# ---- block 1 ----
### Sequential cells grouped by signal name, block 1

Scale bar: 20 um. Other sequential cells in the stronger grey, the rest of the logic in the fainter grey.
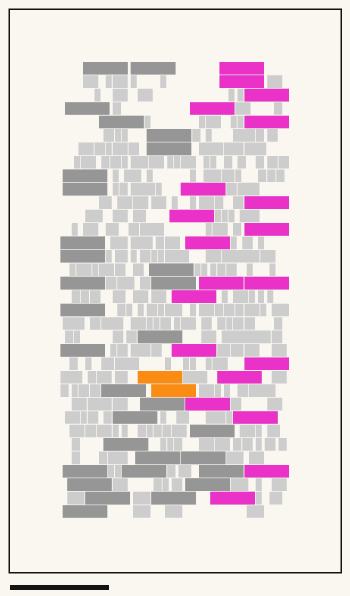
## src/rtl/sr_ctrl_pkg.sv

```systemverilog
// Shared types and defaults for the sr_ff button command stage.
package sr_ctrl_pkg;

   typedef enum logic [1:0] {
      IDLE    = 2'd0,
      SET_ACT = 2'd1,
      RST_ACT = 2'd2,
      LOCK    = 2'd3
   } state_t;

   localparam int DEBOUNCE_CYCLES_DEF = 16;
   localparam int CNT_W_DEF           = 20;

endpackage

```

## src/rtl/debounce_sync.sv

```systemverilog
// Two-flop synchronizer followed by a stability counter; db follows the
// synchronized level once it has differed from db for DEBOUNCE_CYCLES-1 edges.
module debounce_sync
   import sr_ctrl_pkg::*;
#(
   parameter int DEBOUNCE_CYCLES = DEBOUNCE_CYCLES_DEF,
   parameter int CNT_W           = CNT_W_DEF
) (
   input  logic clk,
   input  logic rst_n,
   input  logic raw,
   output logic db
);

   localparam logic [CNT_W-1:0] LP_CNT_LAST = CNT_W'(DEBOUNCE_CYCLES - 1);

   logic             r_sync1;
   logic             r_sync2;
   logic             r_db;
   logic [CNT_W-1:0] r_cnt;
   logic [CNT_W-1:0] w_cnt_inc;

   assign w_cnt_inc = r_cnt + CNT_W'(1);

   // The edge whose increment reaches the last count is the one that commits,
   // so a level stable from sample edge N lands on db at edge N+DEBOUNCE_CYCLES.
   always_ff @(posedge clk or negedge rst_n) begin
      if (!rst_n) begin
         r_sync1 <= 1'b0;
         r_sync2 <= 1'b0;
         r_db    <= 1'b0;
         r_cnt   <= '0;
      end else begin
         r_sync1 <= raw;
         r_sync2 <= r_sync1;
         if (r_sync2 != r_db) begin
            if (w_cnt_inc == LP_CNT_LAST) begin
               r_db  <= r_sync2;
               r_cnt <= '0;
            end else begin
               r_cnt <= w_cnt_inc;
            end
         end else begin
            r_cnt <= '0;
         end
      end
   end

   assign db = r_db;

endmodule

```

## src/rtl/sr_button_ctrl.sv

```systemverilog
// Debounced set/reset buttons turned into one-cycle, mutually exclusive S/R
// pulses for sr_ff; overlapping presses raise a conflict pulse instead.
module sr_button_ctrl
   import sr_ctrl_pkg::*;
#(
   parameter int DEBOUNCE_CYCLES = DEBOUNCE_CYCLES_DEF,
   parameter int CNT_W           = CNT_W_DEF
) (
   input  logic clk,
   input  logic rst_n,
   input  logic btn_set_raw,
   input  logic btn_reset_raw,
   output logic S,
   output logic R,
   output logic conflict,
   output logic db_set,
   output logic db_reset
);

   logic   w_db_set;
   logic   w_db_reset;
   logic   r_db_set_d;
   logic   r_db_reset_d;
   logic   w_rise_set;
   logic   w_rise_reset;
   state_t r_state;
   logic   r_s;
   logic   r_r;
   logic   r_conflict;

   debounce_sync #(
      .DEBOUNCE_CYCLES(DEBOUNCE_CYCLES),
      .CNT_W          (CNT_W)
   ) u_db_set (
      .clk  (clk),
      .rst_n(rst_n),
      .raw  (btn_set_raw),
      .db   (w_db_set)
   );

   debounce_sync #(
      .DEBOUNCE_CYCLES(DEBOUNCE_CYCLES),
      .CNT_W          (CNT_W)
   ) u_db_reset (
      .clk  (clk),
      .rst_n(rst_n),
      .raw  (btn_reset_raw),
      .db   (w_db_reset)
   );

   always_ff @(posedge clk or negedge rst_n) begin
      if (!rst_n) begin
         r_db_set_d   <= 1'b0;
         r_db_reset_d <= 1'b0;
      end else begin
         r_db_set_d   <= w_db_set;
         r_db_reset_d <= w_db_reset;
      end
   end

   assign w_rise_set   = w_db_set   & ~r_db_set_d;
   assign w_rise_reset = w_db_reset & ~r_db_reset_d;

   always_ff @(posedge clk or negedge rst_n) begin
      if (!rst_n) begin
         r_state    <= IDLE;
         r_s        <= 1'b0;
         r_r        <= 1'b0;
         r_conflict <= 1'b0;
      end else begin
         r_s        <= 1'b0;
         r_r        <= 1'b0;
         r_conflict <= 1'b0;
         case (r_state)
            IDLE: begin
               if (w_rise_set && w_rise_reset) begin
                  r_conflict <= 1'b1;
                  r_state    <= LOCK;
               end else if (w_rise_set) begin
                  r_s     <= 1'b1;
                  r_state <= SET_ACT;
               end else if (w_rise_reset) begin
                  r_r     <= 1'b1;
                  r_state <= RST_ACT;
               end
            end
            SET_ACT: begin
               // A reset rising exactly as set drops is a clean handover.
               if (w_rise_reset && w_db_set) begin
                  r_conflict <= 1'b1;
                  r_state    <= LOCK;
               end else if (w_rise_reset) begin
                  r_r     <= 1'b1;
                  r_state <= RST_ACT;
               end else if (!w_db_set && !w_db_reset) begin
                  r_state <= IDLE;
               end
            end
            RST_ACT: begin
               if (w_rise_set && w_db_reset) begin
                  r_conflict <= 1'b1;
                  r_state    <= LOCK;
               end else if (w_rise_set) begin
                  r_s     <= 1'b1;
                  r_state <= SET_ACT;
               end else if (!w_db_set && !w_db_reset) begin
                  r_state <= IDLE;
               end
            end
            LOCK: begin
               if (!w_db_set && !w_db_reset) begin
                  r_state <= IDLE;
               end
            end
            default: r_state <= IDLE;
         endcase
      end
   end

   assign S        = r_s;
   assign R        = r_r;
   assign conflict = r_conflict;
   assign db_set   = w_db_set;
   assign db_reset = w_db_reset;

endmodule

```

## config.mk

```make
export PLATFORM = sky130hd
export DESIGN_NAME = sr_button_ctrl
export DESIGN_NICKNAME = d
export VERILOG_FILES = /design/src/rtl/sr_ctrl_pkg.sv /design/src/rtl/debounce_sync.sv /design/src/rtl/sr_button_ctrl.sv
export SDC_FILE = /design/constraint.sdc
export NUM_CORES = 1
export LEC_CHECK = 0
export CAP_MARGIN = 40
export CORE_ASPECT_RATIO = 2
export CORE_MARGIN = 10
export CORE_UTILIZATION = 66
export DETAILED_ROUTE_END_ITERATION = 16
export GPL_TIMING_DRIVEN = 0
export HOLD_SLACK_MARGIN = 0.05
export MAX_ROUTING_LAYER = met4
export PLACE_DENSITY = 0.84
export SLEW_MARGIN = 20
export SYNTH_ARGS = -nofsm -noshare
export SYNTH_HDL_FRONTEND = slang
export SYNTH_SLANG_ARGS = --single-unit
export TNS_END_PERCENT = 1
```

## constraint.sdc

```tcl
create_clock -name clk -period 6.26 [get_ports clk]
set_input_delay 1.252 -clock clk [delete_from_list [all_inputs] [get_ports clk]]
set_output_delay 1.252 -clock clk [all_outputs]
set_load 0.01 [all_outputs]
```

==> results_slide.txt <==
Physical Implementation Snapshot

Floorplanning
  • Tap Cells: 54
  • Chip area: 0.007612 sq mm
  • I/O pin cnt: 9
  • Die width: 66.90 um

Final layout
  • Sequential share of cell area: 42.05%
  • Final Cell Area: 0.003154 sq mm
  • Largest registers: u_db_reset.r_cnt x20, u_db_set.r_cnt x20, r_state x2
  • Non-clk bufs: 23
  • FILL cells: 322
  • Antenna cells: 0
  • Commonest Layout Cell: dfrtp_1
  • Register area: 0.001326 sq mm
  • Seq cells: 53

Routing
  • Vias: 2231
  • Met1 wire length: 2165 um
  • TritonRoute pass-1 iters: 4
  • Met2 routed wirelength: 3450 um
  • Top Metal Used: met4

Clock network
  • Root buf cell: clkbuf_8
  • CTS Sinks: 53
  • Clk pin slew, worst setup/hold paths: 0.09 ns
  • Insertion delay to the later sink of the worst-skew pair: 0.31 ns

Setup path
  • Critical path type: reg2reg
  • Worst r2r src: u_db_set.r_cnt[0]
  • Crit Reg-Reg Endpoint: u_db_set.r_cnt[12]
  • Worst path bufs/invs: 0
  • Worst EP required: 6.43 ns
  • Crit-path cells: ha_1 > nand4_1 > nor3_1 > mux2i_1 > o221ai_2 > o41ai_4 > nor2_1
  • CP top delay family: AND-OR/OR-AND gates
  • Worst setup path startpoint: u_db_set.r_cnt[0]
  • Worst Setup EP: u_db_set.r_cnt[12]

STA
  • Cycle use final: 44.83%
  • Final hold slack: 0.3553 ns
  • Fmax: 0.3564 GHz
  • Setup Skew: 0.004021 ns
  • RSZ-0062 raised after global routing: false

Logic synthesis
  • XOR Share, Synth: 12.37%
  • Yosys Instances: 300
  • FFs w/ async S/R, synth: 100.0%
  • YS chip area: 0.002903 sq mm
  • Post-synth cell types: 48
  • Seq share, synth: 45.69%

GRT
  • Vias in the first global route: 2217

Place
  • Final HPWL DP: 4311 um
  • DP Area: 0.003048 sq mm

Run status
  • Run status: completed

Min path
  • Hold EP: u_db_set.r_sync2
About 'Sequential cells grouped by signal name' of block 1:
signal	colour	placed flops
`r_state`	orange	2
`u_db_set.r_cnt`	magenta	20
not coloured	31

==> per-stage QoR <==
step / cells / util, % / total power [W] / worst slack, ns
after global routing: 371 / 73.41 / 0.0006346 / 3.262
after global placement: 362 / 71.00 / 0.0004082 / 2.409
final: 371 / 73.41 / 0.0006131 / 3.454
after CTS: 370 / 73.30 / 0.0006160 / 3.453
after detailed placement: 362 / 70.94 / 0.0004103 / 3.478
after floorplan: 300 / - / 0.0003899 / 3.929
==> where the power goes <==
group / switching, W / internal, W
sequential: 0.0000107 / 0.000350
clock: 0.000110 / 0.000100
combinational: 0.0000261 / 0.0000158

# ---- block 2 ----
[src/rtl/x_lut_pkg.sv]
// Shared definitions for the reconfigurable LUT cells: load FSM states,
// table depth helper and the legal address-width range.
package x_lut_pkg;

    localparam int K_MIN = 2;
    localparam int K_MAX = 8;

    typedef enum logic {
        IDLE = 1'b0,
        LOAD = 1'b1
    } cfg_state_e;

    function automatic int tbl_depth(input int k);
        return 1 << k;
    endfunction

    function automatic bit k_legal(input int k);
        return (k >= K_MIN) && (k <= K_MAX);
    endfunction

endpackage

[src/rtl/x_lut_shreg.sv]
// Truth-table storage: a 2^K-bit serial shift register with a parallel read mux.
// New frames enter at bit 0 and leave from the MSB, so chained cells load MSB first.
module x_lut_shreg
    import x_lut_pkg::*;
#(
    parameter int                         K    = 8,
    parameter logic [tbl_depth(K)-1:0]    INIT = '0
) (
    input  logic         clk_i,
    input  logic         rst_n_i,
    input  logic         ce_i,
    input  logic         cdi_i,
    input  logic [K-1:0] adr_i,
    output logic         o_o,
    output logic         cdo_o
);

    localparam int DEPTH = tbl_depth(K);

    logic [DEPTH-1:0] tbl_q;
    logic [DEPTH-1:0] tbl_d;

    always_comb begin
        tbl_d = tbl_q;
        if (ce_i) begin
            tbl_d = {tbl_q[DEPTH-2:0], cdi_i};
        end
    end

    always_ff @(posedge clk_i) begin
        if (!rst_n_i) begin
            tbl_q <= INIT;
        end else begin
            tbl_q <= tbl_d;
        end
    end

    // Reads are intentionally unmasked during a load and see the partial frame.
    assign o_o   = tbl_q[adr_i];
    assign cdo_o = tbl_q[DEPTH-1];

endmodule

[src/rtl/x_cfglut_n.sv]
// Runtime-reconfigurable K-input LUT: serial truth-table reload with a frame
// counter that flags partial loads (CFG_BUSY) and completed frames (CFG_DONE).
module x_cfglut_n
    import x_lut_pkg::*;
#(
    parameter int                         K       = 8,
    parameter logic [tbl_depth(K)-1:0]    INIT    = '0,
    parameter bit                         REG_OUT = 1'b1
) (
    input  logic         CLK,
    input  logic         RST_N,
    input  logic [K-1:0] ADR,
    input  logic         CE,
    input  logic         CDI,
    output logic         O,
    output logic         OQ,
    output logic         CDO,
    output logic         CFG_BUSY,
    output logic         CFG_DONE
);

    localparam int         DEPTH    = tbl_depth(K);
    localparam logic [K:0] LAST_CNT = (K+1)'(DEPTH - 1);
    localparam logic [K:0] ONE_CNT  = (K+1)'(1);

    generate
        if (!k_legal(K)) begin : g_k_range
            $error("x_cfglut_n: K=%0d outside legal range %0d..%0d", K, K_MIN, K_MAX);
        end
    endgenerate

    logic       o_w;
    cfg_state_e state_q;
    logic [K:0] cnt_q;
    logic       done_q;

    x_lut_shreg #(
        .K    (K),
        .INIT (INIT)
    ) u_shreg (
        .clk_i   (CLK),
        .rst_n_i (RST_N),
        .ce_i    (CE),
        .cdi_i   (CDI),
        .adr_i   (ADR),
        .o_o     (o_w),
        .cdo_o   (CDO)
    );

    // The frame counter only advances on CE, so a paused load resumes in place.
    always_ff @(posedge CLK) begin
        if (!RST_N) begin
            state_q <= IDLE;
            cnt_q   <= '0;
            done_q  <= 1'b0;
        end else begin
            done_q <= 1'b0;
            if (CE) begin
                case (state_q)
                    IDLE: begin
                        state_q <= LOAD;
                        cnt_q   <= ONE_CNT;
                    end
                    LOAD: begin
                        if (cnt_q == LAST_CNT) begin
                            state_q <= IDLE;
                            cnt_q   <= '0;
                            done_q  <= 1'b1;
                        end else begin
                            cnt_q <= cnt_q + ONE_CNT;
                        end
                    end
                    default: begin
                        state_q <= IDLE;
                        cnt_q   <= '0;
                    end
                endcase
            end
        end
    end

    generate
        if (REG_OUT) begin : g_oq_reg
            logic oq_q;
            // Samples the pre-shift table, matching what O showed before the edge.
            always_ff @(posedge CLK) begin
                if (!RST_N) begin
                    oq_q <= INIT[0];
                end else begin
                    oq_q <= o_w;
                end
            end
            assign OQ = oq_q;
        end else begin : g_oq_comb
            assign OQ = o_w;
        end
    endgenerate

    assign O        = o_w;
    assign CFG_BUSY = (state_q == LOAD);
    assign CFG_DONE = done_q;

endmodule

[config.mk]
export PLATFORM = sky130hd
export DESIGN_NAME = x_cfglut_n
export DESIGN_NICKNAME = d
export VERILOG_FILES = /design/src/rtl/x_lut_pkg.sv /design/src/rtl/x_lut_shreg.sv /design/src/rtl/x_cfglut_n.sv
export SDC_FILE = /design/constraint.sdc
export NUM_CORES = 1
export LEC_CHECK = 0
export CAP_MARGIN = 20
export CORE_ASPECT_RATIO = 0.8
export CORE_MARGIN = 3
export CORE_UTILIZATION = 60
export CTS_BUF_LIST = sky130_fd_sc_hd__clkbuf_8 sky130_fd_sc_hd__clkbuf_16
export DETAILED_ROUTE_END_ITERATION = 16
export PLACE_DENSITY = 0.77
export RECOVER_POWER = 100
export SETUP_SLACK_MARGIN = 0.2
export SYNTH_ARGS = -nofsm -noshare
export SYNTH_HDL_FRONTEND = slang
export SYNTH_SLANG_ARGS = --single-unit
[constraint.sdc]
create_clock -name CLK -period 2.6 [get_ports CLK]
set_clock_uncertainty 0.1 [all_clocks]
set_input_delay 0.26 -clock CLK [delete_from_list [all_inputs] [get_ports CLK]]
set_output_delay 0.26 -clock CLK [all_outputs]
set_load 0.005 [all_outputs]
### Wires at chosen ports, followed through buffers, block 2

Scale bar: 50 um.
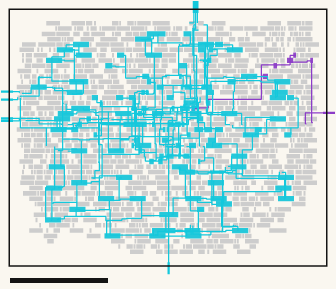
port	colour	bits	direction	end cells	buffers	wire
`ADR`	cyan	8	input	133	45	3280 um
`RST_N`	purple	1	input	6	1	141 um

### Placement density heat map, block 2

Scale bar: 50 um. 16 x 13 tiles, from white (low) to dark blue (high), 0 to 100% covered.
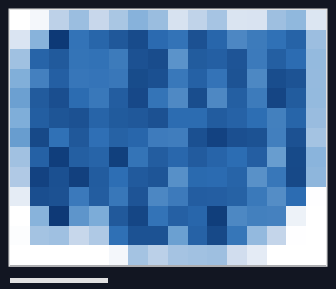
nearly empty tiles	7.2%
fullest tile	96%
tiles over 75% full	46%
mean over tiles	62%

==> results_slide.txt <==
Physical Implementation Snapshot

Final layout
  • Nets: 1150
  • Seq cells: 268

Min path
  • Hold EP: cnt_q[8]

Logic synthesis
  • Aoi share: 3.431%
  • Syn Area/Cell: 10.78 sq um
  • Nets at Floorplan: 1092
  • Post-synth cell types: 47

Run status
  • Violated checks: negative setup slack
  • Run status: finished, violations left

Pwr
  • Power Dens Cells: 614.4 mW/mm^2
  • Net Sw Frac: 22.31%
  • Maximum VDD drop: 0.4886 mV

GRT
  • Initial antenna violation count: 0
  • All-layer global routing usage: 23.25%

Routing
  • Met3 Routed Length: 1130 um
  • Met1 wire length: 11680 um

Setup path
  • Crit path max fanout: 2
  • Critical-path top delay cell: mux4_2
  • Worst setup path startpoint: u_shreg.tbl_q[136]
  • Worst R2R Setup Slack: 0.28 ns

Place
  • Placed cell count: 1363

STA
  • Setup violations, final: 1
  • Final worst slack: -0.2775 ns
==> power by group through the flow <==
stage	combinational (W)	clock, W	sequential [W]
floorplan	0.000384	0	0.00421
global placement	0.000561	0	0.00421
detailed placement	0.000565	0	0.00421
CTS	0.000570	0.00365	0.00412
global route	0.000594	0.00381	0.00411
finish	0.000559	0.00357	0.00412
==> what timing repair did <==
| item | 4_1_cts | 5_1_grt |
|---|---|---|
| hold buffers | 0 | 0 |
| cloned | 0 | 0 |
| setup endpoints to repair | 1 | 2 |
| buffers inserted | 0 | 0 |
| pin swaps | 5 | 5 |
| resized | 10 | 3 |

# ---- block 3 ----
`config.mk`:
```
export PLATFORM = sky130hd
export DESIGN_NAME = conv_feature_writer
export DESIGN_NICKNAME = d
export VERILOG_FILES = /design/src/rtl/conv_feature_writer.sv
export SDC_FILE = /design/constraint.sdc
export NUM_CORES = 1
export LEC_CHECK = 0
export CAP_MARGIN = 20
export CORE_AREA = 2 2 290 292
export CTS_BUF_LIST = sky130_fd_sc_hd__clkbuf_4
export DETAILED_ROUTE_END_ITERATION = 10
export DIE_AREA = 0 0 292 294
export GPL_ROUTABILITY_DRIVEN = 0
export SLEW_MARGIN = 20
export SYNTH_ARGS = -nofsm -noshare
export SYNTH_HDL_FRONTEND = slang
export SYNTH_SLANG_ARGS = --single-unit
export TNS_END_PERCENT = 20
```
`constraint.sdc`:
```
create_clock -name clk -period 30.2 [get_ports clk]
set_input_delay 3.02 -clock clk [delete_from_list [all_inputs] [get_ports clk]]
set_output_delay 3.02 -clock clk [all_outputs]
set_load 0.005 [all_outputs]
```
`src/rtl/conv_feature_writer.sv`:
```
`default_nettype none
// +------------------------------------------------------------------------+
// | conv_feature_writer: buffers up to two completed feature rows and      |
// | serializes them one word per cycle into the feature RAM.               |
// | Revision: 1.0                                                          |
// +------------------------------------------------------------------------+
`ifndef DATA_WIDTH
`define DATA_WIDTH 32
`endif
`ifndef EXT_ADDR_WIDTH
`define EXT_ADDR_WIDTH 16
`endif

module conv_feature_writer #(
  parameter int ARRAY_SIZE   = 6,
  parameter int ARRAY_WIDTH  = 3,
  parameter int WEIGHT_WIDTH = 2,
  parameter int TOTAL_WEIGHT = 4,
  parameter int BASE_ADDR    = 0
) (
  input  logic                              clk,
  input  logic                              rst,
  input  logic                              valid,
  input  logic [WEIGHT_WIDTH-1:0]           feature_idx,
  input  logic [ARRAY_WIDTH-1:0]            feature_row,
  input  logic [ARRAY_SIZE*`DATA_WIDTH-1:0] feature_output,
  input  logic                              image_calc_fin,
  input  logic                              ram_ready,
  output logic                              ram_we,
  output logic [`EXT_ADDR_WIDTH-1:0]        ram_addr,
  output logic [`DATA_WIDTH-1:0]            ram_data,
  output logic                              busy,
  output logic                              overflow,
  output logic                              write_fin
);

  localparam int DW          = `DATA_WIDTH;
  localparam int AW          = `EXT_ADDR_WIDTH;
  localparam int ROW_W       = ARRAY_SIZE * DW;
  localparam int IMAGE_WORDS = TOTAL_WEIGHT * ARRAY_SIZE * ARRAY_SIZE;
  localparam int SPAN_W      = $clog2(BASE_ADDR + IMAGE_WORDS + 1);
  // Modular arithmetic: any width >= AW yields the same truncated address.
  localparam int CALC_W      = (SPAN_W > AW) ? SPAN_W : AW;

  localparam logic [ARRAY_WIDTH-1:0] LAST_COL = ARRAY_WIDTH'(ARRAY_SIZE - 1);

  localparam logic [1:0] ST_IDLE  = 2'd0;
  localparam logic [1:0] ST_WRITE = 2'd1;
  localparam logic [1:0] ST_FIN   = 2'd2;

  logic [1:0]             r_state;
  logic [1:0]             r_count;
  logic                   r_wr_ptr;
  logic                   r_rd_ptr;
  logic [ROW_W-1:0]       r_fifo_data [0:1];
  logic [AW-1:0]          r_fifo_base [0:1];
  logic [ROW_W-1:0]       r_shift;
  logic [AW-1:0]          r_row_base;
  logic [ARRAY_WIDTH-1:0] r_col;
  logic                   r_fin_pending;

  logic [CALC_W-1:0]      w_base_calc;
  logic [AW-1:0]          w_base;
  logic [ROW_W-1:0]       w_head_data;
  logic [AW-1:0]          w_head_base;
  logic                   w_xfer;
  logic                   w_last;
  logic                   w_pop;
  logic                   w_full;
  logic                   w_push;
  logic                   w_drop;
  logic [1:0]             w_count_next;
  logic [1:0]             w_state_next;
  logic [ARRAY_WIDTH-1:0] w_col_next;

  assign w_base_calc = CALC_W'(BASE_ADDR)
                     + CALC_W'(feature_idx) * CALC_W'(ARRAY_SIZE * ARRAY_SIZE)
                     + CALC_W'(feature_row) * CALC_W'(ARRAY_SIZE);
  assign w_base      = AW'(w_base_calc);

  assign w_head_data = r_fifo_data[r_rd_ptr];
  assign w_head_base = r_fifo_base[r_rd_ptr];

  assign w_xfer     = ram_we && ram_ready;
  assign w_last     = (r_col == LAST_COL);
  assign w_col_next = r_col + 1'b1;
  // Popping on the final word keeps consecutive rows free of idle cycles.
  assign w_pop  = (r_count != 2'd0) &&
                  ((r_state == ST_IDLE) || ((r_state == ST_WRITE) && w_xfer && w_last));
  assign w_full = (r_count == 2'd2);
  assign w_push = valid && (!w_full || w_pop);
  assign w_drop = valid && w_full && !w_pop;

  always_comb begin
    w_count_next = r_count;
    if (w_push && !w_pop) begin
      w_count_next = r_count + 2'd1;
    end else if (!w_push && w_pop) begin
      w_count_next = r_count - 2'd1;
    end
  end

  always_comb begin
    w_state_next = r_state;
    case (r_state)
      ST_IDLE: begin
        if (w_pop) begin
          w_state_next = ST_WRITE;
        end else if (r_fin_pending) begin
          w_state_next = ST_FIN;
        end
      end
      ST_WRITE: begin
        if (w_xfer && w_last && !w_pop) begin
          w_state_next = ST_IDLE;
        end
      end
      ST_FIN:  w_state_next = ST_IDLE;
      default: w_state_next = ST_IDLE;
    endcase
  end

  // Row storage carries no reset; occupancy is tracked by r_count alone.
  always_ff @(posedge clk) begin
    if (w_push) begin
      r_fifo_data[r_wr_ptr] <= feature_output;
      r_fifo_base[r_wr_ptr] <= w_base;
    end
  end

  always_ff @(posedge clk or posedge rst) begin
    if (rst) begin
      r_state       <= ST_IDLE;
      r_count       <= 2'd0;
      r_wr_ptr      <= 1'b0;
      r_rd_ptr      <= 1'b0;
      r_shift       <= '0;
      r_row_base    <= '0;
      r_col         <= '0;
      r_fin_pending <= 1'b0;
      ram_we        <= 1'b0;
      ram_addr      <= '0;
      ram_data      <= '0;
      busy          <= 1'b0;
      overflow      <= 1'b0;
      write_fin     <= 1'b0;
    end else begin
      r_state   <= w_state_next;
      r_count   <= w_count_next;
      busy      <= (w_count_next != 2'd0) || (w_state_next != ST_IDLE);
      write_fin <= (w_state_next == ST_FIN);

      if (w_push) begin
        r_wr_ptr <= ~r_wr_ptr;
      end
      if (w_pop) begin
        r_rd_ptr <= ~r_rd_ptr;
      end
      if (w_drop) begin
        overflow <= 1'b1;
      end

      if (image_calc_fin) begin
        r_fin_pending <= 1'b1;
      end else if (r_state == ST_FIN) begin
        r_fin_pending <= 1'b0;
      end

      // Shift register holds the words still to be presented after ram_data.
      if (w_pop) begin
        r_shift    <= w_head_data << DW;
        r_row_base <= w_head_base;
        r_col      <= '0;
        ram_we     <= 1'b1;
        ram_addr   <= w_head_base;
        ram_data   <= w_head_data[ROW_W-1 -: DW];
      end else if (w_xfer) begin
        if (w_last) begin
          ram_we <= 1'b0;
        end else begin
          r_col    <= w_col_next;
          r_shift  <= r_shift << DW;
          ram_addr <= r_row_base + AW'(w_col_next);
          ram_data <= r_shift[ROW_W-1 -: DW];
        end
      end
    end
  end

endmodule

`default_nettype wire
```
### Wires at chosen ports, followed through buffers, block 3

Scale bar: 100 um.
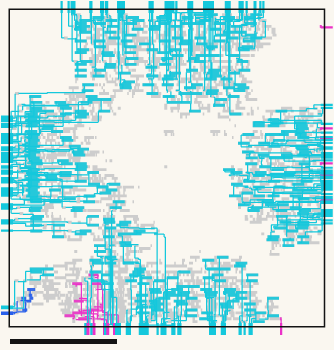
port	colour	bits	direction	end cells	buffers	wire
`ram_addr`	magenta	16	output	16	9	370 um
`feature_idx`	blue	2	input	6	2	63.6 um
`feature_output`	cyan	192	input	384	192	11400 um

cell type report:
cell class	count	area (sq um)
diodes	11	27.53
clock buffers	252	1892
clock inverters	54	290.3
fillers	7960	52690
inverters	10	45.04
multi-input cells	1031	6475
flip-flops and latches	619	17490
well taps	1080	1351
repair buffers	266	2638
through the flow:
stage	hold slack, ns	util (%)	area, sq um	instances
2_1_floorplan	0.4663	-	24660	1794
3_3_place_gp	0.4650	33.74	27970	3005
3_5_place_dp	0.4715	33.74	27970	3005
4_1_cts	0.4855	36.38	30150	3311
5_1_grt	0.5051	36.43	30200	3320
6_report	0.4795	36.44	30200	3323
==> results_slide.txt <==
Physical Implementation Snapshot

Run status
  • Run status: completed

Logic synthesis
  • Simple share: 10.76%
  • Top comb family, area: AND-OR/OR-AND gates
  • Top area contributor share: 48.51%
  • Ys Warns: 0
  • Top cells by count: 398 x edfxtp_1, 343 x nand2_1, 221 x dfrtp_1, 164 x nor2b_1, 163 x a31oi_1
  • Post-synth mux share: 1.513%

Final layout
  • Layout cells sized above 1: 17.79%
  • Nets: 2307
  • Layout Area Growth over Synthesis: 22.59%
  • Max reg flops: 384

Pwr
  • Total Power: 0.002010 W
  • Maximum VDD drop: 0.03783 mV
  • Seq pwr share: 53.9%
  • Comb. pwr: 0.000181 W
  • Static Leakage: 10.77 nW
  • Net Sw Frac: 24.77%

Setup path
  • Worst setup path startpoint: ram_ready
  • Worst EP required: 30.75 ns
  • CP top delay family: buffers and inverters
  • Levels on crit path: 7
  • Worst Setup EP: r_fifo_data[0][145]
  • Worst r2r src: r_count[0]

STA
  • Final Hold Viols: 0
  • Setup Skew: 0.06378 ns
  • Final min period: 6.722 ns

Clock network
  • Post-CTS setup buffers: 0
  • Insertion delay to the later sink of the worst-skew pair: 0.99 ns
  • CTS resizes: 0
  • CTS Buf Count: 163
  • H-tree depth: 4

GRT
  • Grt ovf: 0
  • Met2 usage: 20.74%
  • Vias in the first global route: 16140

Routing
  • Antenna viol nets, final: 0
  • Routed wire per std cell: 17.67 um

Floorplanning
  • Die Ht: 294 um

Min path
  • Worst Hold Class: reg2reg

Run
  • Log Warnings: 32

# ---- block 4 ----
### Placement density heat map, block 4

Scale bar: 20 um. 6 x 6 tiles, from white (low) to dark blue (high), 0 to 100% covered.
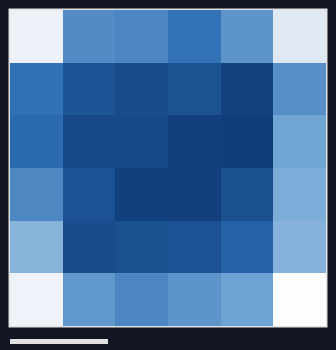
`config.mk`:
```
export PLATFORM = sky130hd
export DESIGN_NAME = sync_updown_counter
export DESIGN_NICKNAME = d
export VERILOG_FILES = /design/src/rtl/sync_updown_counter_pkg.sv /design/src/rtl/sync_updown_counter_if.sv /design/src/rtl/sync_updown_counter_core.sv /design/src/rtl/sync_updown_counter_sync_ff.sv /design/src/rtl/sync_updown_counter.sv
export SDC_FILE = /design/constraint.sdc
export NUM_CORES = 1
export LEC_CHECK = 0
export ABC_AREA = 1
export CORE_MARGIN = 1
export CORE_UTILIZATION = 52
export DETAILED_ROUTE_END_ITERATION = 16
export PLACE_DENSITY = 0.89
export SETUP_SLACK_MARGIN = 0.05
export SYNTH_ARGS = -nofsm -noshare
export SYNTH_HDL_FRONTEND = slang
export SYNTH_SLANG_ARGS = --single-unit
```
`constraint.sdc`:
```
create_clock -name clk -period 3.62 [get_ports clk]
set_input_delay 0.724 -clock clk [delete_from_list [all_inputs] [get_ports clk]]
set_output_delay 0.724 -clock clk [all_outputs]
set_load 0.02 [all_outputs]
```
`src/rtl/sync_updown_counter_pkg.sv`:
```
// Shared types and defaults for the up/down counter slice.
// Imported by the counter interface, core and top.
package counter_pkg;

  typedef enum logic {
    CNT_WRAP = 1'b0,
    CNT_SAT  = 1'b1
  } count_mode_e;

  localparam int COUNTER_WIDTH_DEFAULT = 8;
  localparam int SYNC_STAGES_DEFAULT   = 2;

endpackage

```
`src/rtl/sync_updown_counter_if.sv`:
```
// Control/data bundle between the counter top and its core.
// master drives controls and config, slave returns count and tc.
interface sync_updown_counter_if
  import counter_pkg::*;
#(
  parameter int WIDTH = COUNTER_WIDTH_DEFAULT
);

  logic             pause;
  logic             dir;
  logic             load;
  logic             mode;
  logic [WIDTH-1:0] step;
  logic [WIDTH-1:0] limit_lo;
  logic [WIDTH-1:0] limit_hi;
  logic [WIDTH-1:0] parallel_in;
  logic [WIDTH-1:0] counter_out;
  logic             tc;

  modport master (
    output pause, dir, load, mode,
    output step, limit_lo, limit_hi, parallel_in,
    input  counter_out, tc
  );

  modport slave (
    input  pause, dir, load, mode,
    input  step, limit_lo, limit_hi, parallel_in,
    output counter_out, tc
  );

endinterface

```
`src/rtl/sync_updown_counter_core.sv`:
```
// Counter datapath: load > pause > count, with wrap or saturate
// at programmable bounds and a registered terminal-count flag.
module sync_updown_counter_core
  import counter_pkg::*;
#(
  parameter int WIDTH = COUNTER_WIDTH_DEFAULT
) (
  input logic                  clk,
  input logic                  rst,
  sync_updown_counter_if.slave bus
);

  logic [WIDTH-1:0] r_count;
  logic             r_tc;

  logic [WIDTH:0]   w_up;
  logic [WIDTH:0]   w_dn;
  logic             w_cross_up;
  logic             w_cross_dn;
  logic             w_cross;
  logic             w_enable;
  logic             w_sat;
  logic [WIDTH-1:0] w_bound;

  assign w_up = {1'b0, r_count} + {1'b0, bus.step};
  assign w_dn = {1'b0, r_count} - {1'b0, bus.step};

  // a borrow out of the subtract means we went below zero
  assign w_cross_up = w_up > {1'b0, bus.limit_hi};
  assign w_cross_dn = w_dn[WIDTH] | (w_dn < {1'b0, bus.limit_lo});
  assign w_cross    = bus.dir ? w_cross_up : w_cross_dn;

  assign w_enable = (bus.step != '0) &&
                    (bus.limit_lo <= bus.limit_hi);
  assign w_sat    = count_mode_e'(bus.mode) == CNT_SAT;

  // wrap jumps to the far bound, saturate clamps to the near one
  assign w_bound = (bus.dir ^ w_sat) ? bus.limit_lo
                                     : bus.limit_hi;

  always_ff @(posedge clk or posedge rst) begin
    if (rst) begin
      r_count <= '0;
      r_tc    <= 1'b0;
    end else if (bus.load) begin
      r_count <= bus.parallel_in;
      r_tc    <= 1'b0;
    end else if (bus.pause || !w_enable) begin
      r_tc    <= 1'b0;
    end else if (w_cross) begin
      r_count <= w_bound;
      r_tc    <= 1'b1;
    end else begin
      r_count <= bus.dir ? w_up[WIDTH-1:0]
                         : w_dn[WIDTH-1:0];
      r_tc    <= 1'b0;
    end
  end

  assign bus.counter_out = r_count;
  assign bus.tc          = r_tc;

endmodule

```
`src/rtl/sync_updown_counter_sync_ff.sv`:
```
// Multi-flop synchroniser for one asynchronous control bit.
// Async active-high reset clears every stage to 0.
module sync_ff #(
  parameter int STAGES = 2
) (
  input  logic clk,
  input  logic rst,
  input  logic i_d,
  output logic o_q
);

  logic [STAGES-1:0] r_sync;

  always_ff @(posedge clk or posedge rst) begin
    if (rst) begin
      r_sync <= '0;
    end else begin
      r_sync <= {r_sync[STAGES-2:0], i_d};
    end
  end

  assign o_q = r_sync[STAGES-1];

endmodule

```
`src/rtl/sync_updown_counter.sv`:
```
// Up/down counter top; define SYNC_CTRL_EN to pass pause/dir/load
// through SYNC_STAGES-deep synchronisers, else they are used raw.
module sync_updown_counter
  import counter_pkg::*;
#(
  parameter int WIDTH       = COUNTER_WIDTH_DEFAULT,
  parameter int SYNC_STAGES = SYNC_STAGES_DEFAULT
) (
  input  logic             clk,
  input  logic             reset,
  input  logic             pause,
  input  logic             dir,
  input  logic             load,
  input  logic             mode,
  input  logic [WIDTH-1:0] step,
  input  logic [WIDTH-1:0] limit_lo,
  input  logic [WIDTH-1:0] limit_hi,
  input  logic [WIDTH-1:0] parallel_in,
  output logic [WIDTH-1:0] counter_out,
  output logic             tc
);

  logic w_pause;
  logic w_dir;
  logic w_load;

  if (WIDTH < 2 || WIDTH > 32 || SYNC_STAGES < 2) begin : g_bad_cfg
    $error("sync_updown_counter: bad WIDTH or SYNC_STAGES");
  end

`ifdef SYNC_CTRL_EN
  sync_ff #(.STAGES(SYNC_STAGES)) u_sync_pause (
    .clk (clk),
    .rst (reset),
    .i_d (pause),
    .o_q (w_pause)
  );

  sync_ff #(.STAGES(SYNC_STAGES)) u_sync_dir (
    .clk (clk),
    .rst (reset),
    .i_d (dir),
    .o_q (w_dir)
  );

  sync_ff #(.STAGES(SYNC_STAGES)) u_sync_load (
    .clk (clk),
    .rst (reset),
    .i_d (load),
    .o_q (w_load)
  );
`else
  assign w_pause = pause;
  assign w_dir   = dir;
  assign w_load  = load;
`endif

  sync_updown_counter_if #(.WIDTH(WIDTH)) u_if ();

  assign u_if.pause       = w_pause;
  assign u_if.dir         = w_dir;
  assign u_if.load        = w_load;
  assign u_if.mode        = mode;
  assign u_if.step        = step;
  assign u_if.limit_lo    = limit_lo;
  assign u_if.limit_hi    = limit_hi;
  assign u_if.parallel_in = parallel_in;

  sync_updown_counter_core #(.WIDTH(WIDTH)) u_core (
    .clk (clk),
    .rst (reset),
    .bus (u_if.slave)
  );

  assign counter_out = u_if.counter_out;
  assign tc          = u_if.tc;

endmodule
```
==> results_slide.txt <==
Physical Implementation Snapshot

Run status
  • Run status: completed

Floorplanning
  • Core ar.: 0.003716 sq mm
  • Die width: 64.55 um
  • Tap Cells: 48
  • Chip area: 0.004167 sq mm
  • Die Ht: 64.55 um

Pwr
  • Comb pwr share: 81.3%
  • Net switching power: 0.0007907 W
  • Maximum VDD drop: 0.2976 mV
  • Total Power: 0.001507 W
  • Internal power: 0.0007168 W

GRT
  • Grt ovf: 0
  • First-pass GRT wire length: 9211 um

Min path
  • Hold EP: u_core.bus.counter_out[7]
  • Worst Hold Class: reg2reg
  • Worst Hold Depth: 2

Clock network
  • CTS Buf Count: 3
  • Clk pin slew, worst setup/hold paths: 0.05 ns
  • CTS resizes: 5

Setup path
  • Crit Reg-Reg Endpoint: u_core.bus.counter_out[0]
  • CP top delay family: simple AND/OR/NAND/NOR gates
  • Worst setup path startpoint: step[0]
  • Worst Setup EP: u_core.bus.counter_out[0]
  • Critical-path top delay cell: fa_1
  • Worst EP arrival: 3.59 ns

STA
  • Setup violations, final: 0
  • Max-slew violation count: 0
  • Fmax: 0.2885 GHz

Logic synthesis
  • Top cells, area: ha_1 24%, nand2_1 20%, dfrtp_1 11%, inv_1 8.7%, nand3_1 7.9%
  • FFs w/ async S/R, synth: 100.0%
  • Yosys Instances: 327
  • Syn Std Cell Area: 0.002034 sq mm
  • Nets at Floorplan: 406
  • Top cells by count: 108 x nand2_1, 47 x inv_1, 39 x ha_1, 32 x nand3_1, 23 x nor2_1
  • Flops after synth: 9
  • Top-count cell post-synth: nand2_1

Final layout
  • Layout Area Growth over Synthesis: 40.53%
  • FILL cells: 254
  • Final core occ: 76.94%
  • Count of multi-input gates: 263
  • Nets: 476
  • Final Non-Filler Cells: 444

Run
  • Log Warnings: 34

Routing
  • Met3 Routed Length: 454 um
  • TritonRoute pass-1 iters: 5
About 'Placement density heat map' of block 4:
densest ninth of the die	middle
mean over tiles	67%
nearly empty tiles	2.8%
fullest tile	95%
tiles over 75% full	47%

sequential cells by signal, summed over array words and instances (netlist names):
| signal | count |
|---|---|
| u_core.bus.tc | 1 |
| u_core.bus.counter_out | 8 |
power groups by stage:
stage / Clock (W) / Sequential (W) / Combinational (W)
after floorplan: 0 / 0.000185 / 0.000672
after detailed placement: 0 / 0.000160 / 0.00104
after global placement: 0 / 0.000160 / 0.00101
after global routing: 0.000126 / 0.000169 / 0.00135
final: 0.000117 / 0.000164 / 0.00123
after CTS: 0.000119 / 0.000159 / 0.00107

# ---- block 5 ----
### Placed standard cells, block 5

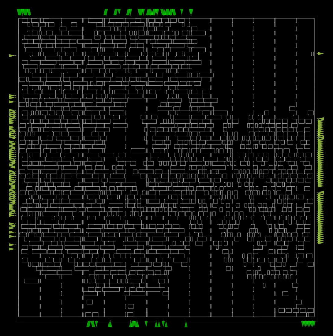
### Sequential cells grouped by signal name, block 5

Scale bar: 50 um. Other sequential cells in the stronger grey, the rest of the logic in the fainter grey.
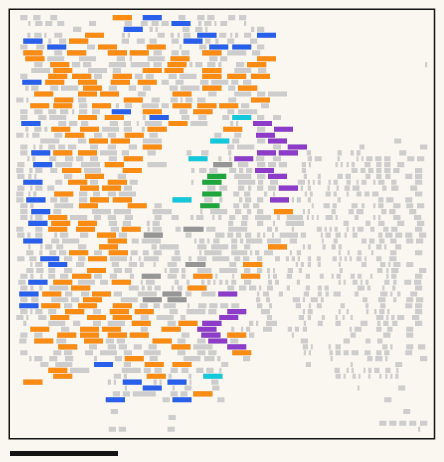
<file path="src/rtl/wb_pkg.sv">
// Shared types and constants for the write-back arbiter and its result FIFO.
package wb_pkg;

  localparam int REG_W     = 5;
  localparam int RF_ADDR_W = 6;
  localparam int DATA_W    = 32;

  typedef struct packed {
    logic              valid;
    logic              killed;
    logic              is_float;
    logic [REG_W-1:0]  rd;
    logic [DATA_W-1:0] data;
  } wb_entry_t;

  // Integer register 0 is hard-wired to zero and must never be written.
  function automatic logic is_int_r0(input logic is_float, input logic [REG_W-1:0] rd);
    return !is_float && (rd == '0);
  endfunction

endpackage

</file>
<file path="src/rtl/wb_fifo.sv">
// Circular buffer of write-back entries for the multi-cycle port.
// Every slot can be killed individually and exposes its target so the
// parent can build the pending-write scoreboards.
module wb_fifo
  import wb_pkg::*;
#(
  parameter int DEPTH = 4
) (
  input  logic                        clk,
  input  logic                        reset,
  input  logic                        i_push,
  input  wb_entry_t                   i_push_entry,
  input  logic                        i_pop,
  input  logic [DEPTH-1:0]            i_kill,
  output wb_entry_t                   o_head,
  output logic [$clog2(DEPTH)-1:0]    o_head_idx,
  output logic                        o_empty,
  output logic                        o_full,
  output logic [$clog2(DEPTH):0]      o_count,
  output logic [DEPTH-1:0]            o_live,
  output logic [DEPTH-1:0]            o_is_float,
  output logic [DEPTH-1:0][REG_W-1:0] o_rd
);

  localparam int AW = $clog2(DEPTH);

  logic [AW:0] r_wr_ptr;
  logic [AW:0] r_rd_ptr;
  wb_entry_t   w_slot [DEPTH];

  assign o_head_idx = r_rd_ptr[AW-1:0];
  assign o_head     = w_slot[o_head_idx];
  assign o_empty    = (r_wr_ptr == r_rd_ptr);
  assign o_full     = (r_wr_ptr[AW] != r_rd_ptr[AW]) &&
                      (r_wr_ptr[AW-1:0] == r_rd_ptr[AW-1:0]);
  assign o_count    = r_wr_ptr - r_rd_ptr;

  // Pointers carry one extra wrap bit so full and empty are distinguishable.
  always_ff @(posedge clk or posedge reset) begin
    if (reset) begin
      r_wr_ptr <= '0;
      r_rd_ptr <= '0;
    end else begin
      if (i_push) r_wr_ptr <= r_wr_ptr + 1'b1;
      if (i_pop)  r_rd_ptr <= r_rd_ptr + 1'b1;
    end
  end

  generate
    for (genvar gi = 0; gi < DEPTH; gi++) begin : g_slot
      wb_entry_t r_entry;
      logic      w_push_here;
      logic      w_pop_here;

      assign w_push_here = i_push && (r_wr_ptr[AW-1:0] == AW'(gi));
      assign w_pop_here  = i_pop  && (o_head_idx == AW'(gi));

      // A push overwrites the whole slot; otherwise a pop retires it and a kill marks it dead.
      always_ff @(posedge clk or posedge reset) begin
        if (reset) begin
          r_entry <= '0;
        end else if (w_push_here) begin
          r_entry <= i_push_entry;
        end else begin
          if (w_pop_here) r_entry.valid  <= 1'b0;
          if (i_kill[gi]) r_entry.killed <= 1'b1;
        end
      end

      assign w_slot[gi]     = r_entry;
      assign o_live[gi]     = r_entry.valid && !r_entry.killed;
      assign o_is_float[gi] = r_entry.is_float;
      assign o_rd[gi]       = r_entry.rd;
    end
  endgenerate

endmodule

</file>
<file path="src/rtl/writeback_arbiter.sv">
// Write-back arbiter owning the single register-file write port.
// ALU results (port A) always win; multi-cycle results (port B) queue in a
// FIFO and drain on cycles without ALU traffic. A younger ALU write squashes
// queued writes to the same register, and the live queue contents drive the
// per-register pending-write scoreboards used by decode.
module writeback_arbiter
  import wb_pkg::*;
#(
  parameter int DEPTH  = 4,
  parameter int DATA_W = 32
) (
  input  logic                     clk,
  input  logic                     reset,
  input  logic                     a_valid,
  input  logic                     a_float,
  input  logic [REG_W-1:0]         a_reg,
  input  logic [DATA_W-1:0]        a_data,
  input  logic                     b_valid,
  output logic                     b_ready,
  input  logic                     b_float,
  input  logic [REG_W-1:0]         b_reg,
  input  logic [DATA_W-1:0]        b_data,
  output logic                     wb_write,
  output logic                     wb_float,
  output logic [RF_ADDR_W-1:0]     wb_reg,
  output logic [DATA_W-1:0]        wb_data,
  output logic [31:0]              busy_i,
  output logic [31:0]              busy_f,
  output logic [$clog2(DEPTH):0]   fifo_count
);

  localparam int AW = $clog2(DEPTH);
  localparam int EW = wb_pkg::DATA_W;

  wb_entry_t                   w_push_entry;
  wb_entry_t                   w_head;
  logic                        w_push;
  logic                        w_pop;
  logic                        w_empty;
  logic                        w_full;
  logic [AW-1:0]               w_head_idx;
  logic [DEPTH-1:0]            w_kill;
  logic [DEPTH-1:0]            w_retire;
  logic [DEPTH-1:0]            w_live;
  logic [DEPTH-1:0]            w_is_float;
  logic [DEPTH-1:0][REG_W-1:0] w_rd;

  logic                        w_sel_write;
  logic                        w_sel_float;
  logic [REG_W-1:0]            w_sel_rd;
  logic [DATA_W-1:0]           w_sel_data;

  logic                        r_wb_write;
  logic                        r_wb_float;
  logic [REG_W-1:0]            r_wb_rd;
  logic [DATA_W-1:0]           r_wb_data;

  // Ready is purely !full so the upstream handshake never depends on this cycle's pop.
  assign b_ready      = !w_full && !reset;
  assign w_push       = b_valid && b_ready;
  assign w_pop        = !a_valid && !w_empty;
  assign w_push_entry = '{valid: 1'b1, killed: 1'b0, is_float: b_float,
                          rd: b_reg, data: EW'(b_data)};

  wb_fifo #(.DEPTH(DEPTH)) u_fifo (
    .clk          (clk),
    .reset        (reset),
    .i_push       (w_push),
    .i_push_entry (w_push_entry),
    .i_pop        (w_pop),
    .i_kill       (w_kill),
    .o_head       (w_head),
    .o_head_idx   (w_head_idx),
    .o_empty      (w_empty),
    .o_full       (w_full),
    .o_count      (fifo_count),
    .o_live       (w_live),
    .o_is_float   (w_is_float),
    .o_rd         (w_rd)
  );

  // An ALU write makes any older queued write to the same register obsolete.
  generate
    for (genvar gi = 0; gi < DEPTH; gi++) begin : g_squash
      assign w_kill[gi]   = a_valid && w_live[gi] &&
                            (w_is_float[gi] == a_float) && (w_rd[gi] == a_reg);
      assign w_retire[gi] = w_kill[gi] || (w_pop && (w_head_idx == AW'(gi)));
    end
  endgenerate

  // Scoreboards drop an entry in the same cycle it is popped or squashed.
  always_comb begin
    busy_i = '0;
    busy_f = '0;
    for (int i = 0; i < DEPTH; i++) begin
      if (w_live[i] && !w_retire[i]) begin
        if (w_is_float[i])                     busy_f[w_rd[i]] = 1'b1;
        else if (!is_int_r0(1'b0, w_rd[i]))    busy_i[w_rd[i]] = 1'b1;
      end
    end
  end

  // Source selection: A first, else FIFO head, else hold the last address/data.
  always_comb begin
    w_sel_write = 1'b0;
    w_sel_float = r_wb_float;
    w_sel_rd    = r_wb_rd;
    w_sel_data  = r_wb_data;
    if (a_valid) begin
      w_sel_write = !is_int_r0(a_float, a_reg);
      w_sel_float = a_float;
      w_sel_rd    = a_reg;
      w_sel_data  = a_data;
    end else if (w_pop) begin
      w_sel_write = w_head.valid && !w_head.killed && !is_int_r0(w_head.is_float, w_head.rd);
      w_sel_float = w_head.is_float;
      w_sel_rd    = w_head.rd;
      w_sel_data  = DATA_W'(w_head.data);
    end
  end

  // Register-file write port registers.
  always_ff @(posedge clk or posedge reset) begin
    if (reset) begin
      r_wb_write <= 1'b0;
      r_wb_float <= 1'b0;
      r_wb_rd    <= '0;
      r_wb_data  <= '0;
    end else begin
      r_wb_write <= w_sel_write;
      r_wb_float <= w_sel_float;
      r_wb_rd    <= w_sel_rd;
      r_wb_data  <= w_sel_data;
    end
  end

  assign wb_write = r_wb_write;
  assign wb_float = r_wb_float;
  assign wb_reg   = {1'b0, r_wb_rd};
  assign wb_data  = r_wb_data;

endmodule

</file>
<file path="config.mk">
export PLATFORM = sky130hd
export DESIGN_NAME = writeback_arbiter
export DESIGN_NICKNAME = d
export VERILOG_FILES = /design/src/rtl/wb_pkg.sv /design/src/rtl/wb_fifo.sv /design/src/rtl/writeback_arbiter.sv
export SDC_FILE = /design/constraint.sdc
export NUM_CORES = 1
export LEC_CHECK = 0
export CELL_PAD_IN_SITES_DETAIL_PLACEMENT = 1
export CELL_PAD_IN_SITES_GLOBAL_PLACEMENT = 2
export CORE_AREA = 2 2 194 196
export DETAILED_ROUTE_END_ITERATION = 6
export DIE_AREA = 0 0 196 198
export PLACE_DENSITY = 0.84
export SYNTH_ARGS = -nofsm -noshare
export SYNTH_HDL_FRONTEND = slang
export SYNTH_SLANG_ARGS = --single-unit
</file>
<file path="constraint.sdc">
create_clock -name clk -period 6.7 [get_ports clk]
set_clock_uncertainty 0.2 [all_clocks]
set_input_delay 0.67 -clock clk [delete_from_list [all_inputs] [get_ports clk]]
set_output_delay 0.67 -clock clk [all_outputs]
set_load 0.05 [all_outputs]
</file>
==> results_slide.txt <==
Physical Implementation Snapshot

Run status
  • Run status: completed

Routing
  • Routed wire per std cell: 23.82 um
  • Met3 Routed Length: 3073 um
  • TritonRoute pass-1 iters: 5
  • Top Metal Used: met5
  • Vias: 9163
  • Antenna viol nets, final: 0
  • Met2 routed wirelength: 18220 um

Pwr
  • Maximum VDD drop: 0.2949 mV
  • Seq pwr share: 32.0%
  • Total Power: 0.007566 W
  • Clock Power Share: 15.7%
  • Static Leakage: 5.598 nW

GRT
  • Met2 usage: 32.99%
  • Grt ovf: 0
  • All-layer global routing usage: 19.88%
  • Met3 Resource Use GR: 4.786%
  • Initial antenna violation count: 4
  • First-pass GRT wire length: 59910 um

Floorplanning
  • Rows: 71

Setup path
  • Critical-path top delay cell: nor3_1
  • Worst path bufs/invs: 1
  • Crit path max fanout: 16
  • Critical Path Max Stage Delay: 0.98 ns
  • Crit Reg-Reg Endpoint: u_fifo.g_slot[1].r_entry[20]
  • R2R cell count: 6

Final layout
  • Comb area share: 41.85%
  • Dominant logic cell types in the final layout: 203 x dfrtp_1, 184 x clkdlybuf4s50_1, 152 x mux2_2
  • Layout cells sized above 1: 23.06%
  • Layout Area Growth over Synthesis: 25.12%
  • Nonclk inv count: 14

Place
  • Placed cell count: 1596

Clock network
  • Post-CTS setup buffers: 0
  • CTS tree: yes

Logic synthesis
  • Simple share: 12.26%
  • Top comb family, area: multiplexers
  • Top cells, area: dfrtp_1 44%, mux2_2 15%, mux4_2 7.6%, a22oi_1 3.6%, nand2_1 3.5%
  • Syn Std Cell Area: 0.01157 sq mm
  • Top-count cell post-synth: dfrtp_1

Run
  • Max-cap check violation count: 0

STA
  • Final hold slack: 0.3020 ns
Notes on 'Placed standard cells' of block 5 above:
Core ar.: 0.03696 sq mm
Tap Cells: 474
FILL cells: 4003
final core occ: 39.17%
Seq cells: 205

Notes on 'Sequential cells grouped by signal name' of block 5 above:
signal	colour	placed flops
`u_fifo.o_is_float`	green	4
`wb_data`	blue	32
`u_fifo.o_rd`	purple	20
`u_fifo.g_slot.r_entry`	orange	136
`r_wb_rd`	cyan	5

-- registers in the layout, indices dropped and copies added, names as in the netlist --
register and flops:
u_fifo.o_is_float 4, wb_write 1, r_wb_rd 5, wb_data 32, u_fifo.g_slot.r_entry 136, wb_float 1, u_fifo.r_wr_ptr 3, u_fifo.r_rd_ptr 3
u_fifo.o_rd 20
-- cells by family (layout without fill, tap and decap cells) --
group	Yosys count	in the layout
AND-OR/OR-AND	170	170
XOR/XNOR	30	30
adder cells (fa/ha/maj)	11	11
buffers and inverters	93	246
flip-flops	205	205
multiplexers	229	229
other	1	2
AND/OR/NAND/NOR	265	265

# ---- block 6 ----
### Wires at chosen ports, followed through buffers, block 6

Scale bar: 50 um.
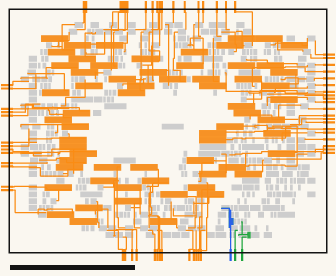
### Sequential cells grouped by signal name, block 6

Scale bar: 50 um. Other cells in grey.
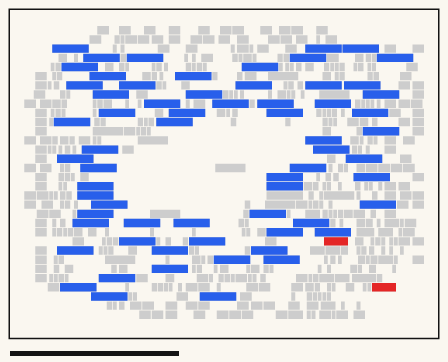
[src/rtl/multififo_pop_stage_if.sv]
// Bus bundle between the FIFO read ports, the pop stage and downstream.
// slave = pop stage side, master = environment (FIFO + downstream).
interface multififo_pop_stage_if #(
    parameter int PORT_NUM = 2,
    parameter int WIDTH    = 32
);
    localparam int CW = $clog2(PORT_NUM) + 1;

    logic [WIDTH-1:0] fifo_data_out [0:PORT_NUM-1];
    logic [PORT_NUM-1:0] fifo_data_out_valid;
    logic                fifo_empty;
    logic [PORT_NUM-1:0] fifo_data_pop_valid;
    logic                fifo_pop;
    logic [WIDTH-1:0] out_data [0:PORT_NUM-1];
    logic [PORT_NUM-1:0] out_valid;
    logic [CW-1:0]       out_accept_num;

    modport slave (
        input  fifo_data_out,
        input  fifo_data_out_valid,
        input  fifo_empty,
        input  out_accept_num,
        output fifo_data_pop_valid,
        output fifo_pop,
        output out_data,
        output out_valid
    );

    modport master (
        output fifo_data_out,
        output fifo_data_out_valid,
        output fifo_empty,
        output out_accept_num,
        input  fifo_data_pop_valid,
        input  fifo_pop,
        input  out_data,
        input  out_valid
    );
endinterface

[src/rtl/multififo_pop_stage.sv]
// Compacting staging register draining multi-port FIFO read slots
// and handing an in-order prefix to downstream each cycle.
module multififo_pop_stage #(
    parameter int PORT_NUM = 2,
    parameter int WIDTH    = 32
) (
    input logic clk,
    input logic rst,
    input logic flush,
    multififo_pop_stage_if.slave bus
);
    localparam int CW = $clog2(PORT_NUM) + 1;
    localparam int AW = $clog2(PORT_NUM);

    logic [WIDTH-1:0] stage_q [0:PORT_NUM-1];
    logic [WIDTH-1:0] stage_d [0:PORT_NUM-1];
    logic [CW-1:0]    cnt_q;
    logic [CW-1:0]    cnt_d;

    logic [CW-1:0] acc;
    logic [CW-1:0] keep;
    logic [CW-1:0] free;
    logic [CW-1:0] avail;
    logic [CW-1:0] take;
    logic [PORT_NUM-1:0] pop_valid;

    always_comb begin
        acc = bus.out_accept_num;
        if (acc > cnt_q) acc = cnt_q;
        keep = cnt_q - acc;
        free = CW'(PORT_NUM) - keep;

        avail = '0;
        if (!bus.fifo_empty) begin
            for (int i = 0; i < PORT_NUM; i++) begin
                avail = avail + CW'(bus.fifo_data_out_valid[i]);
            end
        end

        take = (avail < free) ? avail : free;
        if (rst || flush) take = '0;

        pop_valid = '0;
        for (int i = 0; i < PORT_NUM; i++) begin
            pop_valid[i] = (CW'(i) < take);
        end

        // Survivors shift down by acc; fresh entries pack in behind them.
        stage_d = stage_q;
        for (int k = 0; k < PORT_NUM; k++) begin
            if (CW'(k) < keep) begin
                stage_d[k] = stage_q[AW'(CW'(k) + acc)];
            end else if ((CW'(k) - keep) < take) begin
                stage_d[k] = bus.fifo_data_out[AW'(CW'(k) - keep)];
            end
        end

        cnt_d = keep + take;
        if (flush) cnt_d = '0;
    end

    always_ff @(posedge clk) begin
        if (rst) begin
            cnt_q <= '0;
        end else begin
            cnt_q <= cnt_d;
        end
        stage_q <= stage_d;
    end

    always_ff @(posedge clk) begin
        if (!rst && !flush) begin
            assert (bus.out_accept_num <= cnt_q)
            else $warning("over-accept %0d > %0d clamped",
                          bus.out_accept_num, cnt_q);
        end
    end

    always_comb begin
        bus.out_valid = '0;
        for (int i = 0; i < PORT_NUM; i++) begin
            bus.out_valid[i] = (CW'(i) < cnt_q);
        end
    end

    assign bus.out_data            = stage_q;
    assign bus.fifo_data_pop_valid = pop_valid;
    assign bus.fifo_pop            = |pop_valid;
endmodule

[src/flat_wrapper.sv]
// flat-port wrapper written by rule: the top's interface ports become plain ports
module multififo_pop_stage_flat 
#(
    parameter int PORT_NUM = 2,
    parameter int WIDTH    = 32
)
  (clk, rst, flush, bus_fifo_data_out, bus_fifo_data_out_valid, bus_fifo_empty, bus_out_accept_num, bus_fifo_data_pop_valid, bus_fifo_pop, bus_out_data, bus_out_valid);
  multififo_pop_stage_if #(.PORT_NUM(PORT_NUM), .WIDTH(WIDTH)) bus_i ();
  input logic clk;
  input logic rst;
  input logic flush;
  input wire logic [$bits(bus_i.fifo_data_out)-1:0] bus_fifo_data_out;
  input wire logic [$bits(bus_i.fifo_data_out_valid)-1:0] bus_fifo_data_out_valid;
  input wire logic [$bits(bus_i.fifo_empty)-1:0] bus_fifo_empty;
  input wire logic [$bits(bus_i.out_accept_num)-1:0] bus_out_accept_num;
  output wire logic [$bits(bus_i.fifo_data_pop_valid)-1:0] bus_fifo_data_pop_valid;
  output wire logic [$bits(bus_i.fifo_pop)-1:0] bus_fifo_pop;
  output wire logic [$bits(bus_i.out_data)-1:0] bus_out_data;
  output wire logic [$bits(bus_i.out_valid)-1:0] bus_out_valid;
  assign bus_i.fifo_data_out = {>>{bus_fifo_data_out}};
  assign bus_i.fifo_data_out_valid = bus_fifo_data_out_valid;
  assign bus_i.fifo_empty = bus_fifo_empty;
  assign bus_i.out_accept_num = bus_out_accept_num;
  assign bus_fifo_data_pop_valid = bus_i.fifo_data_pop_valid;
  assign bus_fifo_pop = bus_i.fifo_pop;
  assign bus_out_data = {>>{bus_i.out_data}};
  assign bus_out_valid = bus_i.out_valid;
  multififo_pop_stage #(.PORT_NUM(PORT_NUM), .WIDTH(WIDTH)) u_core (.clk(clk), .rst(rst), .flush(flush), .bus(bus_i));
endmodule
[config.mk]
export PLATFORM = sky130hd
export DESIGN_NAME = multififo_pop_stage_flat
export DESIGN_NICKNAME = d
export VERILOG_FILES = /design/src/rtl/multififo_pop_stage_if.sv /design/src/rtl/multififo_pop_stage.sv /design/src/flat_wrapper.sv
export SDC_FILE = /design/constraint.sdc
export NUM_CORES = 1
export LEC_CHECK = 0
export ABC_AREA = 1
export CAP_MARGIN = 20
export CORE_ASPECT_RATIO = 0.75
export CORE_MARGIN = 4
export CORE_UTILIZATION = 35
export DETAILED_ROUTE_END_ITERATION = 10
export PLACE_DENSITY = 0.66
export SETUP_SLACK_MARGIN = 0.02
export SLEW_MARGIN = 20
export SYNTH_ARGS = -nofsm -noshare
export SYNTH_HDL_FRONTEND = slang
export SYNTH_SLANG_ARGS = --single-unit
[constraint.sdc]
create_clock -name clk -period 14.2 [get_ports clk]
set_input_delay 4.26 -clock clk [delete_from_list [all_inputs] [get_ports clk]]
set_output_delay 4.26 -clock clk [all_outputs]
set_load 0.05 [all_outputs]
==> results_slide.txt <==
Physical Implementation Snapshot

Run status
  • Run status: completed

Setup path
  • Crit path capture type: output pin
  • Type of element launching the critical path: input pin
  • Critical-path top delay cell: clkdlybuf4s50_1

Logic synthesis
  • Most common flop cell mapped by yosys: edfxtp_1
  • Syn Area/Cell: 9.020 sq um
  • Top-count cell post-synth: nor2_1
  • Flops after synth: 66
  • FFs w/ async S/R, synth: 0%
  • YS chip area: 0.003707 sq mm
  • Synthesized instance count: 411
  • Post-synth mux share: 0%
  • Top area contributor share: 51.84%

Floorplanning
  • I/O pin cnt: 141
  • Tap Cells: 136
  • Core ar.: 0.01033 sq mm

STA
  • Final min period: 12.55 ns
  • Cycle use final: 88.35%
  • Setup Skew: 0.006705 ns

GRT
  • Met3 Resource Use GR: 5.934%

Routing
  • Initial DRC count: 303
  • Met3 Routed Length: 902 um

Pwr
  • Comb pwr share: 58.5%
  • Static Leakage: 1.979 nW
  • Total Power: 0.001535 W

Clock network
  • CTS Buf Count: 9

Place
  • Placed cell count: 662
  • Final HPWL DP: 7009 um

Final layout
  • Non-clk bufs: 144
  • Commonest Layout Cell: clkdlybuf4s50_1
## Picture notes: 'Wires at chosen ports, followed through buffers' of block 6
port	colour	bits	direction	end cells	buffers	wire
`bus_fifo_data_pop_valid`	green	2	output	2	2	38.7 um
`bus_out_data`	orange	64	output	64	64	2190 um
`bus_fifo_pop`	blue	1	output	1	1	29.4 um

## Picture notes: 'Sequential cells grouped by signal name' of block 6
signal	colour	placed flops
`u_core.bus.out_data`	blue	64
`u_core.cnt_q`	red	2

critical path, delay by kind of cell:
kind | cells | cell delay [ns]
buffers and inverters | 7 | 2.06
adder cells (fa/ha/maj) | 4 | 0.97
AND-OR/OR-AND | 1 | 0.12
AND/OR/NAND/NOR | 6 | 0.81
sequential cells by signal, indices dropped and copies added (netlist names):
name                 flops
u_core.cnt_q             2
u_core.bus.out_data     64
kinds of logic after synthesis:
group | Yosys count
AND-OR/OR-AND | 132
buffers and inverters | 49
AND/OR/NAND/NOR | 152
flip-flops | 66
adder cells (fa/ha/maj) | 12

# ---- block 7 ----
`config.mk`:
```
export PLATFORM = sky130hd
export DESIGN_NAME = hazard_scoreboard
export DESIGN_NICKNAME = d
export VERILOG_FILES = /design/src/rtl/hazard_pkg.sv /design/src/rtl/hazard_reg_counter.sv /design/src/rtl/hazard_scoreboard.sv
export SDC_FILE = /design/constraint.sdc
export NUM_CORES = 1
export LEC_CHECK = 0
export CORE_AREA = 2 2 128 130
export DETAILED_ROUTE_END_ITERATION = 10
export DIE_AREA = 0 0 130 132
export PLACE_DENSITY_LB_ADDON = 0.1
export SYNTH_ARGS = -nofsm -noshare
export SYNTH_HDL_FRONTEND = slang
export SYNTH_HIERARCHICAL = 1
export SYNTH_SLANG_ARGS = --single-unit
```
`constraint.sdc`:
```
create_clock -name clk -period 6.2 [get_ports clk]
set_input_delay 0.62 -clock clk [delete_from_list [all_inputs] [get_ports clk]]
set_output_delay 0.62 -clock clk [all_outputs]
set_load 0.03 [all_outputs]
```
`src/rtl/hazard_pkg.sv`:
```
// hazard_pkg: shared constants and counter-width helper for the hazard scoreboard
package hazard_pkg;
  localparam int DEF_MAX_LATENCY = 4;
  localparam int MARGIN_BRANCH = 0;
  localparam int MARGIN_NORMAL = 1;
  localparam int MARGIN_STORE = 2;
  function automatic int cnt_width(input int max_latency);
    return $clog2(max_latency + 2);
  endfunction
endpackage

```
`src/rtl/hazard_reg_counter.sv`:
```
// hazard_reg_counter: per-register down-counter with load, freeze and sync reset
// ports: clk, reset, freeze_i (hold), load_i/load_val_i (new count), count_o, busy_o (registered count != 0)
module hazard_reg_counter #(
  parameter int W = 3
) (
  input  logic         clk,
  input  logic         reset,
  input  logic         freeze_i,
  input  logic         load_i,
  input  logic [W-1:0] load_val_i,
  output logic [W-1:0] count_o,
  output logic         busy_o
);
  logic [W-1:0] cnt_q, cnt_d;
  logic busy_q;
  always_comb cnt_d = freeze_i ? cnt_q : load_i ? load_val_i : (cnt_q != '0) ? cnt_q - W'(1) : cnt_q;
  always_ff @(posedge clk) begin
    if (reset) begin
      cnt_q <= '0;
      busy_q <= 1'b0;
    end else begin
      cnt_q <= cnt_d;
      busy_q <= cnt_d != '0;
    end
  end
  assign count_o = cnt_q;
  assign busy_o = busy_q;
endmodule

```
`src/rtl/hazard_scoreboard.sv`:
```
// hazard_scoreboard: ID-stage scoreboard of per-register down-counters producing stall/bubble
// ports: clk, reset, ID operand/destination info (opcode, valid_id, branch, mem_write_id, use_*_id,
//   reg_*_id, reg_write_id, write_reg_id, latency_id), freeze, flush_id; outputs stall (comb), busy_mask (reg),
//   stall_cycles when HAZARD_PERF_EN is defined
module hazard_scoreboard
  import hazard_pkg::*;
#(
  parameter int LEN_REG_FILE_ADDR = 5,
  parameter int LEN_OP_CODE = 6,
  parameter logic [LEN_OP_CODE-1:0] OP_J = 'h02,
  parameter int MAX_LATENCY = DEF_MAX_LATENCY,
  parameter int LEN_CNT = cnt_width(MAX_LATENCY),
  parameter int NUM_REGS = 2 ** LEN_REG_FILE_ADDR
) (
  input  logic                         clk,
  input  logic                         reset,
  input  logic [LEN_OP_CODE-1:0]       opcode,
  input  logic                         valid_id,
  input  logic                         branch,
  input  logic                         mem_write_id,
  input  logic                         use_1_id,
  input  logic                         use_2_id,
  input  logic [LEN_REG_FILE_ADDR-1:0] reg_1_id,
  input  logic [LEN_REG_FILE_ADDR-1:0] reg_2_id,
  input  logic                         reg_write_id,
  input  logic [LEN_REG_FILE_ADDR-1:0] write_reg_id,
  input  logic [LEN_CNT-1:0]           latency_id,
  input  logic                         freeze,
  input  logic                         flush_id,
`ifdef HAZARD_PERF_EN
  output logic [31:0]                  stall_cycles,
`endif
  output logic                         stall,
  output logic [NUM_REGS-1:0]          busy_mask
);
  localparam logic [LEN_CNT-1:0] MAX_L = LEN_CNT'(MAX_LATENCY);
  logic [NUM_REGS-1:0][LEN_CNT-1:0] cnt;
  logic [LEN_CNT-1:0] margin_1, margin_2, lat_c;
  logic haz_1, haz_2, issue;
  // store data is forwarded in MEM, so it tolerates one more cycle of outstanding latency
  assign margin_1 = branch ? LEN_CNT'(MARGIN_BRANCH) : LEN_CNT'(MARGIN_NORMAL);
  assign margin_2 = branch ? LEN_CNT'(MARGIN_BRANCH) : mem_write_id ? LEN_CNT'(MARGIN_STORE) : LEN_CNT'(MARGIN_NORMAL);
  assign haz_1 = use_1_id && reg_1_id != '0 && cnt[reg_1_id] > margin_1;
  assign haz_2 = use_2_id && reg_2_id != '0 && cnt[reg_2_id] > margin_2;
  assign stall = valid_id && !reset && opcode != OP_J && (haz_1 || haz_2);
  assign issue = valid_id && !stall && !freeze && !flush_id;
  assign lat_c = latency_id > MAX_L ? MAX_L : latency_id;
  assign cnt[0] = '0;
  assign busy_mask[0] = 1'b0;
  for (genvar r = 1; r < NUM_REGS; r++) begin : g_cnt
    hazard_reg_counter #(.W(LEN_CNT)) u_cnt (
      .clk        (clk),
      .reset      (reset),
      .freeze_i   (freeze),
      .load_i     (issue && reg_write_id && write_reg_id == LEN_REG_FILE_ADDR'(r)),
      .load_val_i (lat_c + LEN_CNT'(1)),
      .count_o    (cnt[r]),
      .busy_o     (busy_mask[r])
    );
  end
`ifdef HAZARD_PERF_EN
  logic [31:0] perf_q, perf_d;
  always_comb perf_d = (stall && !freeze) ? perf_q + 32'd1 : perf_q;
  always_ff @(posedge clk) begin
    if (reset) perf_q <= '0;
    else perf_q <= perf_d;
  end
  assign stall_cycles = perf_q;
`endif
endmodule

```
### Wires at chosen ports, followed through buffers, block 7

Scale bar: 50 um.
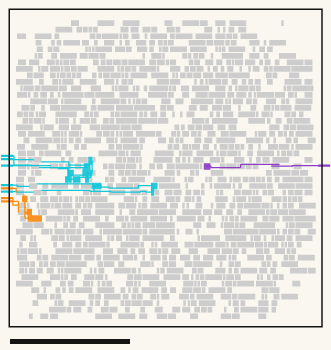
port	colour	bits	direction	end cells	buffers	wire
`write_reg_id`	cyan	5	input	12	5	259 um
`branch`	purple	1	input	2	1	52.6 um
`latency_id`	orange	3	input	3	3	32.9 um

==> results_slide.txt <==
Physical Implementation Snapshot

Final layout
  • FILL cells: 1287
  • Register area: 0.002482 sq mm
  • Antenna cells: 0

Logic synthesis
  • Aoi share: 16.54%
  • XOR Share, Synth: 0.09391%
  • Yosys Instances: 1006
  • Syn Area/Cell: 9.271 sq um

STA
  • Max-slew violation count: 0

Setup path
  • Worst R2R Setup Slack: 1.79 ns
  • Crit-path cells: clkdlybuf4s50_1 > mux2_2 > a22o_1 > mux4_2 > o21a_1 > ha_1 > nor2b_1 > o21ai_0 > a41oi_4 > buf_4 > or2_1 > clkdlybuf4s50_1
  • Levels on crit path: 12
  • Type of element launching the critical path: input pin
  • Worst EP arrival: 4.72 ns

Pwr
  • Net switching power: 0.0008991 W
  • Maximum VDD drop: 0.2200 mV

GRT
  • Largest net degree at the start of global routing: 132

Place
  • Final HPWL DP: 17150 um
  • RePlAce Congestion: 0.9351

Clock network
  • Clk buf depth: 2
  • Clk pin slew, worst setup/hold paths: 0.05 ns

Run status
  • Run status: completed

Min path
  • Hold EP: g_cnt[13].u_cnt/count_o[2]
[per-layer routing]
metal  global-route usage (%)  up-vias  share of wire [%]
li1                         -     3945                  -
met1                    41.94     3943                 45
met2                    44.68      304                 46
met3                    7.386       52                7.4
met4                    10.04        0                2.2
met5                        0        -                  0
[state kept, by name (all words and copies together), names as in the netlist]
name	flops
g_cnt.u_cnt/count_o	93
g_cnt.u_cnt/busy_o	31
[final cells by class]
type                       count  area share (%)
sequential                   124           23.03
timing repair buffer          78           6.862
multi-input combinational    727           57.05
inverter                     131           4.563
tap                          216           2.508
clock inverter                11           1.521
clock buffer                  21           4.458

# ---- block 8 ----
### Wires at chosen ports, followed through buffers, block 8

Scale bar: 50 um.
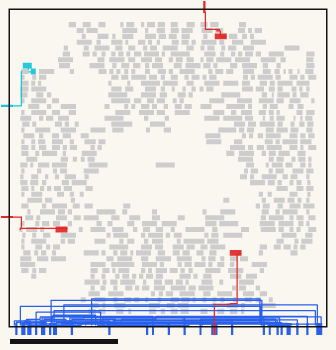
### Power grid, block 8

Scale bar: 50 um. Pins as bars on the die edge. Tap cells in grey.
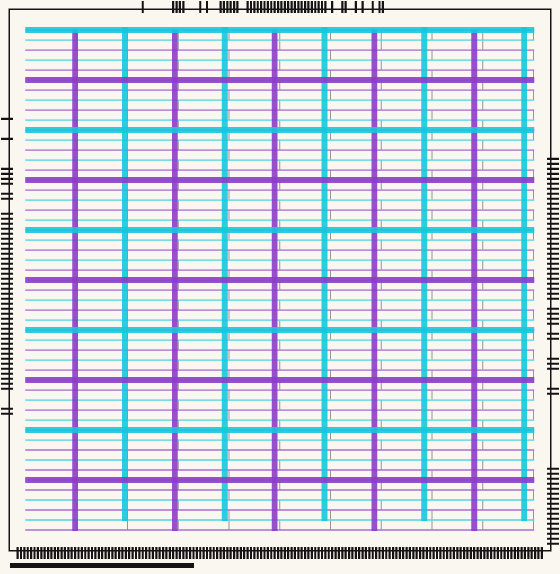
[src/rtl/cm0_mtx_pkg.sv]
// Shared AHB encodings and types for the Cortex-M0 bus-matrix input stage.
package cm0_mtx_pkg;

  localparam logic [1:0] HTRANS_IDLE   = 2'b00;
  localparam logic [1:0] HTRANS_BUSY   = 2'b01;
  localparam logic [1:0] HTRANS_NONSEQ = 2'b10;
  localparam logic [1:0] HTRANS_SEQ    = 2'b11;

  localparam logic HRESP_OKAY  = 1'b0;
  localparam logic HRESP_ERROR = 1'b1;

  typedef enum logic [1:0] {
    ERR_IDLE = 2'b00,
    ERR1     = 2'b01,
    ERR2     = 2'b10
  } err_state_e;

  // Address-phase bundle captured when the output stage cannot take a transfer.
  typedef struct packed {
    logic [31:0] addr;
    logic [31:0] auser;
    logic [1:0]  trans;
    logic        write;
    logic [2:0]  size;
    logic [2:0]  burst;
    logic [3:0]  prot;
    logic [3:0]  master;
    logic        mastlock;
  } ahb_ctrl_t;

endpackage

[src/rtl/cm0_mtx_dflt_slv.sv]
// Default slave: two-cycle AHB ERROR response for transfers to unmapped addresses.
module cm0_mtx_dflt_slv
  import cm0_mtx_pkg::*;
(
  input  logic HCLK,
  input  logic HRESET,
  input  logic trigger,
  output logic HREADYOUT,
  output logic HRESP
);

  err_state_e state;

  // NOTE: sequential state uses non-blocking assignments so every register
  // samples the pre-edge values, independent of statement order.
  always_ff @(posedge HCLK) begin
    if (HRESET) begin
      state     <= ERR_IDLE;
      HREADYOUT <= 1'b1;
      HRESP     <= HRESP_OKAY;
    end else begin
      case (state)
        ERR_IDLE: begin
          if (trigger) begin
            state     <= ERR1;
            HREADYOUT <= 1'b0;
            HRESP     <= HRESP_ERROR;
          end
        end
        ERR1: begin
          state     <= ERR2;
          HREADYOUT <= 1'b1;
          HRESP     <= HRESP_ERROR;
        end
        ERR2: begin
          state     <= ERR_IDLE;
          HREADYOUT <= 1'b1;
          HRESP     <= HRESP_OKAY;
        end
        default: begin
          state     <= ERR_IDLE;
          HREADYOUT <= 1'b1;
          HRESP     <= HRESP_OKAY;
        end
      endcase
    end
  end

endmodule

[src/rtl/cm0_mtx_in_stage.sv]
// Port-0 input stage of the single-output AHB matrix: decode, hold, and
// HREADY/HRESP generation toward the master.
module cm0_mtx_in_stage
  import cm0_mtx_pkg::*;
#(
  parameter logic [31:0] REGION_BASE = 32'h0000_0000,
  parameter logic [31:0] REGION_MASK = 32'hE000_0000
) (
  input  logic        HCLK,
  input  logic        HRESET,
  input  logic        HSELS,
  input  logic [31:0] HADDRS,
  input  logic [31:0] HAUSERS,
  input  logic [1:0]  HTRANSS,
  input  logic        HWRITES,
  input  logic [2:0]  HSIZES,
  input  logic [2:0]  HBURSTS,
  input  logic [3:0]  HPROTS,
  input  logic [3:0]  HMASTERS,
  input  logic        HMASTLOCKS,
  input  logic [31:0] HWDATAS,
  input  logic [31:0] HWUSERS,
  input  logic        HREADYS,
  output logic        HREADYOUTS,
  output logic        HRESPS,
  output logic        sel_op0,
  output logic [31:0] addr_op0,
  output logic [31:0] auser_op0,
  output logic [1:0]  trans_op0,
  output logic        write_op0,
  output logic [2:0]  size_op0,
  output logic [2:0]  burst_op0,
  output logic [3:0]  prot_op0,
  output logic [3:0]  master_op0,
  output logic        mastlock_op0,
  output logic [31:0] wdata_op0,
  output logic [31:0] wuser_op0,
  output logic        held_tran_op0,
  input  logic        active_op0,
  input  logic        HREADYMUXM,
  input  logic        HRESPM
);

  logic      new_tran;
  logic      mapped;
  logic      accept;
  logic      pend;
  logic      dphase;
  logic      dflt_ready;
  logic      dflt_resp;
  ahb_ctrl_t live_ctrl;
  ahb_ctrl_t held_ctrl;
  ahb_ctrl_t out_ctrl;

  assign new_tran = HSELS & HREADYS & HTRANSS[1];
  assign mapped   = ((HADDRS & REGION_MASK) == REGION_BASE);
  assign accept   = active_op0 & HREADYMUXM;

  assign live_ctrl = '{
    addr:     HADDRS,
    auser:    HAUSERS,
    trans:    HTRANSS,
    write:    HWRITES,
    size:     HSIZES,
    burst:    HBURSTS,
    prot:     HPROTS,
    master:   HMASTERS,
    mastlock: HMASTLOCKS
  };

  // pend cannot coincide with new_tran because HREADYOUTS is low while pending.
  always_ff @(posedge HCLK) begin
    if (HRESET) begin
      pend      <= 1'b0;
      dphase    <= 1'b0;
      held_ctrl <= '0;
    end else begin
      if (new_tran && mapped && !accept) begin
        pend      <= 1'b1;
        held_ctrl <= live_ctrl;
      end else if (accept) begin
        pend <= 1'b0;
      end

      if ((new_tran && mapped && accept) || (pend && accept))
        dphase <= 1'b1;
      else if (HREADYMUXM)
        dphase <= 1'b0;
    end
  end

  assign out_ctrl      = pend ? held_ctrl : live_ctrl;
  assign sel_op0       = pend | (HSELS & mapped);
  assign addr_op0      = out_ctrl.addr;
  assign auser_op0     = out_ctrl.auser;
  assign trans_op0     = out_ctrl.trans;
  assign write_op0     = out_ctrl.write;
  assign size_op0      = out_ctrl.size;
  assign burst_op0     = out_ctrl.burst;
  assign prot_op0      = out_ctrl.prot;
  assign master_op0    = out_ctrl.master;
  assign mastlock_op0  = out_ctrl.mastlock;
  assign wdata_op0     = HWDATAS;
  assign wuser_op0     = HWUSERS;
  assign held_tran_op0 = pend | (new_tran & mapped);

  cm0_mtx_dflt_slv u_dflt_slv (
    .HCLK      (HCLK),
    .HRESET    (HRESET),
    .trigger   (new_tran & ~mapped),
    .HREADYOUT (dflt_ready),
    .HRESP     (dflt_resp)
  );

  // The default slave reports ERROR exactly while it is in ERR1/ERR2,
  // so its HRESP doubles as the "error response in progress" flag.
  // NOTE: every always_comb output gets a default first so no path can
  // leave it unassigned and infer a latch.
  always_comb begin
    HREADYOUTS = 1'b1;
    HRESPS     = HRESP_OKAY;
    if (dflt_resp) begin
      HREADYOUTS = dflt_ready;
      HRESPS     = HRESP_ERROR;
    end else if (pend) begin
      HREADYOUTS = 1'b0;
    end else if (dphase) begin
      HREADYOUTS = HREADYMUXM;
      HRESPS     = HRESPM;
    end
  end

endmodule

[config.mk]
export PLATFORM = sky130hd
export DESIGN_NAME = cm0_mtx_in_stage
export DESIGN_NICKNAME = d
export VERILOG_FILES = /design/src/rtl/cm0_mtx_pkg.sv /design/src/rtl/cm0_mtx_dflt_slv.sv /design/src/rtl/cm0_mtx_in_stage.sv
export SDC_FILE = /design/constraint.sdc
export NUM_CORES = 1
export LEC_CHECK = 0
export CAP_MARGIN = 20
export CELL_PAD_IN_SITES_DETAIL_PLACEMENT = 1
export CELL_PAD_IN_SITES_GLOBAL_PLACEMENT = 1
export CORE_MARGIN = 4
export CORE_UTILIZATION = 28
export CTS_CLUSTER_DIAMETER = 120
export CTS_CLUSTER_SIZE = 24
export DETAILED_ROUTE_END_ITERATION = 10
export PLACE_DENSITY = 0.84
export REMOVE_ABC_BUFFERS = 1
export SLEW_MARGIN = 20
export SYNTH_ARGS = -nofsm -noshare
export SYNTH_HDL_FRONTEND = slang
export SYNTH_SLANG_ARGS = --single-unit
[constraint.sdc]
create_clock -name HCLK -period 1.5 [get_ports HCLK]
set_input_delay 0.375 -clock HCLK [delete_from_list [all_inputs] [get_ports HCLK]]
set_output_delay 0.375 -clock HCLK [all_outputs]
set_load 0.005 [all_outputs]
==> results_slide.txt <==
Physical Implementation Snapshot

Pwr
  • Power Dens Cells: 711.7 mW/mm^2
  • Net switching power: 0.001356 W
  • Seq pwr share: 41.0%
  • Clock net power: 0.00240 W
  • Total Power: 0.005759 W
  • Clock Power Share: 41.7%

STA
  • Final Hold Viols: 0
  • Post-route setup TNS: -33.96 ns
  • Final min period: 1.967 ns
  • Final worst slack: -0.4671 ns
  • RSZ-0062 raised after global routing: true
  • Setup violations, final: 86
  • Cycle use final: 131.1%

Logic synthesis
  • Aoi share: 1.135%
  • Top area contributor share: 32.62%
  • Simple share: 20.32%
  • Adder Area Share: 0%
  • Largest area contributor in the netlist: dfxtp_1
  • Yosys Instances: 532
  • Top cells, area: dfxtp_1 33%, nand2b_1 18%, mux2_2 17%, mux2i_1 14%, buf_4 8.9%

Final layout
  • Layout cells sized above 1: 39.94%
  • Layout Area Growth over Synthesis: 49.83%
  • Register area: 0.001765 sq mm
  • Final Cell Area: 0.008093 sq mm

Setup path
  • Worst r2r src: pend
  • R2R cell count: 5
  • Critical-path top delay cell: dfxtp_4
  • Worst Setup EP: auser_op0[5]
  • Crit path capture type: output pin
  • Critical path type: reg2out
  • Type of element launching the critical path: flip-flop

Routing
  • TritonRoute pass-1 iters: 4
  • Top Metal Used: met5
  • Met1 wire length: 8499 um
  • Met2 routed wirelength: 8791 um
  • Vias: 4381
  • Routed WL: 20730 um

Place
  • DP Area: 0.007054 sq mm

Min path
  • Worst Hold Class: reg2reg
  • Hold path start: held_ctrl[38]

Run
  • Max-cap check violation count: 0

Floorplanning
  • Die width: 146.9 um
  • FP Util: 28.68%
  • Core ar.: 0.01883 sq mm

Clock network
  • CTS tree: yes
  • CTS Sinks: 88
  • Clk buf depth: 2
  • Post-CTS setup buffers: 9

GRT
  • First-pass GRT wire length: 27530 um
  • Largest net degree at the start of global routing: 95
  • Vias in the first global route: 4446
  • Grt ovf: 0
  • All-layer global routing usage: 16.74%

Run status
  • Run status: finished, violations left
  • Violated checks: negative setup slack
## Picture notes: 'Wires at chosen ports, followed through buffers' of block 8
port	colour	bits	direction	end cells	buffers	wire
`wdata_op0`	blue	32	output	0	0	2150 um
`HMASTLOCKS`	cyan	1	input	2	1	25.0 um
`size_op0`	red	3	output	3	3	100 um

## Picture notes: 'Power grid' of block 8
net	colour
VDD	cyan
VSS	purple
met5 straps	10
signal pins	303
met4 straps	10
tap cells	260

[layout make-up]
| cell class | count | share of cell area (%) |
|---|---|---|
| inverters | 1 | 0.1082 |
| repair buffers | 257 | 31.14 |
| multi-input cells | 344 | 39.01 |
| flip-flops and latches | 88 | 21.82 |
| well taps | 260 | 4.020 |
| clock inverters | 6 | 0.8194 |
| clock buffers | 10 | 3.092 |
[layer usage]
layer	vias to the layer above	global-route usage, %
li1	2057	-
met1	2078	19.84
met2	221	23.42
met3	21	12.68
met4	4	3.681
met5	-	7.273

# ---- block 9 ----
### Sequential cells grouped by signal name, block 9

Scale bar: 20 um. Other sequential cells in the stronger grey, the rest of the logic in the fainter grey.
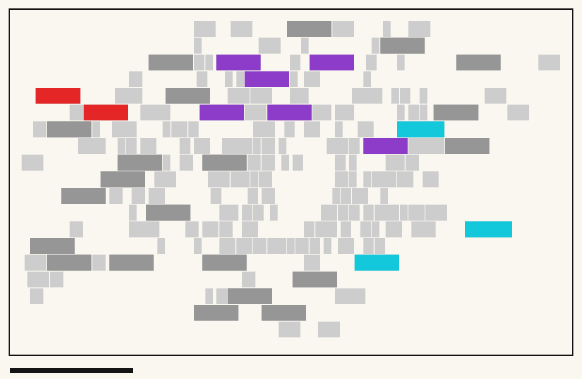
### Placed standard cells, block 9

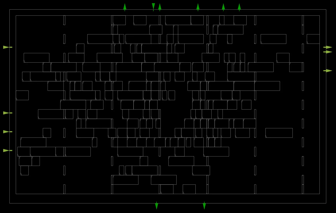
--- config.mk ---
export PLATFORM = sky130hd
export DESIGN_NAME = spi_frame_rx
export DESIGN_NICKNAME = d
export VERILOG_FILES = /design/src/rtl/spi_frame_rx.sv
export SDC_FILE = /design/constraint.sdc
export NUM_CORES = 1
export LEC_CHECK = 0
export CORE_ASPECT_RATIO = 0.6
export CORE_MARGIN = 1.5
export CORE_UTILIZATION = 30
export DETAILED_ROUTE_END_ITERATION = 6
export HOLD_SLACK_MARGIN = 0.1
export PLACE_DENSITY = 0.56
export SYNTH_ARGS = -nofsm -noshare
export SYNTH_HDL_FRONTEND = slang
export SYNTH_SLANG_ARGS = --single-unit
--- constraint.sdc ---
create_clock -name clk -period 1.8 [get_ports clk]
set_input_delay 0.36 -clock clk [delete_from_list [all_inputs] [get_ports clk]]
set_output_delay 0.36 -clock clk [all_outputs]
set_load 0.005 [all_outputs]
--- src/rtl/spi_frame_rx.sv ---
// Serial frame receiver: CS/SCLK/DI link, LSB-first word assembly.
// Optional even-parity bit enabled by SPI_FRAME_RX_PARITY_EN.
module spi_frame_rx #(
  parameter int DATA_W      = 6,
  parameter int SYNC_STAGES = 2
) (
  input  logic              clk,
  input  logic              rst,
  input  logic              SCLK,
  input  logic              CS,
  input  logic              DI,
  output logic [DATA_W-1:0] data_out,
  output logic              data_valid,
  output logic              frame_err,
  output logic              busy,
  output logic              parity_err
);

`ifdef SPI_FRAME_RX_PARITY_EN
  localparam int FRAME_W = DATA_W + 1;
`else
  localparam int FRAME_W = DATA_W;
`endif
  localparam int CNT_W = $clog2(FRAME_W + 1);
  localparam logic [CNT_W-1:0] LAST = CNT_W'(FRAME_W - 1);

  typedef enum logic [2:0] {
    IDLE,
    ARMED,
    RX,
    DONE,
    WAIT_CS
  } state_t;

  logic [SYNC_STAGES-1:0] cs_q;
  logic [SYNC_STAGES-1:0] sclk_q;
  logic [SYNC_STAGES-1:0] di_q;
  logic [SYNC_STAGES-1:0] fill;
  logic                   cs_d;
  logic                   sclk_d;
  logic                   cs_ok;

  logic cs_s;
  logic sclk_s;
  logic di_s;
  logic sclk_rise;
  logic cs_rise;
  logic cs_fall;

  state_t             state;
  logic [FRAME_W-1:0] shreg;
  logic [CNT_W-1:0]   cnt;
  logic [FRAME_W-1:0] bit_in;

  assign cs_s      = cs_q[SYNC_STAGES-1];
  assign sclk_s    = sclk_q[SYNC_STAGES-1];
  assign di_s      = di_q[SYNC_STAGES-1];
  assign sclk_rise = sclk_s & ~sclk_d;
  assign cs_rise   = cs_s & ~cs_d;
  // Arming needs a real CS-high seen first, so a CS held low
  // through reset cannot look like a fresh falling edge.
  assign cs_fall   = ~cs_s & cs_d & cs_ok;
  assign bit_in    = FRAME_W'(di_s) << cnt;

  // Input synchronizers, edge history and the CS-high qualifier
  always_ff @(posedge clk) begin
    if (rst) begin
      cs_q   <= '1;
      sclk_q <= '0;
      di_q   <= '0;
      fill   <= '0;
      cs_d   <= 1'b1;
      sclk_d <= 1'b0;
      cs_ok  <= 1'b0;
    end else begin
      cs_q   <= {cs_q[SYNC_STAGES-2:0], CS};
      sclk_q <= {sclk_q[SYNC_STAGES-2:0], SCLK};
      di_q   <= {di_q[SYNC_STAGES-2:0], DI};
      fill   <= {fill[SYNC_STAGES-2:0], 1'b1};
      cs_d   <= cs_s;
      sclk_d <= sclk_s;
      cs_ok  <= cs_ok | (fill[SYNC_STAGES-1] & cs_s);
    end
  end

  // Frame state machine with registered outputs
  always_ff @(posedge clk) begin
    if (rst) begin
      state      <= IDLE;
      data_out   <= '0;
      data_valid <= 1'b0;
      frame_err  <= 1'b0;
      busy       <= 1'b0;
      cnt        <= '0;
      shreg      <= '0;
`ifdef SPI_FRAME_RX_PARITY_EN
      parity_err <= 1'b0;
`endif
    end else begin
      data_valid <= 1'b0;
      frame_err  <= 1'b0;
`ifdef SPI_FRAME_RX_PARITY_EN
      parity_err <= 1'b0;
`endif
      unique case (state)
        IDLE: begin
          busy  <= 1'b0;
          cnt   <= '0;
          shreg <= '0;
          if (cs_fall) begin
            busy <= 1'b1;
            if (sclk_rise) begin
              shreg <= FRAME_W'(di_s);
              cnt   <= CNT_W'(1);
              state <= RX;
            end else begin
              state <= ARMED;
            end
          end
        end
        ARMED: begin
          if (cs_rise) begin
            busy  <= 1'b0;
            state <= IDLE;
          end else if (sclk_rise) begin
            shreg <= bit_in;
            cnt   <= cnt + CNT_W'(1);
            state <= RX;
          end
        end
        RX: begin
          if (cs_rise) begin
            frame_err <= 1'b1;
            busy      <= 1'b0;
            state     <= IDLE;
          end else if (sclk_rise) begin
            shreg <= shreg | bit_in;
            cnt   <= cnt + CNT_W'(1);
            if (cnt == LAST) begin
              busy  <= 1'b0;
              state <= DONE;
            end
          end
        end
        DONE: begin
          data_out   <= shreg[DATA_W-1:0];
          data_valid <= 1'b1;
`ifdef SPI_FRAME_RX_PARITY_EN
          parity_err <= ^shreg;
`endif
          if (cs_rise) begin
            state <= IDLE;
          end else begin
            state <= WAIT_CS;
            if (sclk_rise)
              frame_err <= 1'b1;
          end
        end
        WAIT_CS: begin
          if (cs_rise)
            state <= IDLE;
          else if (sclk_rise & ~cs_s)
            frame_err <= 1'b1;
        end
        default: begin
          busy  <= 1'b0;
          state <= IDLE;
        end
      endcase
    end
  end

`ifndef SPI_FRAME_RX_PARITY_EN
  assign parity_err = 1'b0;
`endif

endmodule

==> results_slide.txt <==
Physical Implementation Snapshot

Final layout
  • Buffering overhead: 11.51%
  • Nets: 186
  • Layout cells sized above 1: 12.85%
  • Clock buf count: 6
  • Largest registers: data_out x6, shreg x6
  • Non-clk bufs: 22
  • Antenna cells: 0

Logic synthesis
  • Most common flop cell mapped by yosys: dfxtp_1
  • Syn Area/Cell: 8.829 sq um
  • Post-synth mux share: 0.7972%
  • Yosys Instances: 160
  • FFs w/ async S/R, synth: 0%
  • Flops after synth: 32
  • Top cells by count: 32 x dfxtp_1, 17 x nand2_1, 11 x a21oi_1, 11 x nor2_1, 8 x nor2b_1
  • Top-count cell post-synth: dfxtp_1
  • XOR Share, Synth: 1.771%

Pwr
  • Seq pwr share: 44.9%
  • Static Leakage: 0.6404 nW
  • Clock Power Share: 27.4%
  • Comb pwr share: 27.8%
  • Comb. pwr: 0.000533 W
  • Net Sw Frac: 33.99%
  • Maximum VDD drop: 0.4392 mV

Setup path
  • Crit path capture type: flip-flop
  • Critical Path Max Stage Delay: 0.51 ns
  • Worst EP arrival: 1.84 ns
  • Levels on crit path: 4
  • Worst setup path startpoint: state[0]

GRT
  • All-layer global routing usage: 14.17%
  • Initial antenna violation count: 0

Place
  • Final HPWL DP: 2342 um

Floorplanning
  • FP Util: 31.11%
  • Chip area: 0.005143 sq mm
  • Die width: 91.59 um

Clock network
  • Root buf cell: clkbuf_8
  • Hold buffers post-CTS: 0
  • CTS Sinks: 32

Routing
  • Initial DRC count: 107
  • Routed WL: 3182 um
  • Detailed-route DRC error count: 0
  • TritonRoute pass-1 iters: 4

Run status
  • Run status: completed

Min path
  • Hold path start: cs_q[0]
  • Worst Hold Class: reg2reg

STA
  • Setup violations, final: 0
About 'Sequential cells grouped by signal name' of block 9:
signal	colour	placed flops
`di_q`	red	2
`shreg`	purple	6
`state`	cyan	3
not coloured	21

About 'Placed standard cells' of block 9:
FILL cells: 464
sequential share of cell area: 37.44%
Core ar.: 0.004541 sq mm
Seq cells: 32

==> metrics by stage <==
stage	cell area, sq um	util, %	cells
after CTS	1717	37.81	242
after global placement	1638	36.07	235
final	1718	37.83	242
after detailed placement	1638	36.07	235
after floorplan	1413	-	160
after global routing	1718	37.83	242
==> repair_timing <==
item | CTS | global route
resized | 1 | 1
endpoints found under the setup margin | 1 | 4
buffers inserted | 0 | 0
==> routing by layer <==
metal  GRT usage (%)  share of wire (%)  wire length (um)
met4           7.366                1.7                54
met3           4.645                7.3               231
met5               0                  0                 0
met2           18.76                 38              1194
met1           20.12                 53              1701

# ---- block 10 ----
### Sequential cells grouped by signal name, block 10

Scale bar: 50 um. Other sequential cells in the stronger grey, the rest of the logic in the fainter grey.
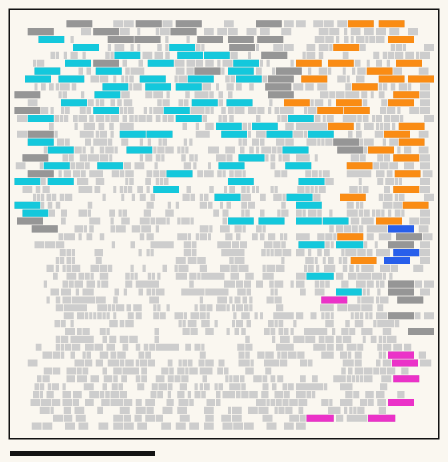
$ cat config.mk
export PLATFORM = sky130hd
export DESIGN_NAME = deflate_bit_packer
export DESIGN_NICKNAME = d
export VERILOG_FILES = /design/src/rtl/deflate_bit_packer.sv
export SDC_FILE = /design/constraint.sdc
export NUM_CORES = 1
export LEC_CHECK = 0
export CAP_MARGIN = 20
export CORE_UTILIZATION = 50
export CTS_BUF_LIST = sky130_fd_sc_hd__clkbuf_8
export CTS_CLUSTER_SIZE = 10
export DETAILED_ROUTE_END_ITERATION = 16
export PLACE_DENSITY = 0.72
export SLEW_MARGIN = 15
export SYNTH_ARGS = -nofsm -noshare
export SYNTH_HDL_FRONTEND = slang
export SYNTH_SLANG_ARGS = --single-unit
export TNS_END_PERCENT = 20
$ cat constraint.sdc
create_clock -name clk -period 16.2 [get_ports clk]
set_clock_uncertainty 0.1 [all_clocks]
set_input_delay 3.24 -clock clk [delete_from_list [all_inputs] [get_ports clk]]
set_output_delay 3.24 -clock clk [all_outputs]
set_load 0.02 [all_outputs]
$ cat src/rtl/deflate_bit_packer.sv
`default_nettype none
// ============================================================================
//  Module      : deflate_bit_packer
//  Description : Packs variable-length DEFLATE code chunks (LSB-first) into
//                32-bit output words. The stream header is preloaded into the
//                accumulator. A final chunk flushes the remaining bits in one
//                or two zero-padded beats.
//  Revision    : 1.0 - initial release
// ============================================================================
module deflate_bit_packer #(
    parameter logic [2:0] HEADER_BITS = 3'b011,
    parameter int         CNT_WIDTH   = 32
) (
    input  logic                 clk,
    input  logic                 rst_n,
    input  logic                 in_valid,
    input  logic [5:0]           in_size,
    input  logic [31:0]          in_data,
    input  logic                 in_last,
    output logic                 out_valid,
    output logic [31:0]          out_data,
    output logic [2:0]           out_bytes,
    output logic                 out_last,
    output logic [CNT_WIDTH-1:0] out_byte_cnt,
    output logic                 size_err
);

    localparam logic [6:0]  HEADER_FILL = 7'd3;
    localparam logic [63:0] HEADER_ACC  = {61'd0, HEADER_BITS};

    typedef enum logic [0:0] {
        ST_RUN   = 1'b0,
        ST_FLUSH = 1'b1
    } state_t;

    state_t      state;
    state_t      state_nxt;
    logic [63:0] acc;
    logic [63:0] acc_nxt;
    logic [6:0]  fill;
    logic [6:0]  fill_nxt;

    logic        size_ok;
    logic [5:0]  eff_size;
    logic [31:0] chunk_bits;
    logic [63:0] merged;
    logic [6:0]  total;

    logic        beat_valid;
    logic [31:0] beat_data;
    logic [2:0]  beat_bytes;
    logic        beat_last;
    logic        err_nxt;

    // Number of whole-or-partial bytes needed to carry nbits (nbits <= 32).
    function automatic logic [2:0] ceil_bytes(input logic [6:0] nbits);
        return 3'((nbits + 7'd7) >> 3);
    endfunction

    // Chunk qualification and merge of the incoming bits above the current fill.
    // An illegal size contributes no bits, so acc/fill are left untouched.
    always_comb begin
        size_ok    = (in_size <= 6'd32);
        eff_size   = size_ok ? in_size : 6'd0;
        chunk_bits = size_ok ? (in_data & ~(32'hFFFF_FFFF << in_size)) : 32'd0;
        merged     = acc | ({32'd0, chunk_bits} << fill);
        total      = fill + {1'b0, eff_size};
    end

    // Next-state, accumulator update and output-beat selection.
    always_comb begin
        state_nxt  = state;
        acc_nxt    = acc;
        fill_nxt   = fill;
        beat_valid = 1'b0;
        beat_data  = 32'd0;
        beat_bytes = 3'd0;
        beat_last  = 1'b0;
        err_nxt    = size_err;

        case (state)
            ST_RUN: begin
                if (in_valid) begin
                    if (!size_ok) begin
                        err_nxt = 1'b1;
                    end
                    if (in_last) begin
                        beat_valid = 1'b1;
                        beat_data  = merged[31:0];
                        if (total > 7'd32) begin
                            // Two-beat tail: full word now, remainder from FLUSH.
                            beat_bytes = 3'd4;
                            acc_nxt    = merged >> 32;
                            fill_nxt   = total - 7'd32;
                            state_nxt  = ST_FLUSH;
                        end else begin
                            beat_bytes = ceil_bytes(total);
                            beat_last  = 1'b1;
                            acc_nxt    = HEADER_ACC;
                            fill_nxt   = HEADER_FILL;
                        end
                    end else if (total >= 7'd32) begin
                        beat_valid = 1'b1;
                        beat_data  = merged[31:0];
                        beat_bytes = 3'd4;
                        acc_nxt    = merged >> 32;
                        fill_nxt   = total - 7'd32;
                    end else begin
                        acc_nxt  = merged;
                        fill_nxt = total;
                    end
                end
            end

            ST_FLUSH: begin
                // No backpressure exists, so a chunk arriving now is lost.
                if (in_valid) begin
                    err_nxt = 1'b1;
                end
                beat_valid = 1'b1;
                beat_data  = acc[31:0];
                beat_bytes = ceil_bytes(fill);
                beat_last  = 1'b1;
                acc_nxt    = HEADER_ACC;
                fill_nxt   = HEADER_FILL;
                state_nxt  = ST_RUN;
            end

            default: begin
                state_nxt = ST_RUN;
                acc_nxt   = HEADER_ACC;
                fill_nxt  = HEADER_FILL;
            end
        endcase
    end

    // State register.
    always_ff @(posedge clk or negedge rst_n) begin
        if (!rst_n) begin
            state <= ST_RUN;
        end else begin
            state <= state_nxt;
        end
    end

    // Accumulator, registered output beat, byte counter and sticky error.
    always_ff @(posedge clk or negedge rst_n) begin
        if (!rst_n) begin
            acc          <= HEADER_ACC;
            fill         <= HEADER_FILL;
            out_valid    <= 1'b0;
            out_data     <= 32'd0;
            out_bytes    <= 3'd0;
            out_last     <= 1'b0;
            out_byte_cnt <= '0;
            size_err     <= 1'b0;
        end else begin
            acc       <= acc_nxt;
            fill      <= fill_nxt;
            out_valid <= beat_valid;
            out_data  <= beat_data;
            out_bytes <= beat_bytes;
            out_last  <= beat_last;
            size_err  <= err_nxt;
            // The total stays visible on the last beat and restarts afterwards.
            if (beat_valid) begin
                out_byte_cnt <= (out_last ? '0 : out_byte_cnt) + CNT_WIDTH'(beat_bytes);
            end else if (out_last) begin
                out_byte_cnt <= '0;
            end
        end
    end

endmodule
`default_nettype wire
==> results_slide.txt <==
Physical Implementation Snapshot

Logic synthesis
  • Top area contributor share: 32.60%
  • Top-count cell post-synth: nor2_1
  • Largest area contributor in the netlist: dfrtp_1
  • Top cells, area: dfrtp_1 33%, nor2_1 5.8%, a21oi_1 4.3%, nand2_1 4.0%, o21ai_0 3.2%
  • Flops after synth: 142
  • FFs w/ async S/R, synth: 100.0%

STA
  • Slew @ Worst Pin: 1.141 ns
  • RSZ-0062 raised after global routing: false

Final layout
  • Final Cell Area: 0.01227 sq mm
  • Register name with the most flops: acc
  • Layout Area Growth over Synthesis: 15.86%
  • Clk cell area share: 3.222%
  • Nets: 1397
  • FILL cells: 1864
  • Sequential share of cell area: 28.99%
  • Count of multi-input gates: 1009
  • Clock buf count: 18

Setup path
  • CP top delay family: simple AND/OR/NAND/NOR gates
  • Worst path bufs/invs: 5
  • Crit Reg-Reg Endpoint: out_byte_cnt[12]
  • Crit path max fanout: 25
  • Crit path capture type: flip-flop
  • Type of element launching the critical path: input pin

Pwr
  • Total Power: 0.002134 W

Min path
  • Worst Hold Class: reg2reg
  • Hold EP: size_err

Floorplanning
  • I/O pin cnt: 112
  • Rows: 52

GRT
  • First-pass GRT wire length: 61090 um
  • GRT met1 Usage: 49.94%
  • Met3 Resource Use GR: 8.457%

Run status
  • Run status: completed

Routing
  • Met1 wire length: 15530 um
  • Routed WL: 38720 um
Notes on 'Sequential cells grouped by signal name' of block 10 above:
signal	colour	placed flops
`acc`	cyan	64
`fill`	magenta	7
`out_byte_cnt`	orange	32
`out_bytes`	blue	3
not coloured	36

-- power by group --
group          switching, W  internal, W
Clock              0.000165     0.000132
Combinational      0.000897     0.000439
Sequential        0.0000523     0.000449
-- stage by stage --
| step | hold slack (ns) | std cells | setup slack, ns |
|---|---|---|---|
| floorplan | 0.3497 | 1277 | 8.143 |
| global placement | 0.3509 | 1593 | 7.271 |
| detailed placement | 0.3599 | 1593 | 7.088 |
| CTS | 0.3814 | 1625 | 7.570 |
| global route | 0.3970 | 1626 | 7.071 |
| finish | 0.3734 | 1626 | 7.538 |

# ---- block 11 ----
$ cat config.mk
export PLATFORM = sky130hd
export DESIGN_NAME = len_to_mask_seq
export DESIGN_NICKNAME = d
export VERILOG_FILES = /design/src/rtl/len_to_mask_seq_pkg.sv /design/src/rtl/len_to_mask_seq_thermo.sv /design/src/rtl/len_to_mask_seq.sv
export SDC_FILE = /design/constraint.sdc
export NUM_CORES = 1
export LEC_CHECK = 0
export CORE_MARGIN = 2
export CORE_UTILIZATION = 58
export CTS_BUF_LIST = sky130_fd_sc_hd__clkbuf_8
export DETAILED_ROUTE_END_ITERATION = 10
export GPL_TIMING_DRIVEN = 0
export PLACE_DENSITY = 0.95
export SKIP_CTS_REPAIR_TIMING = 1
export SYNTH_ARGS = -nofsm -noshare
export SYNTH_HDL_FRONTEND = slang
export SYNTH_SLANG_ARGS = --single-unit
$ cat constraint.sdc
create_clock -name clk -period 6.9 [get_ports clk]
set_input_delay 0.69 -clock clk [delete_from_list [all_inputs] [get_ports clk]]
set_output_delay 0.69 -clock clk [all_outputs]
set_load 0.03 [all_outputs]
$ cat src/rtl/len_to_mask_seq_pkg.sv
// Shared types and helpers for the streaming length-to-byte-enable sequencer.
package len_to_mask_seq_pkg;

  typedef enum logic {
    IDLE = 1'b0,
    BUSY = 1'b1
  } state_t;

  function automatic int beat_clog2(input int v);
    for (int r = 0; r < 31; r++) begin
      if ((1 << r) >= v) return r;
    end
    return 31;
  endfunction

endpackage

$ cat src/rtl/len_to_mask_seq_thermo.sv
// Combinational thermometer: bit i set when the residual byte count exceeds i.
module thermo_mask
  import len_to_mask_seq_pkg::*;
#(
  parameter int BEAT_W = 8,
  parameter int CNT_W  = beat_clog2(BEAT_W) + 1
) (
  input  logic [CNT_W-1:0]  cnt,
  output logic [BEAT_W-1:0] mask
);

  always_comb begin
    mask = '0;
    for (int i = 0; i < BEAT_W; i++) begin
      mask[i] = (cnt > CNT_W'(i));
    end
  end

endmodule

$ cat src/rtl/len_to_mask_seq.sv
// Streams one byte-enable mask per beat for an accepted packet length.
// Build option LEN_TO_MASK_SEQ_MSB_FIRST_EN bit-reverses every mask for big-endian lanes.
module len_to_mask_seq
  import len_to_mask_seq_pkg::*;
#(
  parameter int LEN_W  = 16,
  parameter int BEAT_W = 8
) (
  input  logic              clk,
  input  logic              rst,
  input  logic              len_valid_i,
  output logic              len_ready_o,
  input  logic [LEN_W-1:0]  len_i,
  output logic              mask_valid_o,
  input  logic              mask_ready_i,
  output logic [BEAT_W-1:0] mask_o,
  output logic              last_o
);

  localparam int              CNT_W    = beat_clog2(BEAT_W) + 1;
  localparam logic [LEN_W-1:0] BEAT_LEN = LEN_W'(BEAT_W);

  state_t             state;
  logic [LEN_W-1:0]   remaining;
  logic [LEN_W-1:0]   next_rem;
  logic [CNT_W-1:0]   next_cnt;
  logic [BEAT_W-1:0]  thermo;
  logic [BEAT_W-1:0]  next_mask;
  logic               accept;
  logic               xfer;

  assign xfer        = mask_valid_o & mask_ready_i;
  assign len_ready_o = (state == IDLE) | (xfer & last_o);
  assign accept      = len_valid_i & len_ready_o;

  // The next beat is built from either the fresh length or what is left after this beat.
  assign next_rem = accept ? len_i : (remaining - BEAT_LEN);
  assign next_cnt = (next_rem > BEAT_LEN) ? CNT_W'(BEAT_W) : next_rem[CNT_W-1:0];

  thermo_mask #(
    .BEAT_W (BEAT_W),
    .CNT_W  (CNT_W)
  ) u_thermo (
    .cnt  (next_cnt),
    .mask (thermo)
  );

`ifdef LEN_TO_MASK_SEQ_MSB_FIRST_EN
  always_comb begin
    next_mask = '0;
    for (int i = 0; i < BEAT_W; i++) begin
      next_mask[BEAT_W-1-i] = thermo[i];
    end
  end
`else
  assign next_mask = thermo;
`endif

  always_ff @(posedge clk or posedge rst) begin
    if (rst) begin
      state        <= IDLE;
      mask_valid_o <= 1'b0;
      mask_o       <= '0;
      last_o       <= 1'b0;
      remaining    <= '0;
    end else if (accept || (xfer && !last_o)) begin
      state        <= BUSY;
      mask_valid_o <= 1'b1;
      mask_o       <= next_mask;
      last_o       <= (next_rem <= BEAT_LEN);
      remaining    <= next_rem;
    end else if (xfer) begin
      state        <= IDLE;
      mask_valid_o <= 1'b0;
      mask_o       <= '0;
      last_o       <= 1'b0;
      remaining    <= '0;
    end
  end

`ifdef FORMAL
  logic [LEN_W:0] f_len;
  logic [LEN_W:0] f_sum;
  logic [LEN_W:0] f_pop;

  assign f_pop = (LEN_W + 1)'($countones(mask_o));

  always_ff @(posedge clk or posedge rst) begin
    if (rst) begin
      f_len <= '0;
      f_sum <= '0;
    end else if (accept) begin
      f_len <= {1'b0, len_i};
      f_sum <= '0;
    end else if (xfer) begin
      f_sum <= f_sum + f_pop;
    end
  end

  always @(posedge clk) begin
    if (!rst && mask_valid_o) begin
      assert ($onehot({1'b0, mask_o} + {{BEAT_W{1'b0}}, 1'b1}));
    end
    if (!rst && xfer && last_o) begin
      assert (f_sum + f_pop == f_len);
    end
  end
`endif

endmodule

### Placed standard cells, block 11

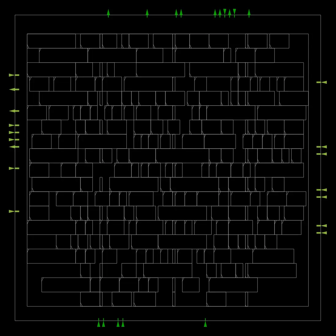
Seq cells: 26
Final Non-Filler Cells: 254

==> results_slide.txt <==
Physical Implementation Snapshot

Run status
  • Run status: completed

Clock network
  • H-tree depth: 1
  • Insertion delay to the later sink of the worst-skew pair: 0.27 ns
  • CTS Sinks: 26
  • Clk buf depth: 2

Final layout
  • FILL cells: 204
  • Dominant logic cell types in the final layout: 30 x clkdlybuf4s50_1, 26 x o21ai_0, 26 x dfrtp_1
  • Non-clk bufs: 43
  • Final core occ: 75.59%
  • Final Cell Area: 0.002085 sq mm
  • Buffering overhead: 19.27%
  • Layout cells sized above 1: 8.072%

Routing
  • Ratio of routed vias to standard cells: 6.224
  • Antenna viol nets, final: 0
  • Routed wire per std cell: 16.32 um

Logic synthesis
  • Nets at Floorplan: 210
  • YS chip area: 0.001690 sq mm
  • Post-synth mux share: 1.184%
  • Top cells, area: dfrtp_1 38%, o21ai_0 7.7%, nand2_1 4.2%, nor2_1 3.6%, buf_6 2.7%
  • Top comb family, area: AND-OR/OR-AND gates
  • Seq share, synth: 38.49%
  • XOR Share, Synth: 4.145%
  • Top area contributor share: 38.49%
  • Number of enable flip-flop cells: 0
  • Adder Area Share: 0.7402%
  • Most common flop cell mapped by yosys: dfrtp_1
  • Yosys Instances: 189
  • Post-synth cell types: 49
  • Syn Std Cell Area: 0.001690 sq mm
  • FFs w/ async S/R, synth: 100.0%
  • Largest area contributor in the netlist: dfrtp_1
  • Ys Warns: 0
  • Aoi share: 25.83%
  • Simple share: 22.72%

Floorplanning
  • Die width: 57.99 um
  • Die Ht: 57.99 um
  • Core ar.: 0.002758 sq mm
  • Rows: 19

Min path
  • Worst Hold Class: reg2reg

GRT
  • All-layer global routing usage: 26.37%
  • Met2 usage: 43.51%
  • Initial antenna violation count: 0
  • Gr busiest metal: met2

Pwr
  • Total Power: 0.0008270 W
  • Maximum VDD drop: 0.2936 mV
  • Static Leakage: 0.8553 nW

Setup path
  • Crit-path cells: inv_1 > ha_1 > or4b_1 > buf_6 > nor4_4 > xnor2_1 > a31oi_1 > nor3b_2 > a41oi_4 > a221o_1
  • Type of element launching the critical path: flip-flop
  • Worst EP arrival: 3.22 ns

STA
  • Cycle use final: 44.43%
  • Setup violations, final: 0
  • Post-route setup TNS: 0 ns
  • Rel. slew slack: 33.72%

Run
  • Max-cap check violation count: 0

Place
  • Placed cell count: 250
### Placement density heat map, block 11

Scale bar: 20 um. 12 x 12 tiles, from white (low) to dark blue (high), 0 to 100% covered.
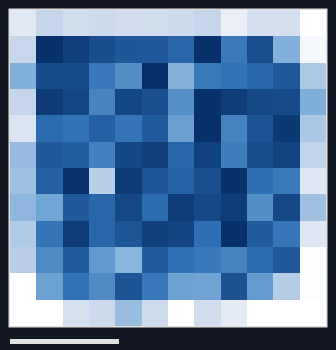
tiles over 75% full	44%
nearly empty tiles	6.9%
fullest tile	100%
densest ninth of the die	middle
mean over tiles	61%

-- final timing paths --
check                             start  depth (start not counted)             to  slack (ns)
setup / recovery           remaining[3]                         10      mask_o[4]        3.83
hold / removal                mask_o[7]                          1      mask_o[7]        0.49
setup reg to reg           remaining[3]                         10      mask_o[4]        3.83
hold reg to reg               mask_o[7]                          1      mask_o[7]        0.49
max in group asynchronous           rst                          2      mask_o[2]        5.35
min in group asynchronous           rst                          2  remaining[13]        0.95
-- state kept, by name (all words and copies together) (netlist names) --
| register | cells |
|---|---|
| state | 1 |
| mask_o | 8 |
| remaining | 16 |
| last_o | 1 |

# ---- block 12 ----
### Power grid, block 12

Scale bar: 10 um. Pins as bars on the die edge. Tap cells in grey.
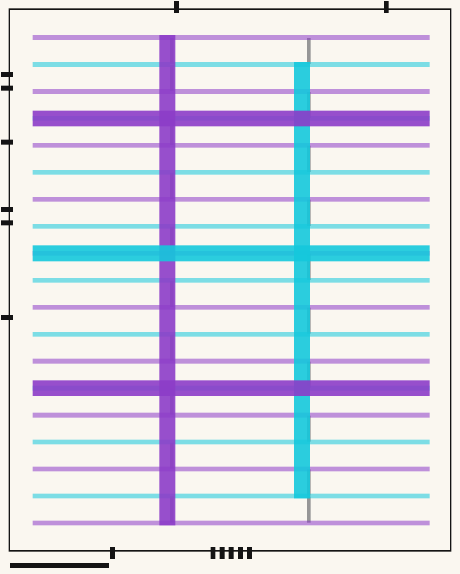
### Placed standard cells, block 12

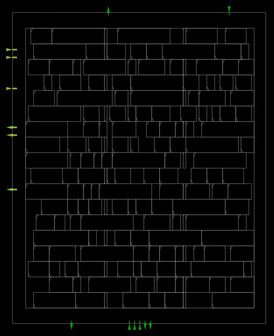
**src/rtl/tlc_farm_sensor_if.sv**
```systemverilog
// Bundle between the farm-road sensor and the traffic-light controller.
// The sensor drives the request and status. The controller drives the farm light.
interface tlc_farm_sensor_if #(
  parameter int unsigned CAR_CNT_W = 4
) ();
  logic [2:0]           light_farm;
  logic                 car_req;
  logic                 car_present;
  logic [CAR_CNT_W-1:0] waiting_cnt;
  logic                 req_err;

  modport master (
    input  light_farm,
    output car_req, car_present, waiting_cnt, req_err
  );

  modport slave (
    output light_farm,
    input  car_req, car_present, waiting_cnt, req_err
  );
endinterface

```
**src/rtl/tlc_farm_sensor.sv**
```systemverilog
// Farm-road loop detector: synchronise, debounce, count waiting cars, and
// hold a request until farm green, then back off before requesting again.
module tlc_farm_sensor #(
  parameter int unsigned DEBOUNCE_CYCLES = 4,
  parameter int unsigned HOLDOFF_CYCLES  = 8,
  parameter int unsigned CAR_CNT_W       = 4
) (
  input  logic              clk,
  input  logic              rst,
  input  logic              ena,
  input  logic              loop_raw,
  tlc_farm_sensor_if.master bus
);

  localparam int unsigned DB_W = (DEBOUNCE_CYCLES > 1) ? $clog2(DEBOUNCE_CYCLES) : 1;
  localparam int unsigned HO_W = (HOLDOFF_CYCLES > 1) ? $clog2(HOLDOFF_CYCLES) : 1;
  localparam logic [CAR_CNT_W-1:0] CNT_MAX = {CAR_CNT_W{1'b1}};

  localparam logic [2:0] LIGHT_RED    = 3'b100;
  localparam logic [2:0] LIGHT_YELLOW = 3'b010;
  localparam logic [2:0] LIGHT_GREEN  = 3'b001;

  typedef enum logic [1:0] {IDLE, REQUEST, SERVED, HOLDOFF} state_e;

  state_e               state_q, state_d;
  logic                 s1_q, s1_d;
  logic                 loop_s_q, loop_s_d;
  logic [DB_W-1:0]      db_cnt_q, db_cnt_d;
  logic                 car_present_q, car_present_d;
  logic [CAR_CNT_W-1:0] waiting_cnt_q, waiting_cnt_d;
  logic                 req_err_q, req_err_d;
  logic [HO_W-1:0]      timer_q, timer_d;
  logic                 arrival_c;
  logic                 served_c;
  logic                 light_legal_c;

  always_ff @(posedge clk or posedge rst) begin
    if (rst) begin
      state_q       <= IDLE;
      s1_q          <= 1'b0;
      loop_s_q      <= 1'b0;
      db_cnt_q      <= '0;
      car_present_q <= 1'b0;
      waiting_cnt_q <= '0;
      req_err_q     <= 1'b0;
      timer_q       <= '0;
    end else begin
      state_q       <= state_d;
      s1_q          <= s1_d;
      loop_s_q      <= loop_s_d;
      db_cnt_q      <= db_cnt_d;
      car_present_q <= car_present_d;
      waiting_cnt_q <= waiting_cnt_d;
      req_err_q     <= req_err_d;
      timer_q       <= timer_d;
    end
  end

  always_comb begin
    s1_d          = loop_raw;
    loop_s_d      = s1_q;
    state_d       = state_q;
    db_cnt_d      = db_cnt_q;
    car_present_d = car_present_q;
    waiting_cnt_d = waiting_cnt_q;
    req_err_d     = req_err_q;
    timer_d       = timer_q;
    arrival_c     = 1'b0;
    served_c      = 1'b0;
    light_legal_c = (bus.light_farm == LIGHT_RED) || (bus.light_farm == LIGHT_YELLOW) ||
                    (bus.light_farm == LIGHT_GREEN);

    if (ena) begin
      // Debounce: commit the new level after DEBOUNCE_CYCLES consecutive mismatches
      if (loop_s_q == car_present_q) begin
        db_cnt_d = '0;
      end else if (db_cnt_q == DB_W'(DEBOUNCE_CYCLES - 1)) begin
        db_cnt_d      = '0;
        car_present_d = ~car_present_q;
        arrival_c     = ~car_present_q;
      end else begin
        db_cnt_d = db_cnt_q + DB_W'(1);
      end

      case (state_q)
        IDLE: begin
          if ((waiting_cnt_q != '0) || arrival_c) state_d = REQUEST;
        end
        REQUEST: begin
          if (bus.light_farm == LIGHT_GREEN) begin
            state_d  = SERVED;
            served_c = 1'b1;
          end
        end
        SERVED: begin
          if (bus.light_farm == LIGHT_RED) begin
            timer_d = HO_W'(HOLDOFF_CYCLES - 1);
            state_d = HOLDOFF;
          end
        end
        HOLDOFF: begin
          if (timer_q == '0) state_d = IDLE;
          else               timer_d = timer_q - HO_W'(1);
        end
        default: state_d = IDLE;
      endcase

      // An illegal light, now or earlier, parks the FSM in IDLE
      if (!light_legal_c || req_err_q) begin
        req_err_d = 1'b1;
        state_d   = IDLE;
        served_c  = 1'b0;
      end

      if (served_c)                                  waiting_cnt_d = arrival_c ? CAR_CNT_W'(1) : '0;
      else if (arrival_c && waiting_cnt_q != CNT_MAX) waiting_cnt_d = waiting_cnt_q + CAR_CNT_W'(1);
    end
  end

  assign bus.car_req     = (state_q == REQUEST);
  assign bus.car_present = car_present_q;
  assign bus.waiting_cnt = waiting_cnt_q;
  assign bus.req_err     = req_err_q;

endmodule

```
**src/flat_wrapper.sv**
```systemverilog
// flat-port wrapper written by rule: the top's interface ports become plain ports
module tlc_farm_sensor_flat 
#(
  parameter int unsigned DEBOUNCE_CYCLES = 4,
  parameter int unsigned HOLDOFF_CYCLES  = 8,
  parameter int unsigned CAR_CNT_W       = 4
)
  (clk, rst, ena, loop_raw, bus_light_farm, bus_car_req, bus_car_present, bus_waiting_cnt, bus_req_err);
  tlc_farm_sensor_if #(.CAR_CNT_W(CAR_CNT_W)) bus_i ();
  input  logic clk;
  input  logic rst;
  input  logic ena;
  input  logic loop_raw;
  input wire logic [$bits(bus_i.light_farm)-1:0] bus_light_farm;
  output wire logic [$bits(bus_i.car_req)-1:0] bus_car_req;
  output wire logic [$bits(bus_i.car_present)-1:0] bus_car_present;
  output wire logic [$bits(bus_i.waiting_cnt)-1:0] bus_waiting_cnt;
  output wire logic [$bits(bus_i.req_err)-1:0] bus_req_err;
  assign bus_i.light_farm = bus_light_farm;
  assign bus_car_req = bus_i.car_req;
  assign bus_car_present = bus_i.car_present;
  assign bus_waiting_cnt = bus_i.waiting_cnt;
  assign bus_req_err = bus_i.req_err;
  tlc_farm_sensor #(.DEBOUNCE_CYCLES(DEBOUNCE_CYCLES), .HOLDOFF_CYCLES(HOLDOFF_CYCLES), .CAR_CNT_W(CAR_CNT_W)) u_core (.clk(clk), .rst(rst), .ena(ena), .loop_raw(loop_raw), .bus(bus_i));
endmodule
```
**config.mk**
```make
export PLATFORM = sky130hd
export DESIGN_NAME = tlc_farm_sensor_flat
export DESIGN_NICKNAME = d
export VERILOG_FILES = /design/src/rtl/tlc_farm_sensor_if.sv /design/src/rtl/tlc_farm_sensor.sv /design/src/flat_wrapper.sv
export SDC_FILE = /design/constraint.sdc
export NUM_CORES = 1
export LEC_CHECK = 0
export CORE_ASPECT_RATIO = 1.25
export CORE_MARGIN = 2
export CORE_UTILIZATION = 47
export DETAILED_ROUTE_END_ITERATION = 16
export PLACE_DENSITY_LB_ADDON = 0.05
export RECOVER_POWER = 100
export SETUP_SLACK_MARGIN = 0.02
export SYNTH_ARGS = -nofsm -noshare
export SYNTH_HDL_FRONTEND = slang
export SYNTH_SLANG_ARGS = --single-unit
```
**constraint.sdc**
```tcl
create_clock -name clk -period 1.5 [get_ports clk]
set_input_delay 0.225 -clock clk [delete_from_list [all_inputs] [get_ports clk]]
set_output_delay 0.225 -clock clk [all_outputs]
set_load 0.05 [all_outputs]
```
==> results_slide.txt <==
Physical Implementation Snapshot

STA
  • Cycle use final: 116.4%
  • Final worst slack: -0.2453 ns
  • Setup violations, final: 9
  • Rel. slew slack: 41.55%

Run status
  • Run status: finished, violations left
  • Violated checks: negative setup slack

Final layout
  • Layout Area Growth over Synthesis: 75.03%
  • Seq cells: 15
  • Count of multi-input gates: 71
  • Comb area share: 40.48%
  • Buffering overhead: 31.44%

Routing
  • Routed wire per std cell: 18.72 um
  • Detailed-route DRC error count: 0
  • Ratio of routed vias to standard cells: 5.760

Setup path
  • Critical-path top delay cell: dfrtp_1
  • Levels on crit path: 6

Place
  • Port Buffers: 13
  • Placed cell count: 167

Clock network
  • Insertion delay to the later sink of the worst-skew pair: 0.28 ns
  • Post-CTS setup buffers: 2
  • CTS tree: yes
  • CTS resizes: 27

Logic synthesis
  • Aoi share: 19.08%
  • Flops after synth: 15
  • Number of enable flip-flop cells: 0

Floorplanning
  • Chip area: 0.002416 sq mm

Run
  • Log Warnings: 34

Pwr
  • Top Consumer: combinational logic

Min path
  • Worst Hold Depth: 0
Notes on 'Power grid' of block 12 above:
net	colour
VDD	cyan
VSS	purple
met1 rails	19
signal pins	14
tap cells	20
met5 straps	3

Notes on 'Placed standard cells' of block 12 above:
sequential share of cell area: 22.55%
Final Non-Filler Cells: 175
final core occ: 85.50%
Core ar.: 0.001959 sq mm

final timing paths:
path | end | from | slack [ns]
max in group asynchronous | u_core.bus.waiting_cnt[0] | rst | 0.25
max | u_core.state_q[1] | u_core.state_q[1] | -0.25
min in group asynchronous | u_core.timer_q[2] | rst | 0.65
min | u_core.loop_s_q | u_core.loop_s_d | 0.36
min reg2reg | u_core.loop_s_q | u_core.loop_s_d | 0.36
max reg2reg | u_core.state_q[1] | u_core.state_q[1] | -0.25
per-layer routing:
layer | vias up | share of wire (%)
met2 | 27 | 55
met5 | - | 0
met4 | 0 | 3.9
met3 | 12 | 2.4
li1 | 470 | -
met1 | 499 | 39


==> layout pictures side by side <==
Sequential cells grouped by signal name.
image #1
Scale bar: 20 um. Other sequential cells in the stronger grey, the rest of the logic in the fainter grey.
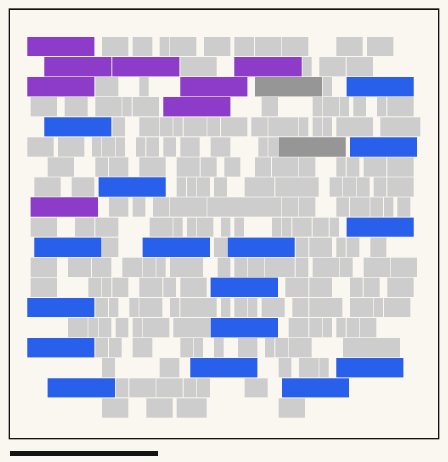
image #2
Scale bar: 50 um. Other sequential cells in the stronger grey, the rest of the logic in the fainter grey.
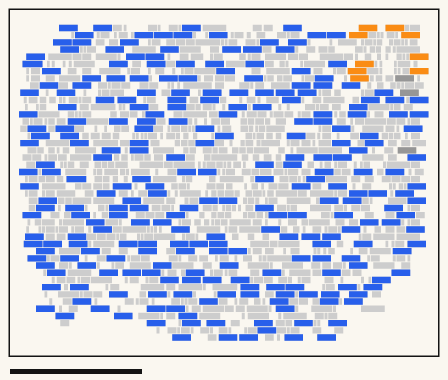
image #3
Scale bar: 50 um. Other sequential cells in the stronger grey, the rest of the logic in the fainter grey.
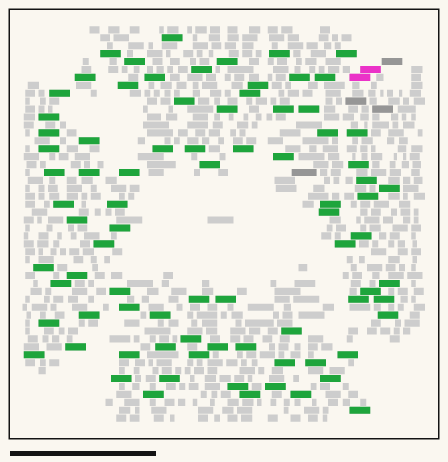
image #4
Scale bar: 50 um. Other cells in grey.
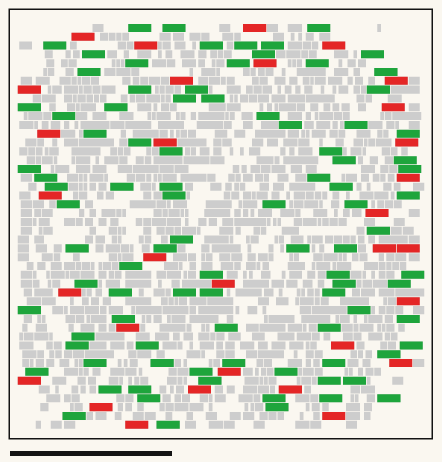
image #5
Scale bar: 100 um. Other sequential cells in the stronger grey, the rest of the logic in the fainter grey.
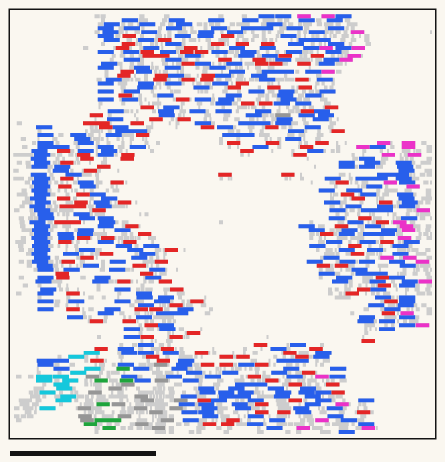
image #6
Scale bar: 10 um. Other sequential cells in the stronger grey, the rest of the logic in the fainter grey.
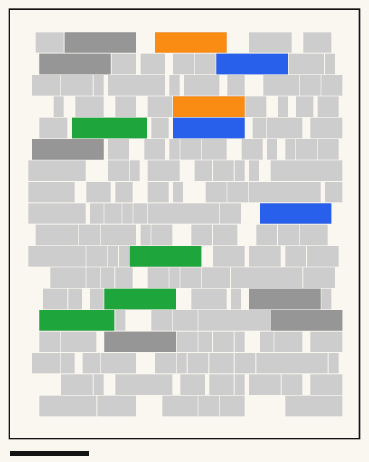
block 8: image #3
block 2: image #2
block 3: image #5
block 12: image #6
block 11: image #1
block 7: image #4
The one with the fewest sequential cells is image #6.
The one with the largest die is image #5.


## Gallery

Wires at chosen ports, followed through buffers.
panel A
Scale bar: 10 um.
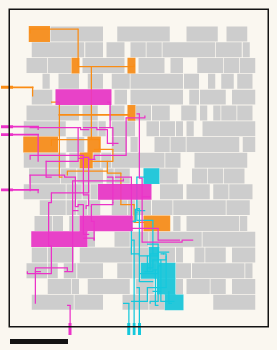
panel B
Scale bar: 20 um.
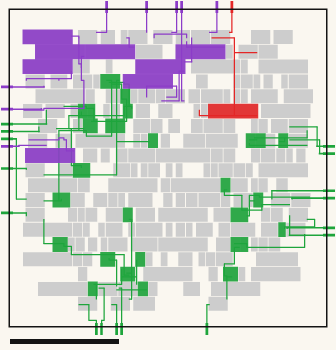
panel C
Scale bar: 20 um.
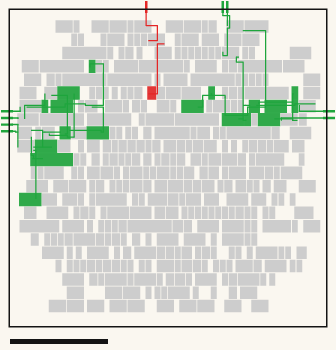
panel D
Scale bar: 50 um.
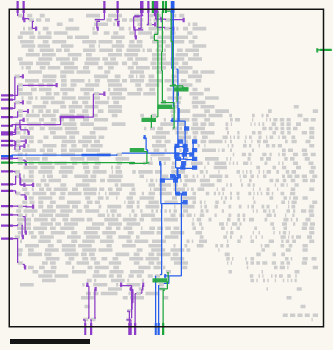
panel E
Scale bar: 50 um.
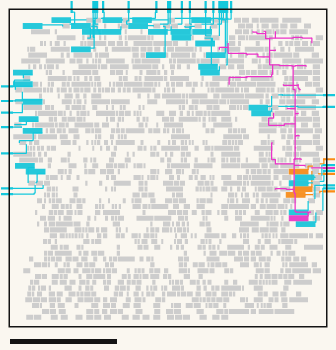
panel F
Scale bar: 20 um.
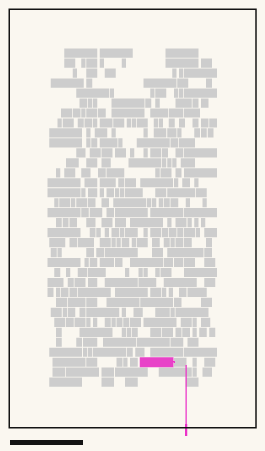
The one with the largest die is panel D.
| picture | from |
|---|---|
| panel B | block 11 |
| panel C | block 4 |
| panel F | block 1 |
| panel E | block 10 |
| panel A | block 12 |
| panel D | block 5 |

Key to panel F:
port	colour	bits	direction	end cells	buffers	wire
`R`	magenta	1	output	1	1	17.3 um

Power is estimated from default activity; no workload was simulated.
